# serial_compar

==> serial_compar/class_map.png <==
Bar = 20 µm.
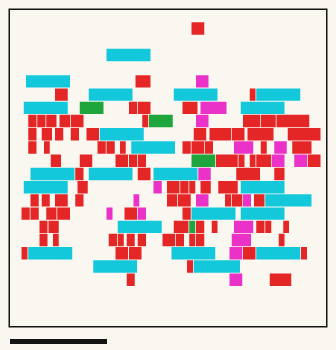

[src/rtl/serial_compar_pkg.sv]
// Shared types and constants for the serial magnitude comparator.
package serial_compar_pkg;

    typedef enum logic [1:0] {
        IDLE,
        CMP,
        DONE
    } state_t;

    localparam int unsigned DIGIT_W = 2;

    localparam logic [1:0] RES_EQ = 2'b00;
    localparam logic [1:0] RES_LT = 2'b01;
    localparam logic [1:0] RES_GT = 2'b10;

endpackage

[src/rtl/serial_compar_compar_2b.sv]
// compar_2b: combinational 2-bit unsigned magnitude comparator (digit stage).
module compar_2b (
    input  logic [1:0] A,
    input  logic [1:0] B,
    output logic       A_gt_B,
    output logic       A_eq_B,
    output logic       A_lt_B
);

    assign A_gt_B = (A > B);
    assign A_eq_B = (A == B);
    assign A_lt_B = (A < B);

endmodule

[src/rtl/serial_compar.sv]
// serial_compar: MSB-first multi-cycle unsigned comparator, one 2-bit digit per cycle.
// Define SERIAL_COMPAR_EARLY_EXIT_EN to finish on the first differing digit.
module serial_compar
    import serial_compar_pkg::*;
#(
    parameter int WIDTH = 8
) (
    input  logic             clk,
    input  logic             rst,
    input  logic             start_valid,
    output logic             start_ready,
    input  logic [WIDTH-1:0] A,
    input  logic [WIDTH-1:0] B,
    output logic             res_valid,
    input  logic             res_ready,
    output logic             A_gt_B,
    output logic             A_eq_B,
    output logic             A_lt_B,
    output logic             busy
);

    localparam int NDIG = WIDTH / 2;
    localparam int CW   = (NDIG > 1) ? $clog2(NDIG) : 1;

    generate
        if (WIDTH < 2 || (WIDTH % 2) != 0) begin : g_bad_width
            $error("serial_compar: WIDTH must be even and >= 2");
        end
    endgenerate

    state_t           state;
    state_t           next;
    logic [WIDTH-1:0] sa;
    logic [WIDTH-1:0] sb;
    logic [CW-1:0]    cnt;
    logic             diff_found;
    logic [1:0]       res;
    logic             dig_gt;
    logic             dig_eq;
    logic             dig_lt;

    compar_2b u_digit (
        .A      (sa[WIDTH-1 -: DIGIT_W]),
        .B      (sb[WIDTH-1 -: DIGIT_W]),
        .A_gt_B (dig_gt),
        .A_eq_B (dig_eq),
        .A_lt_B (dig_lt)
    );

    always_comb begin
        next = state;
        case (state)
            IDLE: if (start_valid) next = CMP;
            CMP: begin
                if (cnt == '0) next = DONE;
`ifdef SERIAL_COMPAR_EARLY_EXIT_EN
                if (!dig_eq && !diff_found) next = DONE;
`endif
            end
            DONE: if (res_ready) next = IDLE;
            default: next = IDLE;
        endcase
    end

    always_ff @(posedge clk or posedge rst) begin
        if (rst) begin
            state      <= IDLE;
            sa         <= '0;
            sb         <= '0;
            cnt        <= '0;
            diff_found <= 1'b0;
            res        <= RES_EQ;
        end else begin
            state <= next;
            case (state)
                IDLE: begin
                    if (start_valid) begin
                        sa         <= A;
                        sb         <= B;
                        cnt        <= CW'(NDIG - 1);
                        diff_found <= 1'b0;
                        res        <= RES_EQ;
                    end
                end
                CMP: begin
                    // Only the most significant differing digit decides the result.
                    if (!dig_eq && !diff_found) begin
                        res        <= {dig_gt, dig_lt};
                        diff_found <= 1'b1;
                    end
                    sa  <= sa << DIGIT_W;
                    sb  <= sb << DIGIT_W;
                    cnt <= cnt - CW'(1);
                end
                default: ;
            endcase
        end
    end

    assign start_ready = (state == IDLE);
    assign busy        = (state != IDLE);
    assign res_valid   = (state == DONE);
    assign A_gt_B      = res_valid && (res == RES_GT);
    assign A_lt_B      = res_valid && (res == RES_LT);
    assign A_eq_B      = res_valid && !diff_found;

endmodule

[config.mk]
export PLATFORM = sky130hd
export DESIGN_NAME = serial_compar
export DESIGN_NICKNAME = d
export VERILOG_FILES = /design/src/rtl/serial_compar_pkg.sv /design/src/rtl/serial_compar_compar_2b.sv /design/src/rtl/serial_compar.sv
export SDC_FILE = /design/constraint.sdc
export NUM_CORES = 1
export LEC_CHECK = 0
export CORE_MARGIN = 1
export CORE_UTILIZATION = 30
export DETAILED_ROUTE_END_ITERATION = 8
export DONT_BUFFER_PORTS = 1
export GPL_TIMING_DRIVEN = 0
export SKIP_LAST_GASP = 1
export SYNTH_ARGS = -nofsm -noshare
export SYNTH_HDL_FRONTEND = slang
export SYNTH_SLANG_ARGS = --single-unit
[constraint.sdc]
create_clock -name clk -period 1.8 [get_ports clk]
set_clock_uncertainty 0.1 [all_clocks]
set_input_delay 0.45 -clock clk [delete_from_list [all_inputs] [get_ports clk]]
set_output_delay 0.45 -clock clk [all_outputs]
set_load 0.1 [all_outputs]
# pipe_ctrl

==> src/rtl/pipe_ctrl_pkg.sv <==
// Shared pipeline-control definitions: stall vector layout, the fixed stall
// masks, and the multi-cycle timer state encoding.
package cpu_defs;

  localparam int STALL_W     = 5;
  localparam int STALL_PC    = 0;
  localparam int STALL_IFID  = 1;
  localparam int STALL_IDEX  = 2;
  localparam int STALL_EXMEM = 3;
  localparam int STALL_MEMWB = 4;

  // Each mask holds every register up to the requesting stage; the register
  // just past the highest set bit loads a bubble.
  localparam logic [STALL_W-1:0] STALL_NONE = 5'b00000;
  localparam logic [STALL_W-1:0] STALL_IF   = 5'b00001;
  localparam logic [STALL_W-1:0] STALL_ID   = 5'b00011;
  localparam logic [STALL_W-1:0] STALL_EX   = 5'b00111;
  localparam logic [STALL_W-1:0] STALL_MEM  = 5'b01111;

  typedef enum logic {
    MC_IDLE = 1'b0,
    MC_BUSY = 1'b1
  } mc_state_e;

endpackage

==> src/rtl/pipe_ctrl_mc_timer.sv <==
// Multi-cycle EX sequencer: IDLE/BUSY FSM with a down-counter that freezes
// under a MEM wait and is cleared by flush.
module mc_timer
  import cpu_defs::*;
#(
  parameter int CNT_W = 6
) (
  input  logic             clk,
  input  logic             rst,
  input  logic             ex_mc_start,
  input  logic [CNT_W-1:0] ex_mc_cycles,
  input  logic             mem_stallreq,
  input  logic             flush_req,
  output logic             ex_mc_stall,
  output logic             ex_mc_done,
  output logic             ex_busy
);

  mc_state_e        state;
  logic [CNT_W-1:0] cnt;
  logic             cnt_last;
  logic             mc_req;

  assign cnt_last = (cnt == CNT_W'(1));
  assign mc_req   = ex_mc_start && (ex_mc_cycles != '0);

  always_ff @(posedge clk) begin
    if (rst) begin
      state <= MC_IDLE;
      cnt   <= '0;
    end else if (flush_req) begin
      state <= MC_IDLE;
      cnt   <= '0;
    end else begin
      case (state)
        MC_IDLE: begin
          if (mc_req && !mem_stallreq) begin
            state <= MC_BUSY;
            cnt   <= ex_mc_cycles;
          end
        end
        MC_BUSY: begin
          // A MEM wait freezes the op in place; otherwise count down to done.
          if (!mem_stallreq) begin
            cnt <= cnt - CNT_W'(1);
            if (cnt_last) state <= MC_IDLE;
          end
        end
        default: begin
          state <= MC_IDLE;
          cnt   <= '0;
        end
      endcase
    end
  end

  // The first cycle the op is seen already stalls; the done cycle does not.
  assign ex_mc_stall = (state == MC_IDLE) ? mc_req : !cnt_last;
  assign ex_mc_done  = (state == MC_BUSY) && cnt_last && !mem_stallreq && !flush_req;
  assign ex_busy     = (state == MC_BUSY);

endmodule

==> src/rtl/pipe_ctrl.sv <==
// Pipeline control: priority-muxes stage stall requests into the per-stage
// hold vector and broadcasts flush; multi-cycle EX timing lives in mc_timer.
module pipe_ctrl
  import cpu_defs::*;
#(
  parameter int CNT_W = 6
) (
  input  logic               clk,
  input  logic               rst,
  input  logic               if_stallreq,
  input  logic               id_stallreq,
  input  logic               ex_mc_start,
  input  logic [CNT_W-1:0]   ex_mc_cycles,
  input  logic               mem_stallreq,
  input  logic               flush_req,
  output logic [STALL_W-1:0] stall,
  output logic               flush,
  output logic               ex_mc_done,
  output logic               ex_busy
);

  logic mc_stall;
  logic mc_done;
  logic mc_busy;

  mc_timer #(.CNT_W(CNT_W)) u_mc_timer (
    .clk          (clk),
    .rst          (rst),
    .ex_mc_start  (ex_mc_start),
    .ex_mc_cycles (ex_mc_cycles),
    .mem_stallreq (mem_stallreq),
    .flush_req    (flush_req),
    .ex_mc_stall  (mc_stall),
    .ex_mc_done   (mc_done),
    .ex_busy      (mc_busy)
  );

  // Reset masks every output so the pipe sees a quiet control word while held.
  always_comb begin
    stall = STALL_NONE;
    flush = 1'b0;
    if (rst) begin
      stall = STALL_NONE;
    end else if (flush_req) begin
      flush = 1'b1;
    end else if (mem_stallreq) begin
      stall = STALL_MEM;
    end else if (mc_stall) begin
      stall = STALL_EX;
    end else if (id_stallreq) begin
      stall = STALL_ID;
    end else if (if_stallreq) begin
      stall = STALL_IF;
    end
  end

  assign ex_mc_done = mc_done && !rst;
  assign ex_busy    = mc_busy && !rst;

endmodule

==> config.mk <==
export PLATFORM = sky130hd
export DESIGN_NAME = pipe_ctrl
export DESIGN_NICKNAME = d
export VERILOG_FILES = /design/src/rtl/pipe_ctrl_pkg.sv /design/src/rtl/pipe_ctrl_mc_timer.sv /design/src/rtl/pipe_ctrl.sv
export SDC_FILE = /design/constraint.sdc
export NUM_CORES = 1
export LEC_CHECK = 0
export CAP_MARGIN = 0
export CORE_MARGIN = 10
export CORE_UTILIZATION = 42
export DETAILED_ROUTE_END_ITERATION = 10
export GPL_TIMING_DRIVEN = 0
export PLACE_DENSITY = 0.76
export SLEW_MARGIN = 20
export SYNTH_ARGS = -nofsm -noshare
export SYNTH_HDL_FRONTEND = slang
export SYNTH_SLANG_ARGS = --single-unit
==> constraint.sdc <==
create_clock -name clk -period 1.7 [get_ports clk]
set_input_delay 0.17 -clock clk [delete_from_list [all_inputs] [get_ports clk]]
set_output_delay 0.17 -clock clk [all_outputs]
set_load 0.03 [all_outputs]
==> serial_compar/congestion_map.png <==
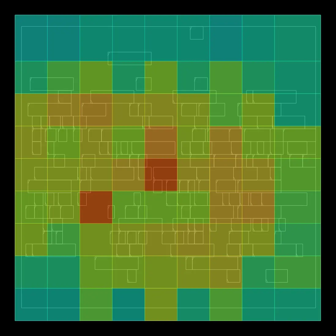
GRT Total Usage: 0.150
busiest layer in global routing: met2
GRT met1 Usage: 0.196
Final Core Density: 0.390
routing usage on met3: 0.0493

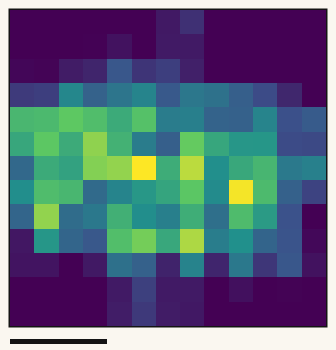
(serial_compar/route_heat.png)
Bar = 20 µm. 13 x 13 tiles, from dark purple (low) to yellow (high), scaled to the fullest tile. Values are wire area over tile area, all layers added.
fullest tile	0.37
mean over tiles	0.11
nearly empty tiles	28%
emptiest ninth of the die	top right
tiles over half the peak	24%

Notes on serial_compar/class_map.png above:
color	class	cells	share of their area
red	remaining logic cells	98	46%
cyan	registers	23	41%
green	clock drivers and dummy loads	4	3.2%
magenta	remaining buffers and delay cells	18	9.9%

==> results.yml, serial_compar <==
# synthesis and place-and-route metrics
final_layout:
  final_cells: 191
  fill_cells: 402
  n_all_inverters: 9
status:
  status: "complete, but fails checks"
  violations: "setup timing"
clocking:
  cts.path.max_buffers: 2
sta:
  setup_violations: 7
  fin_ws_ns: -0.440
yosys:
  ys_area_um2: 1190
  synthArstFlopShare: 1.00
  edf_count: 0
  syn_inst: 128
placement:
  gp_congestion: 0.790
route:
  drt.antenna.violating_nets: 0
  via_count: 956
floorplan:
  dieHeight_um: 65.0
critical_path:
  crit_family: "simple AND/OR/NAND/NOR gates"
  arrival_ns: 1.69
power_and_ir_drop:
  p_per_area_nw_per_um2: 1850
global_route:
  grt-ovfl-total: 0
[serial_compar: worst paths after layout]
check / slack (ns) / end / cells after the start / start
hold reg to reg: 0.39 / sa[6]$_DFFE_PP0P_ / 2 / sa[6]$_DFFE_PP0P_
setup reg to reg: -0.09 / res[1]$_DFFE_PP0P_ / 7 / state[0]$_DFFE_PP0P_
hold / removal: 0.17 / sb[0]$_DFFE_PP0P_ / 1 / rst
min in group clk: 0.17 / state[1]$_DFFE_PP0P_ / 1 / res_ready
setup / recovery: -0.44 / A_gt_B / 2 / state[0]$_DFFE_PP0P_
max in group asynchronous: 0.81 / state[0]$_DFFE_PP0P_ / 1 / rst
[serial_compar: power breakdown]
| group | internal (mW) | switching, mW | total [mW] | leakage, nW |
|---|---|---|---|---|
| clock | 0.158 | 0.162 | 0.320 | 0.0228 |
| sequential | 0.739 | 0.175 | 0.914 | 0.290 |
| combinational | 0.595 | 0.876 | 1.47 | 0.343 |
[serial_compar: cells by family after synthesis]
group	synth area share
AND-OR/OR-AND	0.238
buffers and inverters	0.0525
AND/OR/NAND/NOR	0.173
flip-flops	0.483
adder cells (fa/ha/maj)	0.0315
multiplexers	0.0210
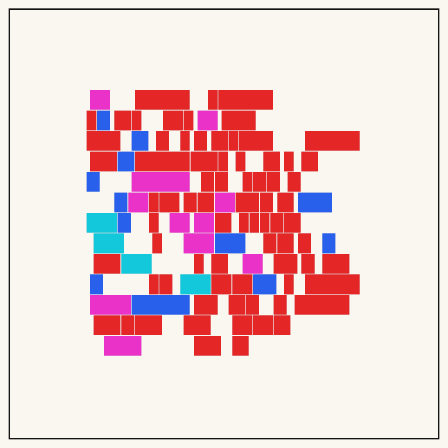
(pipe_ctrl/sizing.png)
color	size	cells	share
red	x1 and smaller	75	74%
magenta	x3 and x4	11	11%
cyan	x6 and larger	4	3.9%
blue	x2	12	12%

==> results.yml, pipe_ctrl <==
# synthesis and place-and-route metrics
final_layout:
  fin_util: 0.639
yosys:
  postSynthSeqShare: 0.246
  mux_area_frac: 0
  synth_cell_types: 34
  syn_inst: 77
critical_path:
  rrSetupSlack_ns: 0.30
  worst-path-stages: 6
clocking:
  clk-insertion-delay-late_ns: 0.26
worst_hold_path:
  holdCritStartpoint: "ex_mc_cycles[1]"
sta:
  setup_violations: 3
  hold_ws_ns: 0.286
  fin_skew_ns: 0.00470
  fin_ws_ns: -0.204
status:
  status: "complete, but fails checks"
  violations: "setup timing"
route:
  avgRoutedWirePerCell_um: 15.6
## pipe_ctrl: sequential cells by signal, indices dropped and copies added (netlist names)
name                flops
u_mc_timer.cnt          6
u_mc_timer.ex_busy      1
## pipe_ctrl: worst min-delay path: cells and delay by family
| family | cells | cell delay, ns |
|---|---|---|
| AOI/OAI and AO/OA | 2 | 0.21 |
| buffers and inverters | 1 | 0.11 |
## pipe_ctrl: layer usage
metal	GRT usage	routed length, µm	share of wire
met2	0.176	804	0.44
met4	0.0638	51	0.028
met3	0.0494	220	0.12
met5	0	0	0
met1	0.102	751	0.41
## pipe_ctrl: cell type report
class	instances	area, µm²
well taps	15	18.8
inverters	4	15.0
repair buffers	21	183
clock buffers	4	26.3
fillers	116	464
multi-input cells	64	422
flip-flops and latches	7	141
plain buffers	2	15.0
## pipe_ctrl: stage by stage
stage,power [mW],instance area [µm²],TNS [ns]
after floorplan,0.258,577,-0.0732
after global placement,0.321,786,-4.15
after detailed placement,0.322,786,-4.18
after CTS,0.485,827,-0.702
after global routing,0.505,821,-0.539
final,0.484,821,-0.447
## pipe_ctrl: what timing repair did
item	in CTS	in global routing
pin swaps	3	3
setup buffers	1	1
gates resized	46	11
setup endpoints to repair	6	6

# uart_cmd_responder

===== src/rtl/uart_cmd_responder.sv =====
// Register-access command responder between the UART RX and TX FIFOs.
// Optional inter-byte timeout is built when UART_CMD_TIMEOUT_EN is defined.
module uart_cmd_responder #(
    parameter int ADDR_WIDTH     = 4,
    parameter int TIMEOUT_CYCLES = 65536
) (
    input  logic                  clk,
    input  logic                  reset,
    input  logic [7:0]            rx_data,
    input  logic                  rx_empty,
    output logic                  rx_rd,
    output logic [7:0]            tx_data,
    input  logic                  tx_full,
    output logic                  tx_wr,
    input  logic [ADDR_WIDTH-1:0] reg_addr,
    output logic [7:0]            reg_rdata,
    output logic                  busy
);

    localparam int DEPTH = 1 << ADDR_WIDTH;
    localparam logic [7:0] CMD_READ  = 8'h52;
    localparam logic [7:0] CMD_WRITE = 8'h57;
    localparam logic [7:0] RESP_ACK  = 8'h06;
    localparam logic [7:0] RESP_NAK  = 8'h15;
    localparam logic [7:0] RESP_CAN  = 8'h18;

    typedef enum logic [1:0] {IDLE, GET_ADDR, GET_DATA, RESP} state_t;

    state_t                state;
    logic                  is_write;
    logic                  addr_ok;
    logic [ADDR_WIDTH-1:0] addr;
    logic [7:0]            resp;
    logic [7:0]            regs [DEPTH];
    logic                  in_range;
    logic                  timed_out;

    // Address bits above the register file width must all be zero.
    assign in_range  = (rx_data >> ADDR_WIDTH) == 8'd0;

    // Popping is suppressed during reset so queued bytes survive for the next packet.
    assign rx_rd     = ~rx_empty & ~reset & (state != RESP);
    assign tx_wr     = (state == RESP) & ~tx_full;
    assign tx_data   = resp;
    assign busy      = (state != IDLE);
    assign reg_rdata = regs[reg_addr];

`ifdef UART_CMD_TIMEOUT_EN
    localparam int TW = (TIMEOUT_CYCLES > 1) ? $clog2(TIMEOUT_CYCLES) : 1;
    localparam logic [TW-1:0] TLIMIT = TW'(TIMEOUT_CYCLES - 1);

    logic [TW-1:0] tcount;

    assign timed_out = rx_empty && (tcount == TLIMIT);

    // Counts idle cycles while waiting for the next byte of a packet.
    always_ff @(posedge clk or posedge reset) begin
        if (reset) begin
            tcount <= '0;
        end else if ((state == GET_ADDR || state == GET_DATA) && !rx_rd && !timed_out) begin
            tcount <= tcount + 1'b1;
        end else begin
            tcount <= '0;
        end
    end
`else
    logic unused_timeout;

    assign timed_out      = 1'b0;
    assign unused_timeout = (TIMEOUT_CYCLES != 0);
`endif

    always_ff @(posedge clk or posedge reset) begin
        if (reset) begin
            state    <= IDLE;
            is_write <= 1'b0;
            addr_ok  <= 1'b0;
            addr     <= '0;
            resp     <= 8'h00;
            for (int i = 0; i < DEPTH; i++) begin
                regs[i] <= 8'h00;
            end
        end else begin
            case (state)
                IDLE: begin
                    if (!rx_empty) begin
                        if (rx_data == CMD_READ || rx_data == CMD_WRITE) begin
                            is_write <= (rx_data == CMD_WRITE);
                            state    <= GET_ADDR;
                        end else begin
                            resp  <= RESP_NAK;
                            state <= RESP;
                        end
                    end
                end
                GET_ADDR: begin
                    if (!rx_empty) begin
                        addr    <= rx_data[ADDR_WIDTH-1:0];
                        addr_ok <= in_range;
                        if (is_write) begin
                            state <= GET_DATA;
                        end else begin
                            resp  <= in_range ? regs[rx_data[ADDR_WIDTH-1:0]] : RESP_NAK;
                            state <= RESP;
                        end
                    end else if (timed_out) begin
                        resp  <= RESP_CAN;
                        state <= RESP;
                    end
                end
                GET_DATA: begin
                    if (!rx_empty) begin
                        if (addr_ok) begin
                            regs[addr] <= rx_data;
                            resp       <= RESP_ACK;
                        end else begin
                            resp <= RESP_NAK;
                        end
                        state <= RESP;
                    end else if (timed_out) begin
                        resp  <= RESP_CAN;
                        state <= RESP;
                    end
                end
                RESP: begin
                    if (!tx_full) begin
                        state <= IDLE;
                    end
                end
                default: state <= IDLE;
            endcase
        end
    end

endmodule


===== config.mk =====
export PLATFORM = sky130hd
export DESIGN_NAME = uart_cmd_responder
export DESIGN_NICKNAME = d
export VERILOG_FILES = /design/src/rtl/uart_cmd_responder.sv
export SDC_FILE = /design/constraint.sdc
export NUM_CORES = 1
export LEC_CHECK = 0
export ABC_AREA = 1
export CORE_UTILIZATION = 40
export DETAILED_ROUTE_END_ITERATION = 10
export GPL_ROUTABILITY_DRIVEN = 0
export PLACE_DENSITY = 0.56
export SETUP_SLACK_MARGIN = 0.4
export SLEW_MARGIN = 0
export SYNTH_ARGS = -nofsm -noshare
export SYNTH_HDL_FRONTEND = slang
export SYNTH_SLANG_ARGS = --single-unit

===== constraint.sdc =====
create_clock -name clk -period 5.4 [get_ports clk]
set_clock_uncertainty 0.05 [all_clocks]
set_input_delay 1.08 -clock clk [delete_from_list [all_inputs] [get_ports clk]]
set_output_delay 1.08 -clock clk [all_outputs]
set_load 0.01 [all_outputs]

# sym_tap_line

$ cat src/rtl/sym_tap_line.sv
// Signed sample delay line with registered symmetric pre-add, fill count and primed flag.
// Optional synchronous clear port enabled by defining SYM_TAP_CLEAR_EN.
module sym_tap_line #(
    parameter  int WIDTH = 16,
    parameter  int DEPTH = 8,
    localparam int HALF  = (DEPTH + 1) / 2,
    localparam int FW    = $clog2(DEPTH + 1)
) (
    input  logic                        clk,
    input  logic                        rst,
    input  logic                        en,
    input  logic [WIDTH-1:0]            sin,
`ifdef SYM_TAP_CLEAR_EN
    input  logic                        clr,
`endif
    output logic [DEPTH*WIDTH-1:0]      taps,
    output logic [HALF*(WIDTH+1)-1:0]   pair_sum,
    output logic                        pair_valid,
    output logic [FW-1:0]               fill,
    output logic                        primed
);

    logic [WIDTH-1:0] tap_reg   [DEPTH];
    logic [WIDTH:0]   pair_reg  [HALF];
    logic [WIDTH:0]   pair_next [HALF];
    logic             en_reg;
    logic             valid_reg;
    logic [FW-1:0]    fill_reg;
    logic             clear;

`ifdef SYM_TAP_CLEAR_EN
    assign clear = clr;
`else
    assign clear = 1'b0;
`endif

    // Folded sums are formed one bit wider so the add can never overflow.
    generate
        for (genvar gi = 0; gi < HALF; gi++) begin : g_pair
            if (2 * gi + 1 == DEPTH) begin : g_mid
                assign pair_next[gi] = {tap_reg[gi][WIDTH-1], tap_reg[gi]};
            end else begin : g_fold
                assign pair_next[gi] = {tap_reg[gi][WIDTH-1], tap_reg[gi]}
                                     + {tap_reg[DEPTH-1-gi][WIDTH-1], tap_reg[DEPTH-1-gi]};
            end
            assign pair_sum[gi*(WIDTH+1) +: (WIDTH+1)] = pair_reg[gi];
        end
        for (genvar gi = 0; gi < DEPTH; gi++) begin : g_tap_out
            assign taps[gi*WIDTH +: WIDTH] = tap_reg[gi];
        end
    endgenerate

    always_ff @(posedge clk or negedge rst) begin
        if (!rst) begin
            for (int i = 0; i < DEPTH; i++) tap_reg[i] <= '0;
            for (int i = 0; i < HALF; i++)  pair_reg[i] <= '0;
            en_reg    <= 1'b0;
            valid_reg <= 1'b0;
            fill_reg  <= '0;
        end else if (clear) begin
            // Clear beats a simultaneous shift: the incoming sample is dropped.
            for (int i = 0; i < DEPTH; i++) tap_reg[i] <= '0;
            for (int i = 0; i < HALF; i++)  pair_reg[i] <= '0;
            en_reg    <= 1'b0;
            valid_reg <= 1'b0;
            fill_reg  <= '0;
        end else begin
            if (en) begin
                tap_reg[0] <= sin;
                for (int i = 1; i < DEPTH; i++) tap_reg[i] <= tap_reg[i-1];
                if (fill_reg != FW'(DEPTH)) fill_reg <= fill_reg + FW'(1);
            end
            for (int i = 0; i < HALF; i++) pair_reg[i] <= pair_next[i];
            // Valid tracks the pair register, which lags the shift by one edge.
            en_reg    <= en;
            valid_reg <= en_reg;
        end
    end

    assign pair_valid = valid_reg;
    assign fill       = fill_reg;
    assign primed     = (fill_reg == FW'(DEPTH));

endmodule

$ cat config.mk
export PLATFORM = sky130hd
export DESIGN_NAME = sym_tap_line
export DESIGN_NICKNAME = d
export VERILOG_FILES = /design/src/rtl/sym_tap_line.sv
export SDC_FILE = /design/constraint.sdc
export NUM_CORES = 1
export LEC_CHECK = 0
export CAP_MARGIN = 20
export CORE_MARGIN = 1.5
export CORE_UTILIZATION = 52
export DETAILED_ROUTE_END_ITERATION = 8
export GPL_ROUTABILITY_DRIVEN = 0
export GPL_TIMING_DRIVEN = 0
export PLACE_DENSITY = 0.82
export SLEW_MARGIN = 25
export SYNTH_ARGS = -nofsm -noshare
export SYNTH_HDL_FRONTEND = slang
export SYNTH_SLANG_ARGS = --single-unit
$ cat constraint.sdc
create_clock -name clk -period 3.9 [get_ports clk]
set_clock_uncertainty 0.2 [all_clocks]
set_input_delay 0.39 -clock clk [delete_from_list [all_inputs] [get_ports clk]]
set_output_delay 0.39 -clock clk [all_outputs]
set_load 0.01 [all_outputs]

==> gallery <==
Port wiring.
image #1
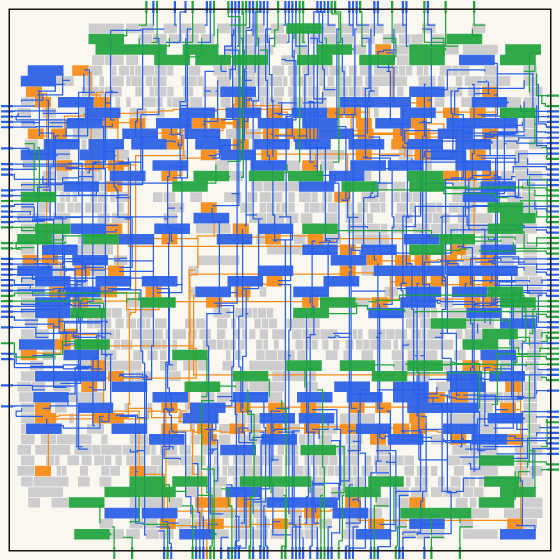
image #2
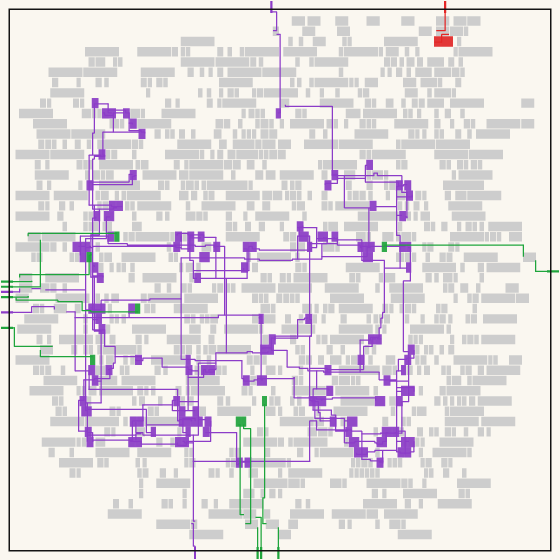
image #1: sym_tap_line
image #2: uart_cmd_responder

==> uart_cmd_responder/class_map.png <==
Bar = 50 µm.
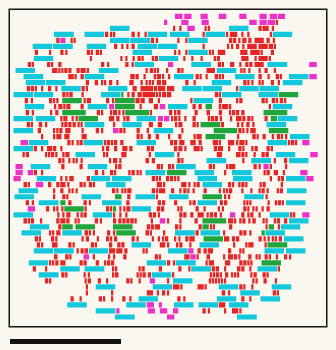
color	class	cells	share of their area
cyan	registers	144	41%
green	clock drivers and dummy loads	32	7.5%
magenta	remaining buffers and delay cells	50	5.1%
red	remaining logic cells	852	46%

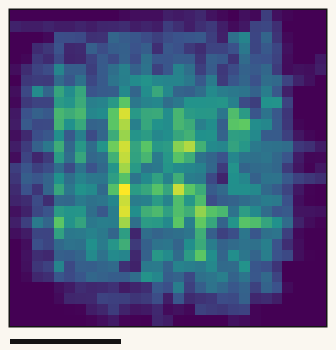
(uart_cmd_responder/route_heat.png)
Bar = 50 µm. 29 x 29 tiles, from dark purple (low) to yellow (high), scaled to the fullest tile. Values are wire area over tile area, all layers added.
tiles over half the peak	16%
nearly empty tiles	15%
fullest tile	0.71

==> results.yml, uart_cmd_responder <==
# synthesis and place-and-route metrics
status:
  status: "finished clean"
clocking:
  clk-insertion-delay-late_ns: 0.43
  cts_buffers: 17
yosys:
  largest_area_cell: "dfrtp_1"
  netlist_top_cells_count: "nand2_1 (308), o21ai_0 (195), dfrtp_1 (144), inv_1 (78), nor2_1 (60)"
  floorplan.nets: 1088
  top_logic_kind: "simple AND/OR/NAND/NOR gates"
  synth_area_um2: 7950
  topCellsByArea: "dfrtp_1 (45%), nand2_1 (15%), o21ai_0 (12%)"
power_and_ir_drop:
  p_sw_mw: 1.04
  p_int_mw: 2.29
  p_per_area_nw_per_um2: 369
global_route:
  grt_pass1_vias: 6834
  grt-ovfl-total: 0
  grt_pass1_wl_um: 40200
sta:
  hold_viol: 0
  tightestPinTransition_ns: 1.11
final_layout:
  fin_util: 0.464
floorplan:
  die_w_um: 143
  coreArea_um2: 19500
critical_path:
  worstPathMaxFanout: 22
  worst-path-stages: 7
  reg2reg_depth: 7
worst_hold_path:
  holdCritStartpoint: "tx_data[3]$_DFFE_PP0P_"
  worstHoldPathCells: 2
  hold_path_class: "register to register"
[uart_cmd_responder: per-layer routing]
metal / track usage / up-vias / share of wire
met5: 0 / - / 0
met4: 0.107 / 0 / 0.031
met3: 0.0463 / 48 / 0.054
met2: 0.423 / 226 / 0.46
met1: 0.359 / 3491 / 0.45
li1: - / 3527 / -
[uart_cmd_responder: final cells by class]
type,count,share of cell area
multi-input cells,770,0.408
flip-flops and latches,144,0.399
repair buffers,50,0.0493
clock buffers,19,0.0491
well taps,265,0.0367
inverters,82,0.0349
clock inverters,13,0.0233
[uart_cmd_responder: stage by stage]
step           hold WS [ns]  std cells  instance area (µm²)  setup slack [ns]
2_1_floorplan         0.403       1066                 7950             0.404
3_3_place_gp          0.418       1311                 8380              1.09
3_5_place_dp          0.418       1311                 8380              1.11
4_1_cts               0.436       1343                 9030              1.11
5_1_grt               0.455       1343                 9030             0.932
6_report              0.432       1343                 9030              1.07
[uart_cmd_responder: registers in the layout, indices dropped and copies added (netlist names)]
signal	flops
tx_data	8
addr	4
state	2
addr_ok	1
regs	128
is_write	1
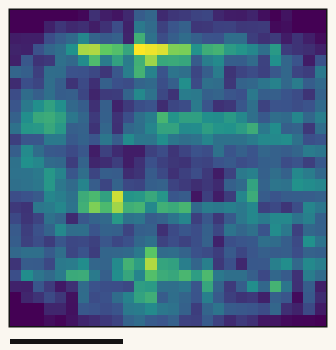
(sym_tap_line/route_heat.png)
Bar = 50 µm. 28 x 28 tiles, from dark purple (low) to yellow (high), scaled to the fullest tile. Values are wire area over tile area, all layers added.
nearly empty tiles	3.4%
tiles over half the peak	11%
mean over tiles	0.20
fullest tile	0.65

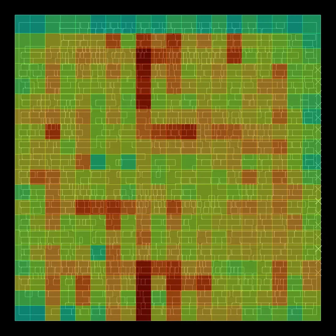
(sym_tap_line/congestion_map.png)
GRT met1 Usage: 0.348
routing usage on met3: 0.0447
busiest layer in global routing: met2
DR WL/cell: 19.0 µm

==> results.yml, sym_tap_line <==
# synthesis and place-and-route metrics
status:
  status: "complete, but fails checks"
  violations: "DRC"
final_layout:
  fill_cells: 1323
  num_antenna_cells: 0
  layout.nonclk_buf_frac: 0.183
  comb_cells: 526
power_and_ir_drop:
  combinationalPowerShare: 0.483
  clock_power_mw: 2.04
  power.leakage_nw: 5.60
  pg_comb_mw: 5.14
  vdd_drop_max_v: 0.000439
route:
  drc: 20
  wl_met1_um: 10500
  drtIter0Drc: 295
yosys:
  synthArstFlopShare: 1.00
  synth-adder-area-share: 0.0936
  aoi_share: 0.111
  yosysWarningCount: 0
clocking:
  root_buffer: "clkbuf_16"
  cts_tree: "done"
critical_path:
  crit_slowest_cell: "a221oi_1"
floorplan:
  coreArea_um2: 18100
global_route:
  grt_start_max_net_pins: 94
[sym_tap_line: path summary, 6_finish.rpt]
kind / start / to / slack (ns) / cells after the start
setup / recovery: taps[32]$_DFFE_PN0P_ / pair_sum[48]$_DFF_PN0_ / 0.84 / 8
min in group clk: en_reg$_DFF_PN0_ / pair_valid$_DFF_PN0_ / 0.16 / 0
max in group asynchronous: rst / taps[77]$_DFFE_PN0P_ / 2.21 / 4
hold reg to reg: en_reg$_DFF_PN0_ / pair_valid$_DFF_PN0_ / 0.16 / 0
setup reg to reg: taps[32]$_DFFE_PN0P_ / pair_sum[48]$_DFF_PN0_ / 0.84 / 8
hold / removal: rst / taps[5]$_DFFE_PN0P_ / 0.16 / 2
[sym_tap_line: metrics by stage]
step / total power [mW] / std cells / area (µm²) / setup WS, ns
2_1_floorplan: 6.27 / 771 / 9680 / 1.24
3_3_place_gp: 8.44 / 1220 / 12200 / -6.11
3_5_place_dp: 8.58 / 1222 / 12200 / 0.882
4_1_cts: 10.7 / 1259 / 12900 / 0.827
5_1_grt: 11.3 / 1259 / 12900 / 0.544
6_report: 10.6 / 1259 / 12900 / 0.837

# branch_resolver_flat

<file path="src/rtl/branch_resolver_pkg.sv">
// Shared definitions for the execute-stage branch resolver and the BTB update path.
package branch_pkg;

    localparam int PC_W        = 16;
    localparam int INSTR_BYTES = 2;

    typedef enum logic [1:0] {
        IDLE     = 2'd0,
        REDIRECT = 2'd1,
        SQUASH   = 2'd2
    } state_t;

    // BTB update record, same layout as the predictor's update port
    typedef struct packed {
        logic            jump;
        logic [PC_W-1:0] target;
        logic [PC_W-1:0] pc;
    } btb_update_t;

endpackage

</file>
<file path="src/rtl/branch_resolver_if.sv">
// Redirect handshake between the resolver (master) and fetch (slave).
interface branch_resolver_if #(
    parameter int PC_W = branch_pkg::PC_W
);

    logic            redirect_valid;
    logic [PC_W-1:0] redirect_pc;
    logic            redirect_ready;

    modport master (
        output redirect_valid,
        output redirect_pc,
        input  redirect_ready
    );

    modport slave (
        input  redirect_valid,
        input  redirect_pc,
        output redirect_ready
    );

endinterface

</file>
<file path="src/rtl/branch_resolver_sat_counter.sv">
// Saturating up-counter used for branch statistics.
module sat_counter #(
    parameter int WIDTH = 16
) (
    input  logic             clk,
    input  logic             reset,
    input  logic             clear,
    input  logic             inc,
    output logic [WIDTH-1:0] count
);

    // Count up on inc, stick at all-ones, clear on reset or clear
    always_ff @(posedge clk) begin
        if (reset || clear) begin
            count <= '0;
        end else if (inc && (count != '1)) begin
            count <= count + 1'b1;
        end
    end

endmodule

</file>
<file path="src/rtl/branch_resolver.sv">
// Execute-stage branch resolver: checks the fetch prediction against the real
// outcome, flushes and redirects fetch on a mispredict, and issues BTB updates.
module branch_resolver #(
    parameter int PC_W          = branch_pkg::PC_W,
    parameter int INSTR_BYTES   = branch_pkg::INSTR_BYTES,
    parameter int SQUASH_CYCLES = 2,
    parameter int CNT_W         = 16
) (
    input  logic                clk,
    input  logic                reset,
    input  logic                valid_execute,
    input  logic                is_branch,
    input  logic [PC_W-1:0]     branch_pc,
    input  logic                pred_taken,
    input  logic [PC_W-1:0]     pred_pc,
    input  logic                actual_taken,
    input  logic [PC_W-1:0]     actual_target,
    output logic                flush,
    branch_resolver_if.master   rdr,
    output logic                upd_valid,
    output logic [PC_W-1:0]     upd_pc,
    output logic                upd_jump,
    output logic [PC_W-1:0]     upd_target,
    output logic [CNT_W-1:0]    branch_cnt,
    output logic [CNT_W-1:0]    mispred_cnt,
    output logic                busy
);

    import branch_pkg::*;

    localparam int SQ_W = (SQUASH_CYCLES > 1) ? $clog2(SQUASH_CYCLES) : 1;

    state_t            state, state_n;
    logic [SQ_W-1:0]   sq_cnt, sq_cnt_n;

    logic              resolve;
    logic              mispredict;
    logic [PC_W-1:0]   correct_pc;

    logic              flush_n;
    logic              rv_n;
    logic [PC_W-1:0]   rpc_n;
    logic              upd_valid_n;
    btb_update_t       upd_q, upd_n;
    logic              busy_n;

    // pred_taken is carried for the record; the next-PC compare alone decides
    logic              unused_pred_taken;
    assign unused_pred_taken = pred_taken;

    // Resolve and compare: only an IDLE resolver looks at execute
    always_comb begin
        resolve    = valid_execute & is_branch & (state == IDLE);
        correct_pc = actual_taken ? actual_target : (branch_pc + PC_W'(INSTR_BYTES));
        mispredict = resolve & (pred_pc != correct_pc);
    end

    // Next-state and next-output logic for the redirect FSM
    always_comb begin
        state_n     = state;
        sq_cnt_n    = sq_cnt;
        flush_n     = 1'b0;
        rv_n        = rdr.redirect_valid;
        rpc_n       = rdr.redirect_pc;
        upd_valid_n = resolve;
        upd_n       = upd_q;

        if (resolve) begin
            upd_n.jump   = actual_taken;
            upd_n.target = actual_target;
            upd_n.pc     = branch_pc;
        end

        case (state)
            IDLE: begin
                if (mispredict) begin
                    state_n = REDIRECT;
                    flush_n = 1'b1;
                    rv_n    = 1'b1;
                    rpc_n   = correct_pc;
                end
            end
            REDIRECT: begin
                if (rdr.redirect_valid && rdr.redirect_ready) begin
                    rv_n = 1'b0;
                    if (SQUASH_CYCLES == 0) begin
                        state_n = IDLE;
                    end else begin
                        state_n  = SQUASH;
                        sq_cnt_n = SQ_W'(SQUASH_CYCLES - 1);
                    end
                end
            end
            SQUASH: begin
                if (sq_cnt == '0) begin
                    state_n = IDLE;
                end else begin
                    sq_cnt_n = sq_cnt - 1'b1;
                end
            end
            default: begin
                state_n = IDLE;
            end
        endcase

        busy_n = (state_n != IDLE);
    end

    // State and registered outputs; reset drops any pending redirect
    always_ff @(posedge clk) begin
        if (reset) begin
            state              <= IDLE;
            sq_cnt             <= '0;
            flush              <= 1'b0;
            rdr.redirect_valid <= 1'b0;
            rdr.redirect_pc    <= '0;
            upd_valid          <= 1'b0;
            upd_q              <= '0;
            busy               <= 1'b0;
        end else begin
            state              <= state_n;
            sq_cnt             <= sq_cnt_n;
            flush              <= flush_n;
            rdr.redirect_valid <= rv_n;
            rdr.redirect_pc    <= rpc_n;
            upd_valid          <= upd_valid_n;
            upd_q              <= upd_n;
            busy               <= busy_n;
        end
    end

    assign upd_pc     = upd_q.pc;
    assign upd_jump   = upd_q.jump;
    assign upd_target = upd_q.target;

    sat_counter #(.WIDTH(CNT_W)) u_branch_cnt (
        .clk   (clk),
        .reset (reset),
        .clear (1'b0),
        .inc   (resolve),
        .count (branch_cnt)
    );

    sat_counter #(.WIDTH(CNT_W)) u_mispred_cnt (
        .clk   (clk),
        .reset (reset),
        .clear (1'b0),
        .inc   (mispredict),
        .count (mispred_cnt)
    );

endmodule

</file>
<file path="src/flat_wrapper.sv">
// flat-port wrapper written by rule: the top's interface ports become plain ports
module branch_resolver_flat import branch_pkg::*;
#(
    parameter int PC_W          = branch_pkg::PC_W,
    parameter int INSTR_BYTES   = branch_pkg::INSTR_BYTES,
    parameter int SQUASH_CYCLES = 2,
    parameter int CNT_W         = 16
)
  (clk, reset, valid_execute, is_branch, branch_pc, pred_taken, pred_pc, actual_taken, actual_target, flush, upd_valid, upd_pc, upd_jump, upd_target, branch_cnt, mispred_cnt, busy, rdr_redirect_valid, rdr_redirect_pc, rdr_redirect_ready);
  branch_resolver_if #(.PC_W(PC_W)) rdr_i ();
  input  logic clk;
  input  logic reset;
  input  logic valid_execute;
  input  logic is_branch;
  input  logic [PC_W-1:0] branch_pc;
  input  logic pred_taken;
  input  logic [PC_W-1:0] pred_pc;
  input  logic actual_taken;
  input  logic [PC_W-1:0] actual_target;
  output logic flush;
  output logic upd_valid;
  output logic [PC_W-1:0] upd_pc;
  output logic upd_jump;
  output logic [PC_W-1:0] upd_target;
  output logic [CNT_W-1:0] branch_cnt;
  output logic [CNT_W-1:0] mispred_cnt;
  output logic busy;
  output wire logic [$bits(rdr_i.redirect_valid)-1:0] rdr_redirect_valid;
  output wire logic [$bits(rdr_i.redirect_pc)-1:0] rdr_redirect_pc;
  input wire logic [$bits(rdr_i.redirect_ready)-1:0] rdr_redirect_ready;
  assign rdr_redirect_valid = rdr_i.redirect_valid;
  assign rdr_redirect_pc = rdr_i.redirect_pc;
  assign rdr_i.redirect_ready = rdr_redirect_ready;
  branch_resolver #(.PC_W(PC_W), .INSTR_BYTES(INSTR_BYTES), .SQUASH_CYCLES(SQUASH_CYCLES), .CNT_W(CNT_W)) u_core (.clk(clk), .reset(reset), .valid_execute(valid_execute), .is_branch(is_branch), .branch_pc(branch_pc), .pred_taken(pred_taken), .pred_pc(pred_pc), .actual_taken(actual_taken), .actual_target(actual_target), .flush(flush), .rdr(rdr_i), .upd_valid(upd_valid), .upd_pc(upd_pc), .upd_jump(upd_jump), .upd_target(upd_target), .branch_cnt(branch_cnt), .mispred_cnt(mispred_cnt), .busy(busy));
endmodule
</file>
<file path="config.mk">
export PLATFORM = sky130hd
export DESIGN_NAME = branch_resolver_flat
export DESIGN_NICKNAME = d
export VERILOG_FILES = /design/src/rtl/branch_resolver_pkg.sv /design/src/rtl/branch_resolver_if.sv /design/src/rtl/branch_resolver_sat_counter.sv /design/src/rtl/branch_resolver.sv /design/src/flat_wrapper.sv
export SDC_FILE = /design/constraint.sdc
export NUM_CORES = 1
export LEC_CHECK = 0
export ABC_AREA = 1
export ABC_CLOCK_PERIOD_IN_PS = 6100
export CAP_MARGIN = 25
export CELL_PAD_IN_SITES_DETAIL_PLACEMENT = 1
export CELL_PAD_IN_SITES_GLOBAL_PLACEMENT = 2
export CORE_AREA = 4 4 191 100
export DETAILED_ROUTE_END_ITERATION = 8
export DIE_AREA = 0 0 195 104
export PLACE_DENSITY_LB_ADDON = 0.1
export RECOVER_POWER = 100
export SLEW_MARGIN = 15
export SYNTH_ARGS = -nofsm -noshare
export SYNTH_HDL_FRONTEND = slang
export SYNTH_SLANG_ARGS = --single-unit
</file>
<file path="constraint.sdc">
create_clock -name clk -period 6.1 [get_ports clk]
set_clock_uncertainty 0.15 [all_clocks]
set_input_delay 1.83 -clock clk [delete_from_list [all_inputs] [get_ports clk]]
set_output_delay 1.83 -clock clk [all_outputs]
set_load 0.02 [all_outputs]
</file>
# byte_serial_adder

## src/rtl/byte_serial_adder.sv

```systemverilog
// Multi-byte adder that reuses one 8-bit add slice, one byte per clock, with
// valid/ready handshakes on both the operand side and the result side.
module byte_serial_adder #(
  parameter int WIDTH = 32
) (
  input  logic             clk,
  input  logic             rst,
  input  logic             in_valid,
  output logic             in_ready,
  input  logic [WIDTH-1:0] A,
  input  logic [WIDTH-1:0] B,
  input  logic             Cin,
  output logic             out_valid,
  input  logic             out_ready,
  output logic [WIDTH-1:0] S,
  output logic             Cout,
  output logic             ovf
);

  localparam int NBYTES = WIDTH / 8;
  localparam int IDX_W  = (NBYTES > 1) ? $clog2(NBYTES) : 1;
  localparam logic [IDX_W-1:0] LAST_IDX = IDX_W'(NBYTES - 1);

  typedef enum logic [1:0] {IDLE, RUN, HOLD} state_t;

  state_t           state, state_nxt;
  logic [IDX_W-1:0] idx;
  logic             carry;
  logic [WIDTH-1:0] a_r, b_r;

  logic             accept;
  logic             last_step;
  logic [IDX_W+2:0] shamt;
  logic [WIDTH-1:0] a_sh, b_sh;
  logic [7:0]       a8, b8, s8;
  logic [8:0]       slice_sum;
  logic             c_into_msb;
  logic [WIDTH-1:0] byte_mask, s8_ext;

  function automatic logic [8:0] add_slice(input logic [7:0] a, input logic [7:0] b,
                                           input logic c);
    add_slice = {1'b0, a} + {1'b0, b} + {8'd0, c};
  endfunction

  assign in_ready  = (state == IDLE) && !rst;
  assign out_valid = (state == HOLD);
  assign accept    = in_valid && in_ready;
  assign last_step = (idx == LAST_IDX);

  // Byte selection: shift the active byte of each operand down to bit 0.
  assign shamt     = {idx, 3'b000};
  assign a_sh      = a_r >> shamt;
  assign b_sh      = b_r >> shamt;
  assign a8        = a_sh[7:0];
  assign b8        = b_sh[7:0];
  assign slice_sum = add_slice(a8, b8, carry);
  assign s8        = slice_sum[7:0];
  // Carry into bit 7 recovered from the sum bit and its two operand bits.
  assign c_into_msb = a8[7] ^ b8[7] ^ s8[7];
  assign byte_mask  = WIDTH'(8'hFF) << shamt;

  always_comb begin
    s8_ext      = '0;
    s8_ext[7:0] = s8;
  end

  always_comb begin
    state_nxt = state;
    case (state)
      IDLE:    if (accept)    state_nxt = RUN;
      RUN:     if (last_step) state_nxt = HOLD;
      HOLD:    if (out_ready) state_nxt = IDLE;
      default:                state_nxt = IDLE;
    endcase
  end

  always_ff @(posedge clk) begin
    if (rst) state <= IDLE;
    else     state <= state_nxt;
  end

  // Operand capture: only on an accepting edge, so RUN/HOLD ignore the inputs.
  always_ff @(posedge clk) begin
    if (accept) begin
      a_r <= A;
      b_r <= B;
    end
  end

  always_ff @(posedge clk) begin
    if (rst) begin
      idx   <= '0;
      carry <= 1'b0;
      S     <= '0;
      Cout  <= 1'b0;
      ovf   <= 1'b0;
    end else begin
      case (state)
        IDLE: begin
          if (accept) begin
            idx   <= '0;
            carry <= Cin;
          end
        end
        RUN: begin
          S     <= (S & ~byte_mask) | (s8_ext << shamt);
          carry <= slice_sum[8];
          idx   <= idx + 1'b1;
          if (last_step) begin
            Cout <= slice_sum[8];
            ovf  <= c_into_msb ^ slice_sum[8];
          end
        end
        default: ;
      endcase
    end
  end

endmodule

```

## config.mk

```make
export PLATFORM = sky130hd
export DESIGN_NAME = byte_serial_adder
export DESIGN_NICKNAME = d
export VERILOG_FILES = /design/src/rtl/byte_serial_adder.sv
export SDC_FILE = /design/constraint.sdc
export NUM_CORES = 1
export LEC_CHECK = 0
export ABC_CLOCK_PERIOD_IN_PS = 4200
export CAP_MARGIN = 20
export CORE_UTILIZATION = 49
export CTS_CLUSTER_DIAMETER = 200
export DETAILED_ROUTE_END_ITERATION = 12
export PLACE_DENSITY = 0.8
export SLEW_MARGIN = 20
export SYNTH_ARGS = -nofsm -noshare
export SYNTH_HDL_FRONTEND = slang
export SYNTH_SLANG_ARGS = --single-unit
```

## constraint.sdc

```tcl
create_clock -name clk -period 4.2 [get_ports clk]
set_clock_uncertainty 0.15 [all_clocks]
set_input_delay 0.42 -clock clk [delete_from_list [all_inputs] [get_ports clk]]
set_output_delay 0.42 -clock clk [all_outputs]
set_load 0.02 [all_outputs]
```

# avalon_lsu_flat

### src/rtl/avalon_lsu_if.sv
// Shared 32-bit data type and the Avalon-MM read/write bus used by the data-side LSU.
package Types;
  typedef logic [31:0] tri32_t;
endpackage

interface AvalonMmRw;
  Types::tri32_t address;
  logic [3:0]    byteenable;
  logic          read;
  logic          write;
  Types::tri32_t host_to_agent;
  Types::tri32_t agent_to_host;
  logic          waitrequest;
  logic          readdatavalid;

  modport Host (
    output address, byteenable, read, write, host_to_agent,
    input  agent_to_host, waitrequest, readdatavalid
  );

  modport Agent (
    input  address, byteenable, read, write, host_to_agent,
    output agent_to_host, waitrequest, readdatavalid
  );
endinterface

### src/rtl/avalon_lsu.sv
// RV32 load/store unit: one byte/half/word access at a time onto an Avalon-MM host port.
module avalon_lsu (
  input  logic        clk,
  input  logic        reset_n,
  input  logic        req,
  input  logic        we,
  input  logic [2:0]  funct3,
  input  logic [31:0] addr,
  input  logic [31:0] wdata,
  output logic        busy,
  output logic        done,
  output logic        err,
  output logic [31:0] rdata,
  AvalonMmRw.Host     bus
);

  typedef enum logic [1:0] {IDLE, REQ, WAIT_DATA, DONE} state_t;

  state_t     state;
  logic       we_l;
  logic [2:0] f3_l;
  logic [1:0] lo_l;

  logic        bad;
  logic [3:0]  be_c;
  logic [31:0] wdata_c;
  logic [31:0] rd_shift;
  logic [31:0] rd_ext;

  always_comb begin
    bad = 1'b0;
    if (funct3 == 3'b011 || funct3 == 3'b110 || funct3 == 3'b111) bad = 1'b1;
    if (we && funct3[2]) bad = 1'b1;
    if (funct3[1:0] == 2'b01 && addr[0]) bad = 1'b1;
    if (funct3[1:0] == 2'b10 && addr[1:0] != 2'b00) bad = 1'b1;

    // Mask to the access size first so unselected lanes go out as zero.
    case (funct3[1:0])
      2'b00: begin
        be_c    = 4'b0001 << addr[1:0];
        wdata_c = {24'h0, wdata[7:0]} << {addr[1:0], 3'b000};
      end
      2'b01: begin
        be_c    = 4'b0011 << addr[1:0];
        wdata_c = {16'h0, wdata[15:0]} << {addr[1:0], 3'b000};
      end
      default: begin
        be_c    = 4'b1111;
        wdata_c = wdata;
      end
    endcase

    rd_shift = bus.agent_to_host >> {lo_l, 3'b000};
    case (f3_l[1:0])
      2'b00:   rd_ext = {{24{rd_shift[7] & ~f3_l[2]}}, rd_shift[7:0]};
      2'b01:   rd_ext = {{16{rd_shift[15] & ~f3_l[2]}}, rd_shift[15:0]};
      default: rd_ext = rd_shift;
    endcase
  end

  assign busy = (state == REQ) || (state == WAIT_DATA);

  always_ff @(posedge clk or negedge reset_n) begin
    if (!reset_n) begin
      state             <= IDLE;
      we_l              <= 1'b0;
      f3_l              <= '0;
      lo_l              <= '0;
      done              <= 1'b0;
      err               <= 1'b0;
      rdata             <= '0;
      bus.address       <= '0;
      bus.byteenable    <= '0;
      bus.host_to_agent <= '0;
      bus.read          <= 1'b0;
      bus.write         <= 1'b0;
    end else begin
      done <= 1'b0;
      err  <= 1'b0;
      case (state)
        IDLE: begin
          if (req) begin
            we_l <= we;
            f3_l <= funct3;
            lo_l <= addr[1:0];
            if (bad) begin
              state <= DONE;
              done  <= 1'b1;
              err   <= 1'b1;
            end else begin
              state             <= REQ;
              bus.address       <= {addr[31:2], 2'b00};
              bus.byteenable    <= be_c;
              bus.host_to_agent <= wdata_c;
              bus.read          <= ~we;
              bus.write         <= we;
            end
          end
        end
        REQ: begin
          if (!bus.waitrequest) begin
            bus.read  <= 1'b0;
            bus.write <= 1'b0;
            if (we_l) begin
              state <= DONE;
              done  <= 1'b1;
            end else begin
              state <= WAIT_DATA;
            end
          end
        end
        WAIT_DATA: begin
          if (bus.readdatavalid) begin
            rdata <= rd_ext;
            state <= DONE;
            done  <= 1'b1;
          end
        end
        DONE: state <= IDLE;
        default: state <= IDLE;
      endcase
    end
  end

endmodule
### src/flat_wrapper.sv
// flat-port wrapper written by rule: the top's interface ports become plain ports
module avalon_lsu_flat 
  (clk, reset_n, req, we, funct3, addr, wdata, busy, done, err, rdata, bus_address, bus_byteenable, bus_read, bus_write, bus_host_to_agent, bus_agent_to_host, bus_waitrequest, bus_readdatavalid);
  AvalonMmRw bus_i ();
  input  logic clk;
  input  logic reset_n;
  input  logic req;
  input  logic we;
  input  logic [2:0] funct3;
  input  logic [31:0] addr;
  input  logic [31:0] wdata;
  output logic busy;
  output logic done;
  output logic err;
  output logic [31:0] rdata;
  output wire logic [$bits(bus_i.address)-1:0] bus_address;
  output wire logic [$bits(bus_i.byteenable)-1:0] bus_byteenable;
  output wire logic [$bits(bus_i.read)-1:0] bus_read;
  output wire logic [$bits(bus_i.write)-1:0] bus_write;
  output wire logic [$bits(bus_i.host_to_agent)-1:0] bus_host_to_agent;
  input wire logic [$bits(bus_i.agent_to_host)-1:0] bus_agent_to_host;
  input wire logic [$bits(bus_i.waitrequest)-1:0] bus_waitrequest;
  input wire logic [$bits(bus_i.readdatavalid)-1:0] bus_readdatavalid;
  assign bus_address = bus_i.address;
  assign bus_byteenable = bus_i.byteenable;
  assign bus_read = bus_i.read;
  assign bus_write = bus_i.write;
  assign bus_host_to_agent = bus_i.host_to_agent;
  assign bus_i.agent_to_host = bus_agent_to_host;
  assign bus_i.waitrequest = bus_waitrequest;
  assign bus_i.readdatavalid = bus_readdatavalid;
  avalon_lsu u_core (.clk(clk), .reset_n(reset_n), .req(req), .we(we), .funct3(funct3), .addr(addr), .wdata(wdata), .busy(busy), .done(done), .err(err), .rdata(rdata), .bus(bus_i));
endmodule
### config.mk
export PLATFORM = sky130hd
export DESIGN_NAME = avalon_lsu_flat
export DESIGN_NICKNAME = d
export VERILOG_FILES = /design/src/rtl/avalon_lsu_if.sv /design/src/rtl/avalon_lsu.sv /design/src/flat_wrapper.sv
export SDC_FILE = /design/constraint.sdc
export NUM_CORES = 1
export LEC_CHECK = 0
export ABC_CLOCK_PERIOD_IN_PS = 2100
export CORE_MARGIN = 2
export CORE_UTILIZATION = 37
export DETAILED_ROUTE_END_ITERATION = 12
export PLACE_DENSITY_LB_ADDON = 0.05
export SLEW_MARGIN = 20
export SYNTH_ARGS = -nofsm -noshare
export SYNTH_HDL_FRONTEND = slang
export SYNTH_SLANG_ARGS = --single-unit
### constraint.sdc
create_clock -name clk -period 2.1 [get_ports clk]
set_clock_uncertainty 0.1 [all_clocks]
set_input_delay 0.42 -clock clk [delete_from_list [all_inputs] [get_ports clk]]
set_output_delay 0.42 -clock clk [all_outputs]
set_load 0.01 [all_outputs]
# bcd_seg_scan

**src/rtl/seg_pkg.sv**
```systemverilog
`default_nettype none
// ============================================================================
//  Module      : seg_pkg
//  Description : Shared constants for the multiplexed BCD seven-segment
//                display path: digit count, segment patterns for 0-9,
//                the dash shown for non-decimal codes, and the blank pattern.
//                Segment bit order is seg[0]=a .. seg[6]=g, active-high.
//  Revision    : 1.0  initial release
// ============================================================================
package seg_pkg;

    localparam int unsigned N_DIGITS = 4;

    localparam logic [6:0] DASH  = 7'h40;
    localparam logic [6:0] BLANK = 7'h00;

    // Full 16-entry table so any 4-bit code indexes it directly; codes
    // 10-15 are not decimal digits and show a dash.
    localparam logic [15:0][6:0] SEG_TABLE = {
        DASH,  DASH,  DASH,  DASH,  DASH,  DASH,   // 15..10
        7'h6F, 7'h7F, 7'h07, 7'h7D, 7'h6D,         //  9..5
        7'h66, 7'h4F, 7'h5B, 7'h06, 7'h3F          //  4..0
    };

endpackage : seg_pkg
`default_nettype wire

```
**src/rtl/bcd_to_seg7.sv**
```systemverilog
`default_nettype none
// ============================================================================
//  Module      : bcd_to_seg7
//  Description : Combinational BCD to seven-segment decoder. Codes 0-9 map
//                to their digit glyphs, codes 10-15 map to a dash.
//  Ports       : code  in  4  BCD code
//                seg   out 7  segments a..g, seg[0]=a, active-high
//  Revision    : 1.0  initial release
// ============================================================================
module bcd_to_seg7
    import seg_pkg::*;
(
    input  logic [3:0] code,
    output logic [6:0] seg
);

    always_comb begin
        seg = SEG_TABLE[code];
    end

endmodule : bcd_to_seg7
`default_nettype wire

```
**src/rtl/bcd_seg_scan.sv**
```systemverilog
`default_nettype none
// ============================================================================
//  Module      : bcd_seg_scan
//  Description : Four-digit multiplexed seven-segment scanner. A prescaler
//                sets how long each digit is enabled; a 2-bit scan index
//                walks the digits. The BCD and decimal-point inputs are
//                snapshotted once per frame so a frame never mixes old and
//                new values. Optional leading-zero blanking is applied live.
//  Ports       : clk         in  1   system clock (rising edge)
//                rst         in  1   synchronous active-high reset
//                bcd_in      in  16  four BCD digits, [3:0] = units
//                dp_in       in  4   decimal point request, bit i = digit i
//                blank_lz    in  1   leading-zero blanking enable
//                seg         out 7   segments a..g, active-high
//                dp          out 1   decimal point, active-high
//                an          out 4   digit enables, active-low
//                frame_tick  out 1   one-clock pulse after each snapshot
//  Revision    : 1.0  initial release
// ============================================================================
module bcd_seg_scan
    import seg_pkg::*;
#(
    parameter int unsigned SCAN_DIV = 50000
) (
    input  logic                    clk,
    input  logic                    rst,
    input  logic [4*N_DIGITS-1:0]   bcd_in,
    input  logic [N_DIGITS-1:0]     dp_in,
    input  logic                    blank_lz,
    output logic [6:0]              seg,
    output logic                    dp,
    output logic [N_DIGITS-1:0]     an,
    output logic                    frame_tick
);

    localparam int unsigned PW = (SCAN_DIV > 1) ? $clog2(SCAN_DIV) : 1;

    logic [PW-1:0]          r_presc;
    logic [1:0]             r_idx;
    logic [1:0]             r_disp_idx;
    logic [4*N_DIGITS-1:0]  r_snap_bcd;
    logic [N_DIGITS-1:0]    r_snap_dp;
    logic                   r_tick_pend;

    logic                   w_load;
    logic                   w_wrap;
    logic [3:0]             w_code;
    logic [6:0]             w_dec_seg;
    logic                   w_blank;
    logic                   w_z3;
    logic                   w_z2;
    logic                   w_z1;

    assign w_load = (r_presc == '0) && (r_idx == 2'd0);
    assign w_wrap = (r_presc == PW'(SCAN_DIV - 1));

    // The output stage works from r_disp_idx, a one-clock-delayed copy of
    // the scan index. The snapshot loads on the first clock of digit 0, so
    // this delay keeps the new snapshot and the index aligned when digit 0
    // reaches the pins, and the frame's last digit still shows old data.
    assign w_code = r_snap_bcd[{r_disp_idx, 2'b00} +: 4];

    bcd_to_seg7 u_dec (
        .code (w_code),
        .seg  (w_dec_seg)
    );

    // A digit is a leading zero only if it and every more significant
    // digit are zero; dash codes are non-zero so they are never blanked.
    assign w_z3 = (r_snap_bcd[15:12] == 4'd0);
    assign w_z2 = w_z3 && (r_snap_bcd[11:8] == 4'd0);
    assign w_z1 = w_z2 && (r_snap_bcd[7:4]  == 4'd0);

    always_comb begin
        w_blank = 1'b0;
        case (r_disp_idx)
            2'd1:    w_blank = blank_lz && w_z1;
            2'd2:    w_blank = blank_lz && w_z2;
            2'd3:    w_blank = blank_lz && w_z3;
            default: w_blank = 1'b0;
        endcase
    end

    always_ff @(posedge clk) begin
        if (rst) begin
            r_presc     <= '0;
            r_idx       <= 2'd0;
            r_disp_idx  <= 2'd0;
            r_snap_bcd  <= '0;
            r_snap_dp   <= '0;
            r_tick_pend <= 1'b0;
            frame_tick  <= 1'b0;
            seg         <= BLANK;
            dp          <= 1'b0;
            an          <= '1;
        end else begin
            if (w_wrap) begin
                r_presc <= '0;
                r_idx   <= r_idx + 2'd1;
            end else begin
                r_presc <= r_presc + PW'(1);
            end

            if (w_load) begin
                r_snap_bcd <= bcd_in;
                r_snap_dp  <= dp_in;
            end

            r_tick_pend <= w_load;
            r_disp_idx  <= r_idx;

            frame_tick  <= r_tick_pend;
            an          <= ~(N_DIGITS'(1) << r_disp_idx);
            seg         <= w_blank ? BLANK : w_dec_seg;
            dp          <= r_snap_dp[r_disp_idx];
        end
    end

endmodule : bcd_seg_scan
`default_nettype wire

```
**config.mk**
```make
export PLATFORM = sky130hd
export DESIGN_NAME = bcd_seg_scan
export DESIGN_NICKNAME = d
export VERILOG_FILES = /design/src/rtl/seg_pkg.sv /design/src/rtl/bcd_to_seg7.sv /design/src/rtl/bcd_seg_scan.sv
export SDC_FILE = /design/constraint.sdc
export NUM_CORES = 1
export LEC_CHECK = 0
export ABC_AREA = 1
export CAP_MARGIN = 20
export CORE_MARGIN = 2
export CORE_UTILIZATION = 34
export CTS_BUF_LIST = sky130_fd_sc_hd__clkbuf_8
export DETAILED_ROUTE_END_ITERATION = 10
export HOLD_SLACK_MARGIN = 0.06
export SLEW_MARGIN = 0
export SYNTH_ARGS = -nofsm -noshare
export SYNTH_HDL_FRONTEND = slang
export SYNTH_SLANG_ARGS = --single-unit
export TNS_END_PERCENT = 10
```
**constraint.sdc**
```tcl
create_clock -name clk -period 5.3 [get_ports clk]
set_input_delay 1.325 -clock clk [delete_from_list [all_inputs] [get_ports clk]]
set_output_delay 1.325 -clock clk [all_outputs]
set_load 0.03 [all_outputs]
```

## Gallery

Wire density map.
shot_01.png
Bar = 20 µm. 19 x 19 tiles, from dark purple (low) to yellow (high), scaled to the fullest tile. Values are wire area over tile area, all layers added.
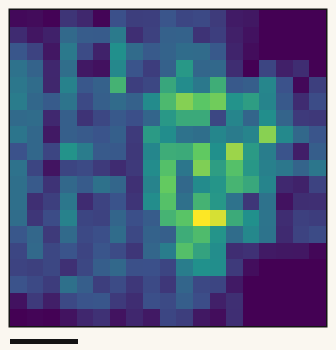
shot_02.png
Bar = 50 µm. 39 x 21 tiles, from dark purple (low) to yellow (high), scaled to the fullest tile. Values are wire area over tile area, all layers added.
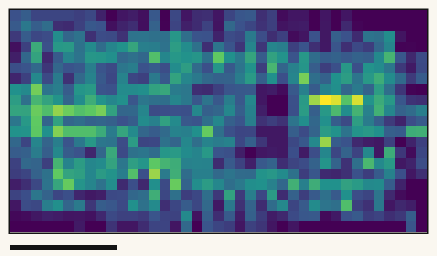
shot_03.png
Bar = 20 µm. 18 x 18 tiles, from dark purple (low) to yellow (high), scaled to the fullest tile. Values are wire area over tile area, all layers added.
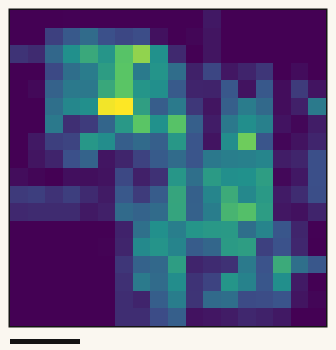
shot_04.png
Bar = 20 µm. 25 x 25 tiles, from dark purple (low) to yellow (high), scaled to the fullest tile. Values are wire area over tile area, all layers added.
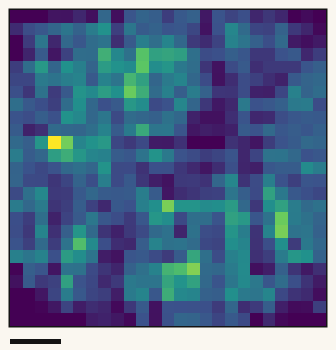
byte_serial_adder: shot_01.png
avalon_lsu_flat: shot_04.png
branch_resolver_flat: shot_02.png
bcd_seg_scan: shot_03.png

Key to shot_03.png:
mean over tiles	0.099
emptiest ninth of the die	bottom left
nearly empty tiles	28%
tiles over half the peak	12%
densest ninth of the die	middle

==> bcd_seg_scan/port_trees.png <==
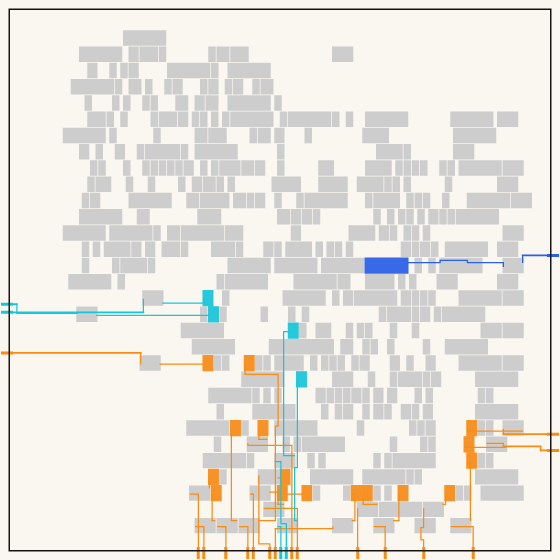
color	port	bits	direction	edge	end cells	wire
cyan	`dp_in`	4	input	2 bottom, 2 left	4	131 µm
blue	`dp`	1	output	right	1	22.6 µm
orange	`bcd_in`	16	input	13 bottom, 2 right, 1 left	16	289 µm

==> results.yml, bcd_seg_scan <==
# synthesis and place-and-route metrics
placement:
  portBuffers: 35
  gp_congestion: 0.800
yosys:
  ff_type: "dfxtp_1"
  topCellsByArea: "dfxtp_1 (43%), nor2_1 (13%), nand2_1 (8.4%)"
  avgSynthCellArea_um2: 7.21
  syn_inst: 352
final_layout:
  largest_class: "logic gates"
  fin_nets: 417
  fill_cells: 756
clocking:
  clk-insertion-delay-late_ns: 0.31
  cts.path.max_buffers: 2
  path_clk_slew_ns: 0.10
status:
  status: "finished clean"
floorplan:
  fp_util: 0.350
  coreArea_um2: 7250
  nWellTaps: 99
sta:
  fmax_mhz: 341
  fin_skew_ns: 0.0145
  tightestPinTransition_ns: 0.735
global_route:
  grtUsageTotal: 0.133
  grt-ovfl-total: 0
critical_path:
  worst-path-stages: 4
  cp-start-kind: "input port"
  end_kind: "register"
route:
  drc: 0
power_and_ir_drop:
  clock_power_share: 0.308
[bcd_seg_scan: cells in the final DEF, fill, tap and decap left out]
master	instances
xor2_1	6
ha_1	9
a22oi_1	1
clkinv_1	1
bufinv_16	1
a21oi_1	11
nor3_1	9
nor3_4	1
a31oi_1	1
inv_2	2
inv_4	1
nor2_1	90
nand2_1	57
or2_0	1
or2_1	1
o21ai_0	23
clkdlybuf4s50_1	35
dfxtp_1	54
nand4_1	7
a21oi_2	1
nor2_4	3
inv_1	36
nand2_4	1
clkbuf_8	5
nor4_1	1
nand2_2	4
clkinvlp_4	1
nand3_1	19
nand3b_1	1
nand3_2	3
[bcd_seg_scan: routing by layer]
layer,vias up,track usage,wire [µm]
met1,974,0.168,2460
li1,1175,-,-
met3,6,0.0351,230
met2,37,0.229,2430
met4,0,0.0269,42
met5,-,0,0
[bcd_seg_scan: per-stage QoR]
stage	util	total power [mW]	cell area, µm²
floorplan	-	0.569	2540
global placement	0.405	0.618	2940
detailed placement	0.405	0.620	2940
CTS	0.421	0.891	3050
global route	0.421	0.927	3050
finish	0.421	0.880	3050
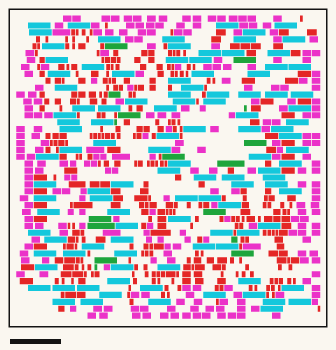
(avalon_lsu_flat/class_map.png)
Bar = 20 µm.
color	class	cells	share of their area
red	remaining logic cells	363	31%
cyan	registers	110	35%
green	clock drivers and dummy loads	16	4.0%
magenta	remaining buffers and delay cells	252	31%

==> results.yml, avalon_lsu_flat <==
# synthesis and place-and-route metrics
sta:
  tns_ns: 0
yosys:
  netlist_top_cells_count: "dfrtp_1 (110), nand2_1 (67), o21ai_0 (54), a21oi_1 (41), nor2_1 (32)"
  postSynthSeqShare: 0.513
  ff_type: "dfrtp_1"
  synth-adder-area-share: 0.0117
  ys_sh_simple: 0.114
power_and_ir_drop:
  p_sw_mw: 3.60
  power.group.top: "combinational cells"
  combinationalPowerShare: 0.487
final_layout:
  drive_above_1_share: 0.150
status:
  status: "finished clean"
clocking:
  cts.path.max_buffers: 2
critical_path:
  arrival_ns: 1.46
  end_kind: "output pin"
  cpPeakStageDelay_ns: 0.40
global_route:
  grt_start_max_net_pins: 42
run:
  drv_cap: 0
## avalon_lsu_flat: critical path, delay by kind of cell (launching register included)
family | cells | cell delay [ns]
flip-flops | 1 | 0.40
adder cells (fa/ha/maj) | 1 | 0.26
buffers and inverters | 2 | 0.44
## avalon_lsu_flat: registers in the layout (all words and copies together) (netlist names)
signal,flops
u_core.lo_l,2
u_core.err,1
u_core.done,1
u_core.bus.write,1
u_core.rdata,32
u_core.bus.read,1
u_core.bus.byteenable,4
u_core.state,2
u_core.we_l,1
u_core.bus.host_to_agent,32
u_core.f3_l,3
u_core.bus.address,30
## avalon_lsu_flat: layer usage
layer  vias up  part of all wire  global-route usage
met5         -                 0                   0
met4         0             0.015              0.0641
met3        18             0.056              0.0438
met2       163              0.46               0.318
met1      2227              0.47               0.292
li1       2250                 -                   -
## avalon_lsu_flat: area by class of cell
cell class	instances	area, µm²
Sequential cell	110	2750
Clock buffer	13	250
Fill cell	1255	6160
Tap cell	184	230
Multi-Input combinational cell	357	2410
Inverter	6	22.5
Timing Repair Buffer	252	2470
Clock inverter	3	67.6
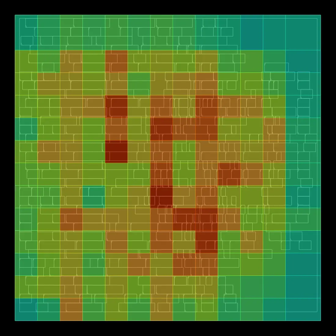
(byte_serial_adder/congestion_map.png)
busiest layer in global routing: met2
Final Core Density: 0.668

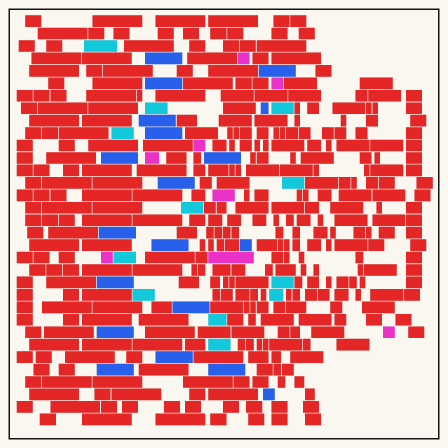
(byte_serial_adder/sizing.png)
color	size	cells	share	most used
cyan	x6 and larger	12	3.1%	clkbuf_8
red	x1 and smaller	354	90%	clkdlybuf4s50_1
blue	x2	19	4.8%	mux4_2
magenta	x3 and x4	8	2.0%	buf_4

==> results.yml, byte_serial_adder <==
# synthesis and place-and-route metrics
sta:
  setup_violations: 0
  hold_ws_ns: 0.355
  drv_slew: 0
  fin_ws_ns: 0.728
  period_used_share: 0.827
route:
  via_count: 2732
  avgViaCountPerCell: 5.49
power_and_ir_drop:
  total_power_mw: 2.01
clocking:
  cts_tree: "done"
  cts.htree.levels: 3
  cts_resized: 0
final_layout:
  n_all_inverters: 7
  largest_class: "sequential cells"
  final_area_um2: 5460
  num_antenna_cells: 0
  area.growth.synth_to_final_pct: 32.9
yosys:
  ys_ff: 103
critical_path:
  rrSetupSlack_ns: 0.73
  cp-start-kind: "register"
  cpPeakStageDelay_ns: 0.60
  arrival_ns: 3.56
  startpoint: "idx[0]$_SDFFE_PP0P_"
global_route:
  grtUsageTotal: 0.196
  gr-usage-met2: 0.306
  use_met1: 0.273
placement:
  hpwlAfterDp_um: 5900
status:
  status: "finished clean"
worst_hold_path:
  hold_end: "S[31]$_SDFFE_PP0P_"
floorplan:
  coreArea_um2: 8180
  nWellTaps: 105
-- byte_serial_adder: layout by cell type (no fill, tap or decap), types with 3 or more instances in the layout --
cell type        netlist  final
clkdlybuf4s50_1        0    104
edfxtp_1              64     64
dfxtp_1               39     39
nor2_1                36     36
a22oi_1               17     17
mux4_2                16     16
ha_1                  11     11
a21oi_1               10     10
clkbuf_8               0      9
nor3_1                 8      8
a32oi_1                8      8
inv_1                  7      7
nand2_1                7      7
o21ai_0                4      4
nand3b_1               4      4
o31ai_1                4      4
buf_4                  0      4
nand2b_1               3      3
xor2_1                 3      3
-- byte_serial_adder: where the power goes --
| part | total (mW) | leakage, nW | internal [mW] | switching, mW |
|---|---|---|---|---|
| logic | 0.324 | 0.860 | 0.164 | 0.160 |
| registers | 1.13 | 0.908 | 1.12 | 0.0184 |
| clock network | 0.554 | 0.0824 | 0.220 | 0.335 |
-- byte_serial_adder: cell families after synthesis --
family	after synthesis	synth area share
AOI/OAI and AO/OA	55	0.102
xor gates and xnor gates	5	0.0107
adders and majority gates	13	0.0433
buffers and inverters	18	0.0171
DFF	103	0.658
muxes	18	0.0926
and+or+nand+nor	67	0.0765
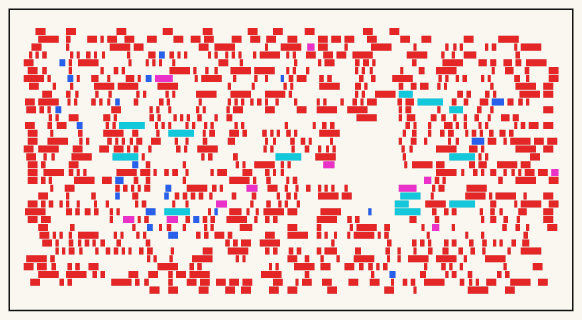
(branch_resolver_flat/sizing.png)
color	size	cells	share
magenta	x3 and x4	11	1.3%
cyan	x6 and larger	13	1.6%
blue	x2	22	2.7%
red	x1 and smaller	779	94%

==> results.yml, branch_resolver_flat <==
# synthesis and place-and-route metrics
route:
  drt_pass1_iterations: 4
  avgViaCountPerCell: 4.57
  drt.antenna.violating_nets: 0
  via_count: 4839
final_layout:
  ff_count: 88
  area.growth.synth_to_final_pct: 39.7
  drive_above_1_share: 0.0558
  fin_util: 0.376
  final_common_cell: "nand2_1"
sta:
  tightestPinTransition_ns: 1.02
  hold_ws_ns: 0.319
placement:
  numPlacedInstances: 1043
status:
  status: "finished clean"
yosys:
  synthArstFlopShare: 0
  ys_area_um2: 4650
  floorplan.nets: 752
floorplan:
  fp_util: 0.269
global_route:
  gr-usage-met2: 0.273
clocking:
  cts.path.max_buffers: 2
  cts_buffers: 9
  cts_resized: 0
critical_path:
  cp-start-kind: "input port"
  rrSetupSlack_ns: 2.95
power_and_ir_drop:
  power.leakage_nw: 2.81
worst_hold_path:
  hold_end: "u_core.sq_cnt$_SDFFE_PP0P_"
-- branch_resolver_flat: flip-flops by register name (all words and copies together), names as in the netlist, 2 cells and up --
signal / count
u_core.rdr.redirect_pc: 16
u_core.u_branch_cnt.count: 16
u_core.upd_target: 16
u_core.upd_pc: 16
u_core.u_mispred_cnt.count: 16
u_core.state: 2
-- branch_resolver_flat: synthesized netlist by cell type (3+ instances only) --
library cell | instances | area, µm²
a21oi_1 | 51 | 255
buf_1 | 4 | 15.0
buf_4 | 4 | 30.0
buf_6 | 4 | 45.0
clkbuf_1 | 13 | 48.8
dfxtp_1 | 88 | 1760
ha_1 | 4 | 50.1
inv_1 | 69 | 259
inv_2 | 5 | 18.8
nand2_1 | 165 | 619
nand3_1 | 51 | 255
nand3_2 | 3 | 30.0
nand3b_1 | 4 | 30.0
nand4_1 | 24 | 150
nor2_1 | 84 | 315
nor2_2 | 5 | 31.3
nor2_4 | 4 | 45.0
nor3_1 | 17 | 85.1
o21ai_0 | 48 | 240
or2_1 | 4 | 25.0
or2_2 | 7 | 43.8
xnor2_1 | 6 | 52.6
xor2_1 | 9 | 78.8


## Gallery

Routing congestion map.
picture 1
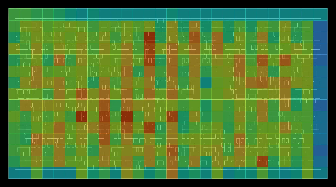
picture 2
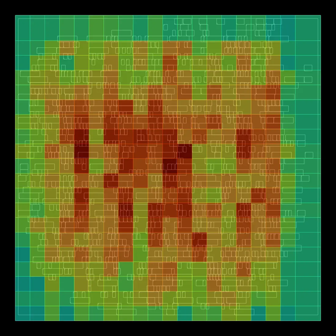
picture 3
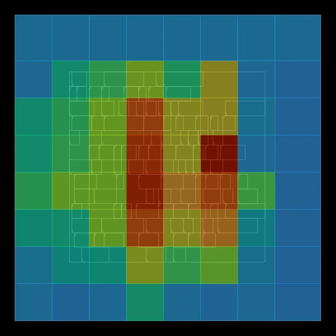
picture 4
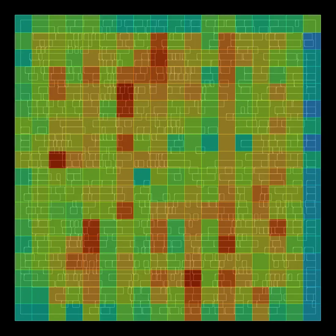
picture 5
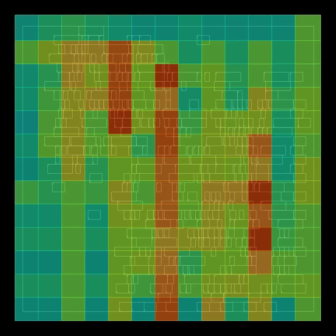
branch_resolver_flat -> picture 1
pipe_ctrl -> picture 3
uart_cmd_responder -> picture 2
bcd_seg_scan -> picture 5
avalon_lsu_flat -> picture 4
- lowest track usage: picture 3


==> layout pictures side by side <==
Port wiring.
panel A
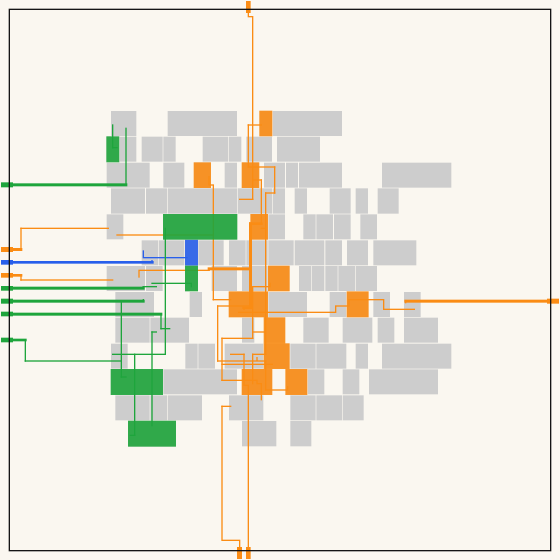
panel B
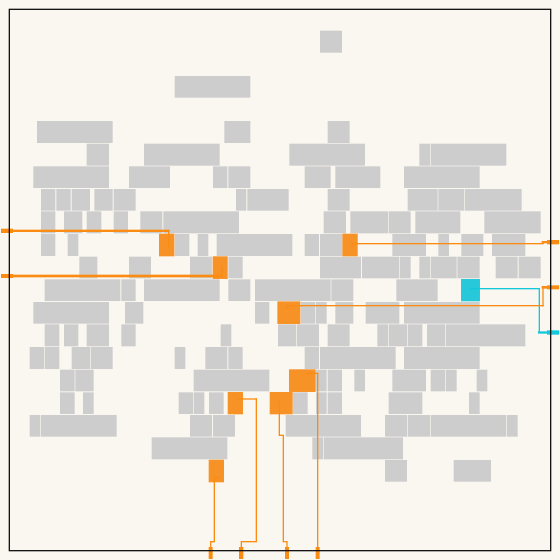
panel C
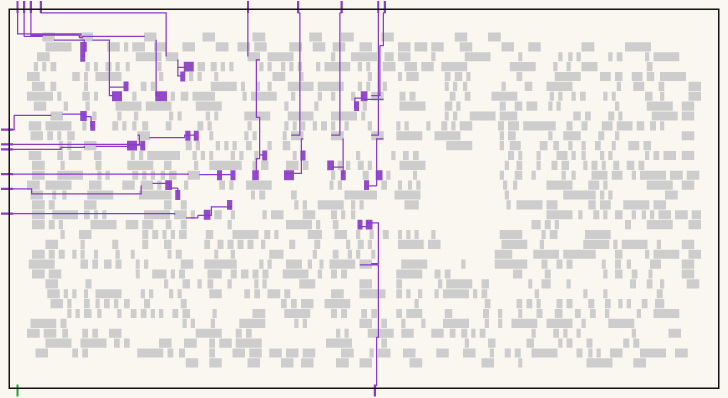
panel D
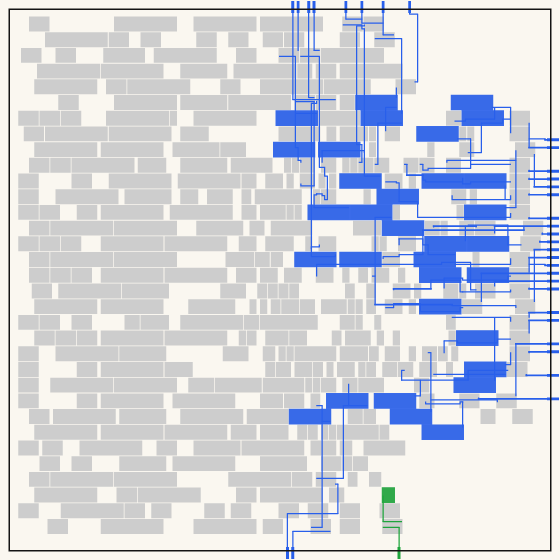
panel E
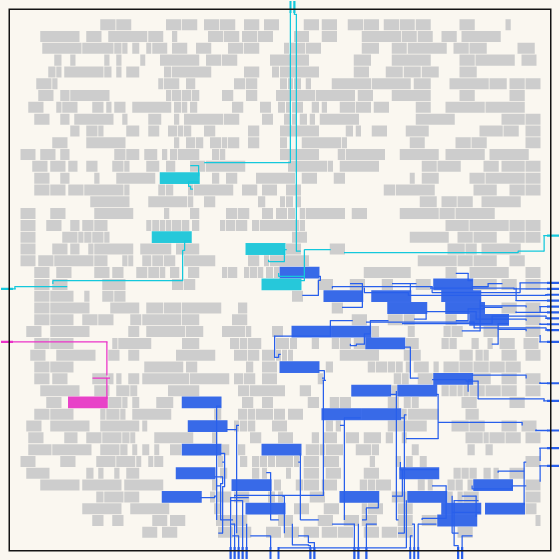
branch_resolver_flat -> panel C
pipe_ctrl -> panel A
avalon_lsu_flat -> panel E
byte_serial_adder -> panel D
serial_compar -> panel B
Of these, fewest cells: panel A

Key to panel B:
color	port	bits	direction	edge	end cells	wire
cyan	`res_ready`	1	input	right	1	14.7 µm
orange	`A`	8	input	4 bottom, 2 left, 2 right	8	177 µm

Power is estimated from default activity; no workload was simulated.
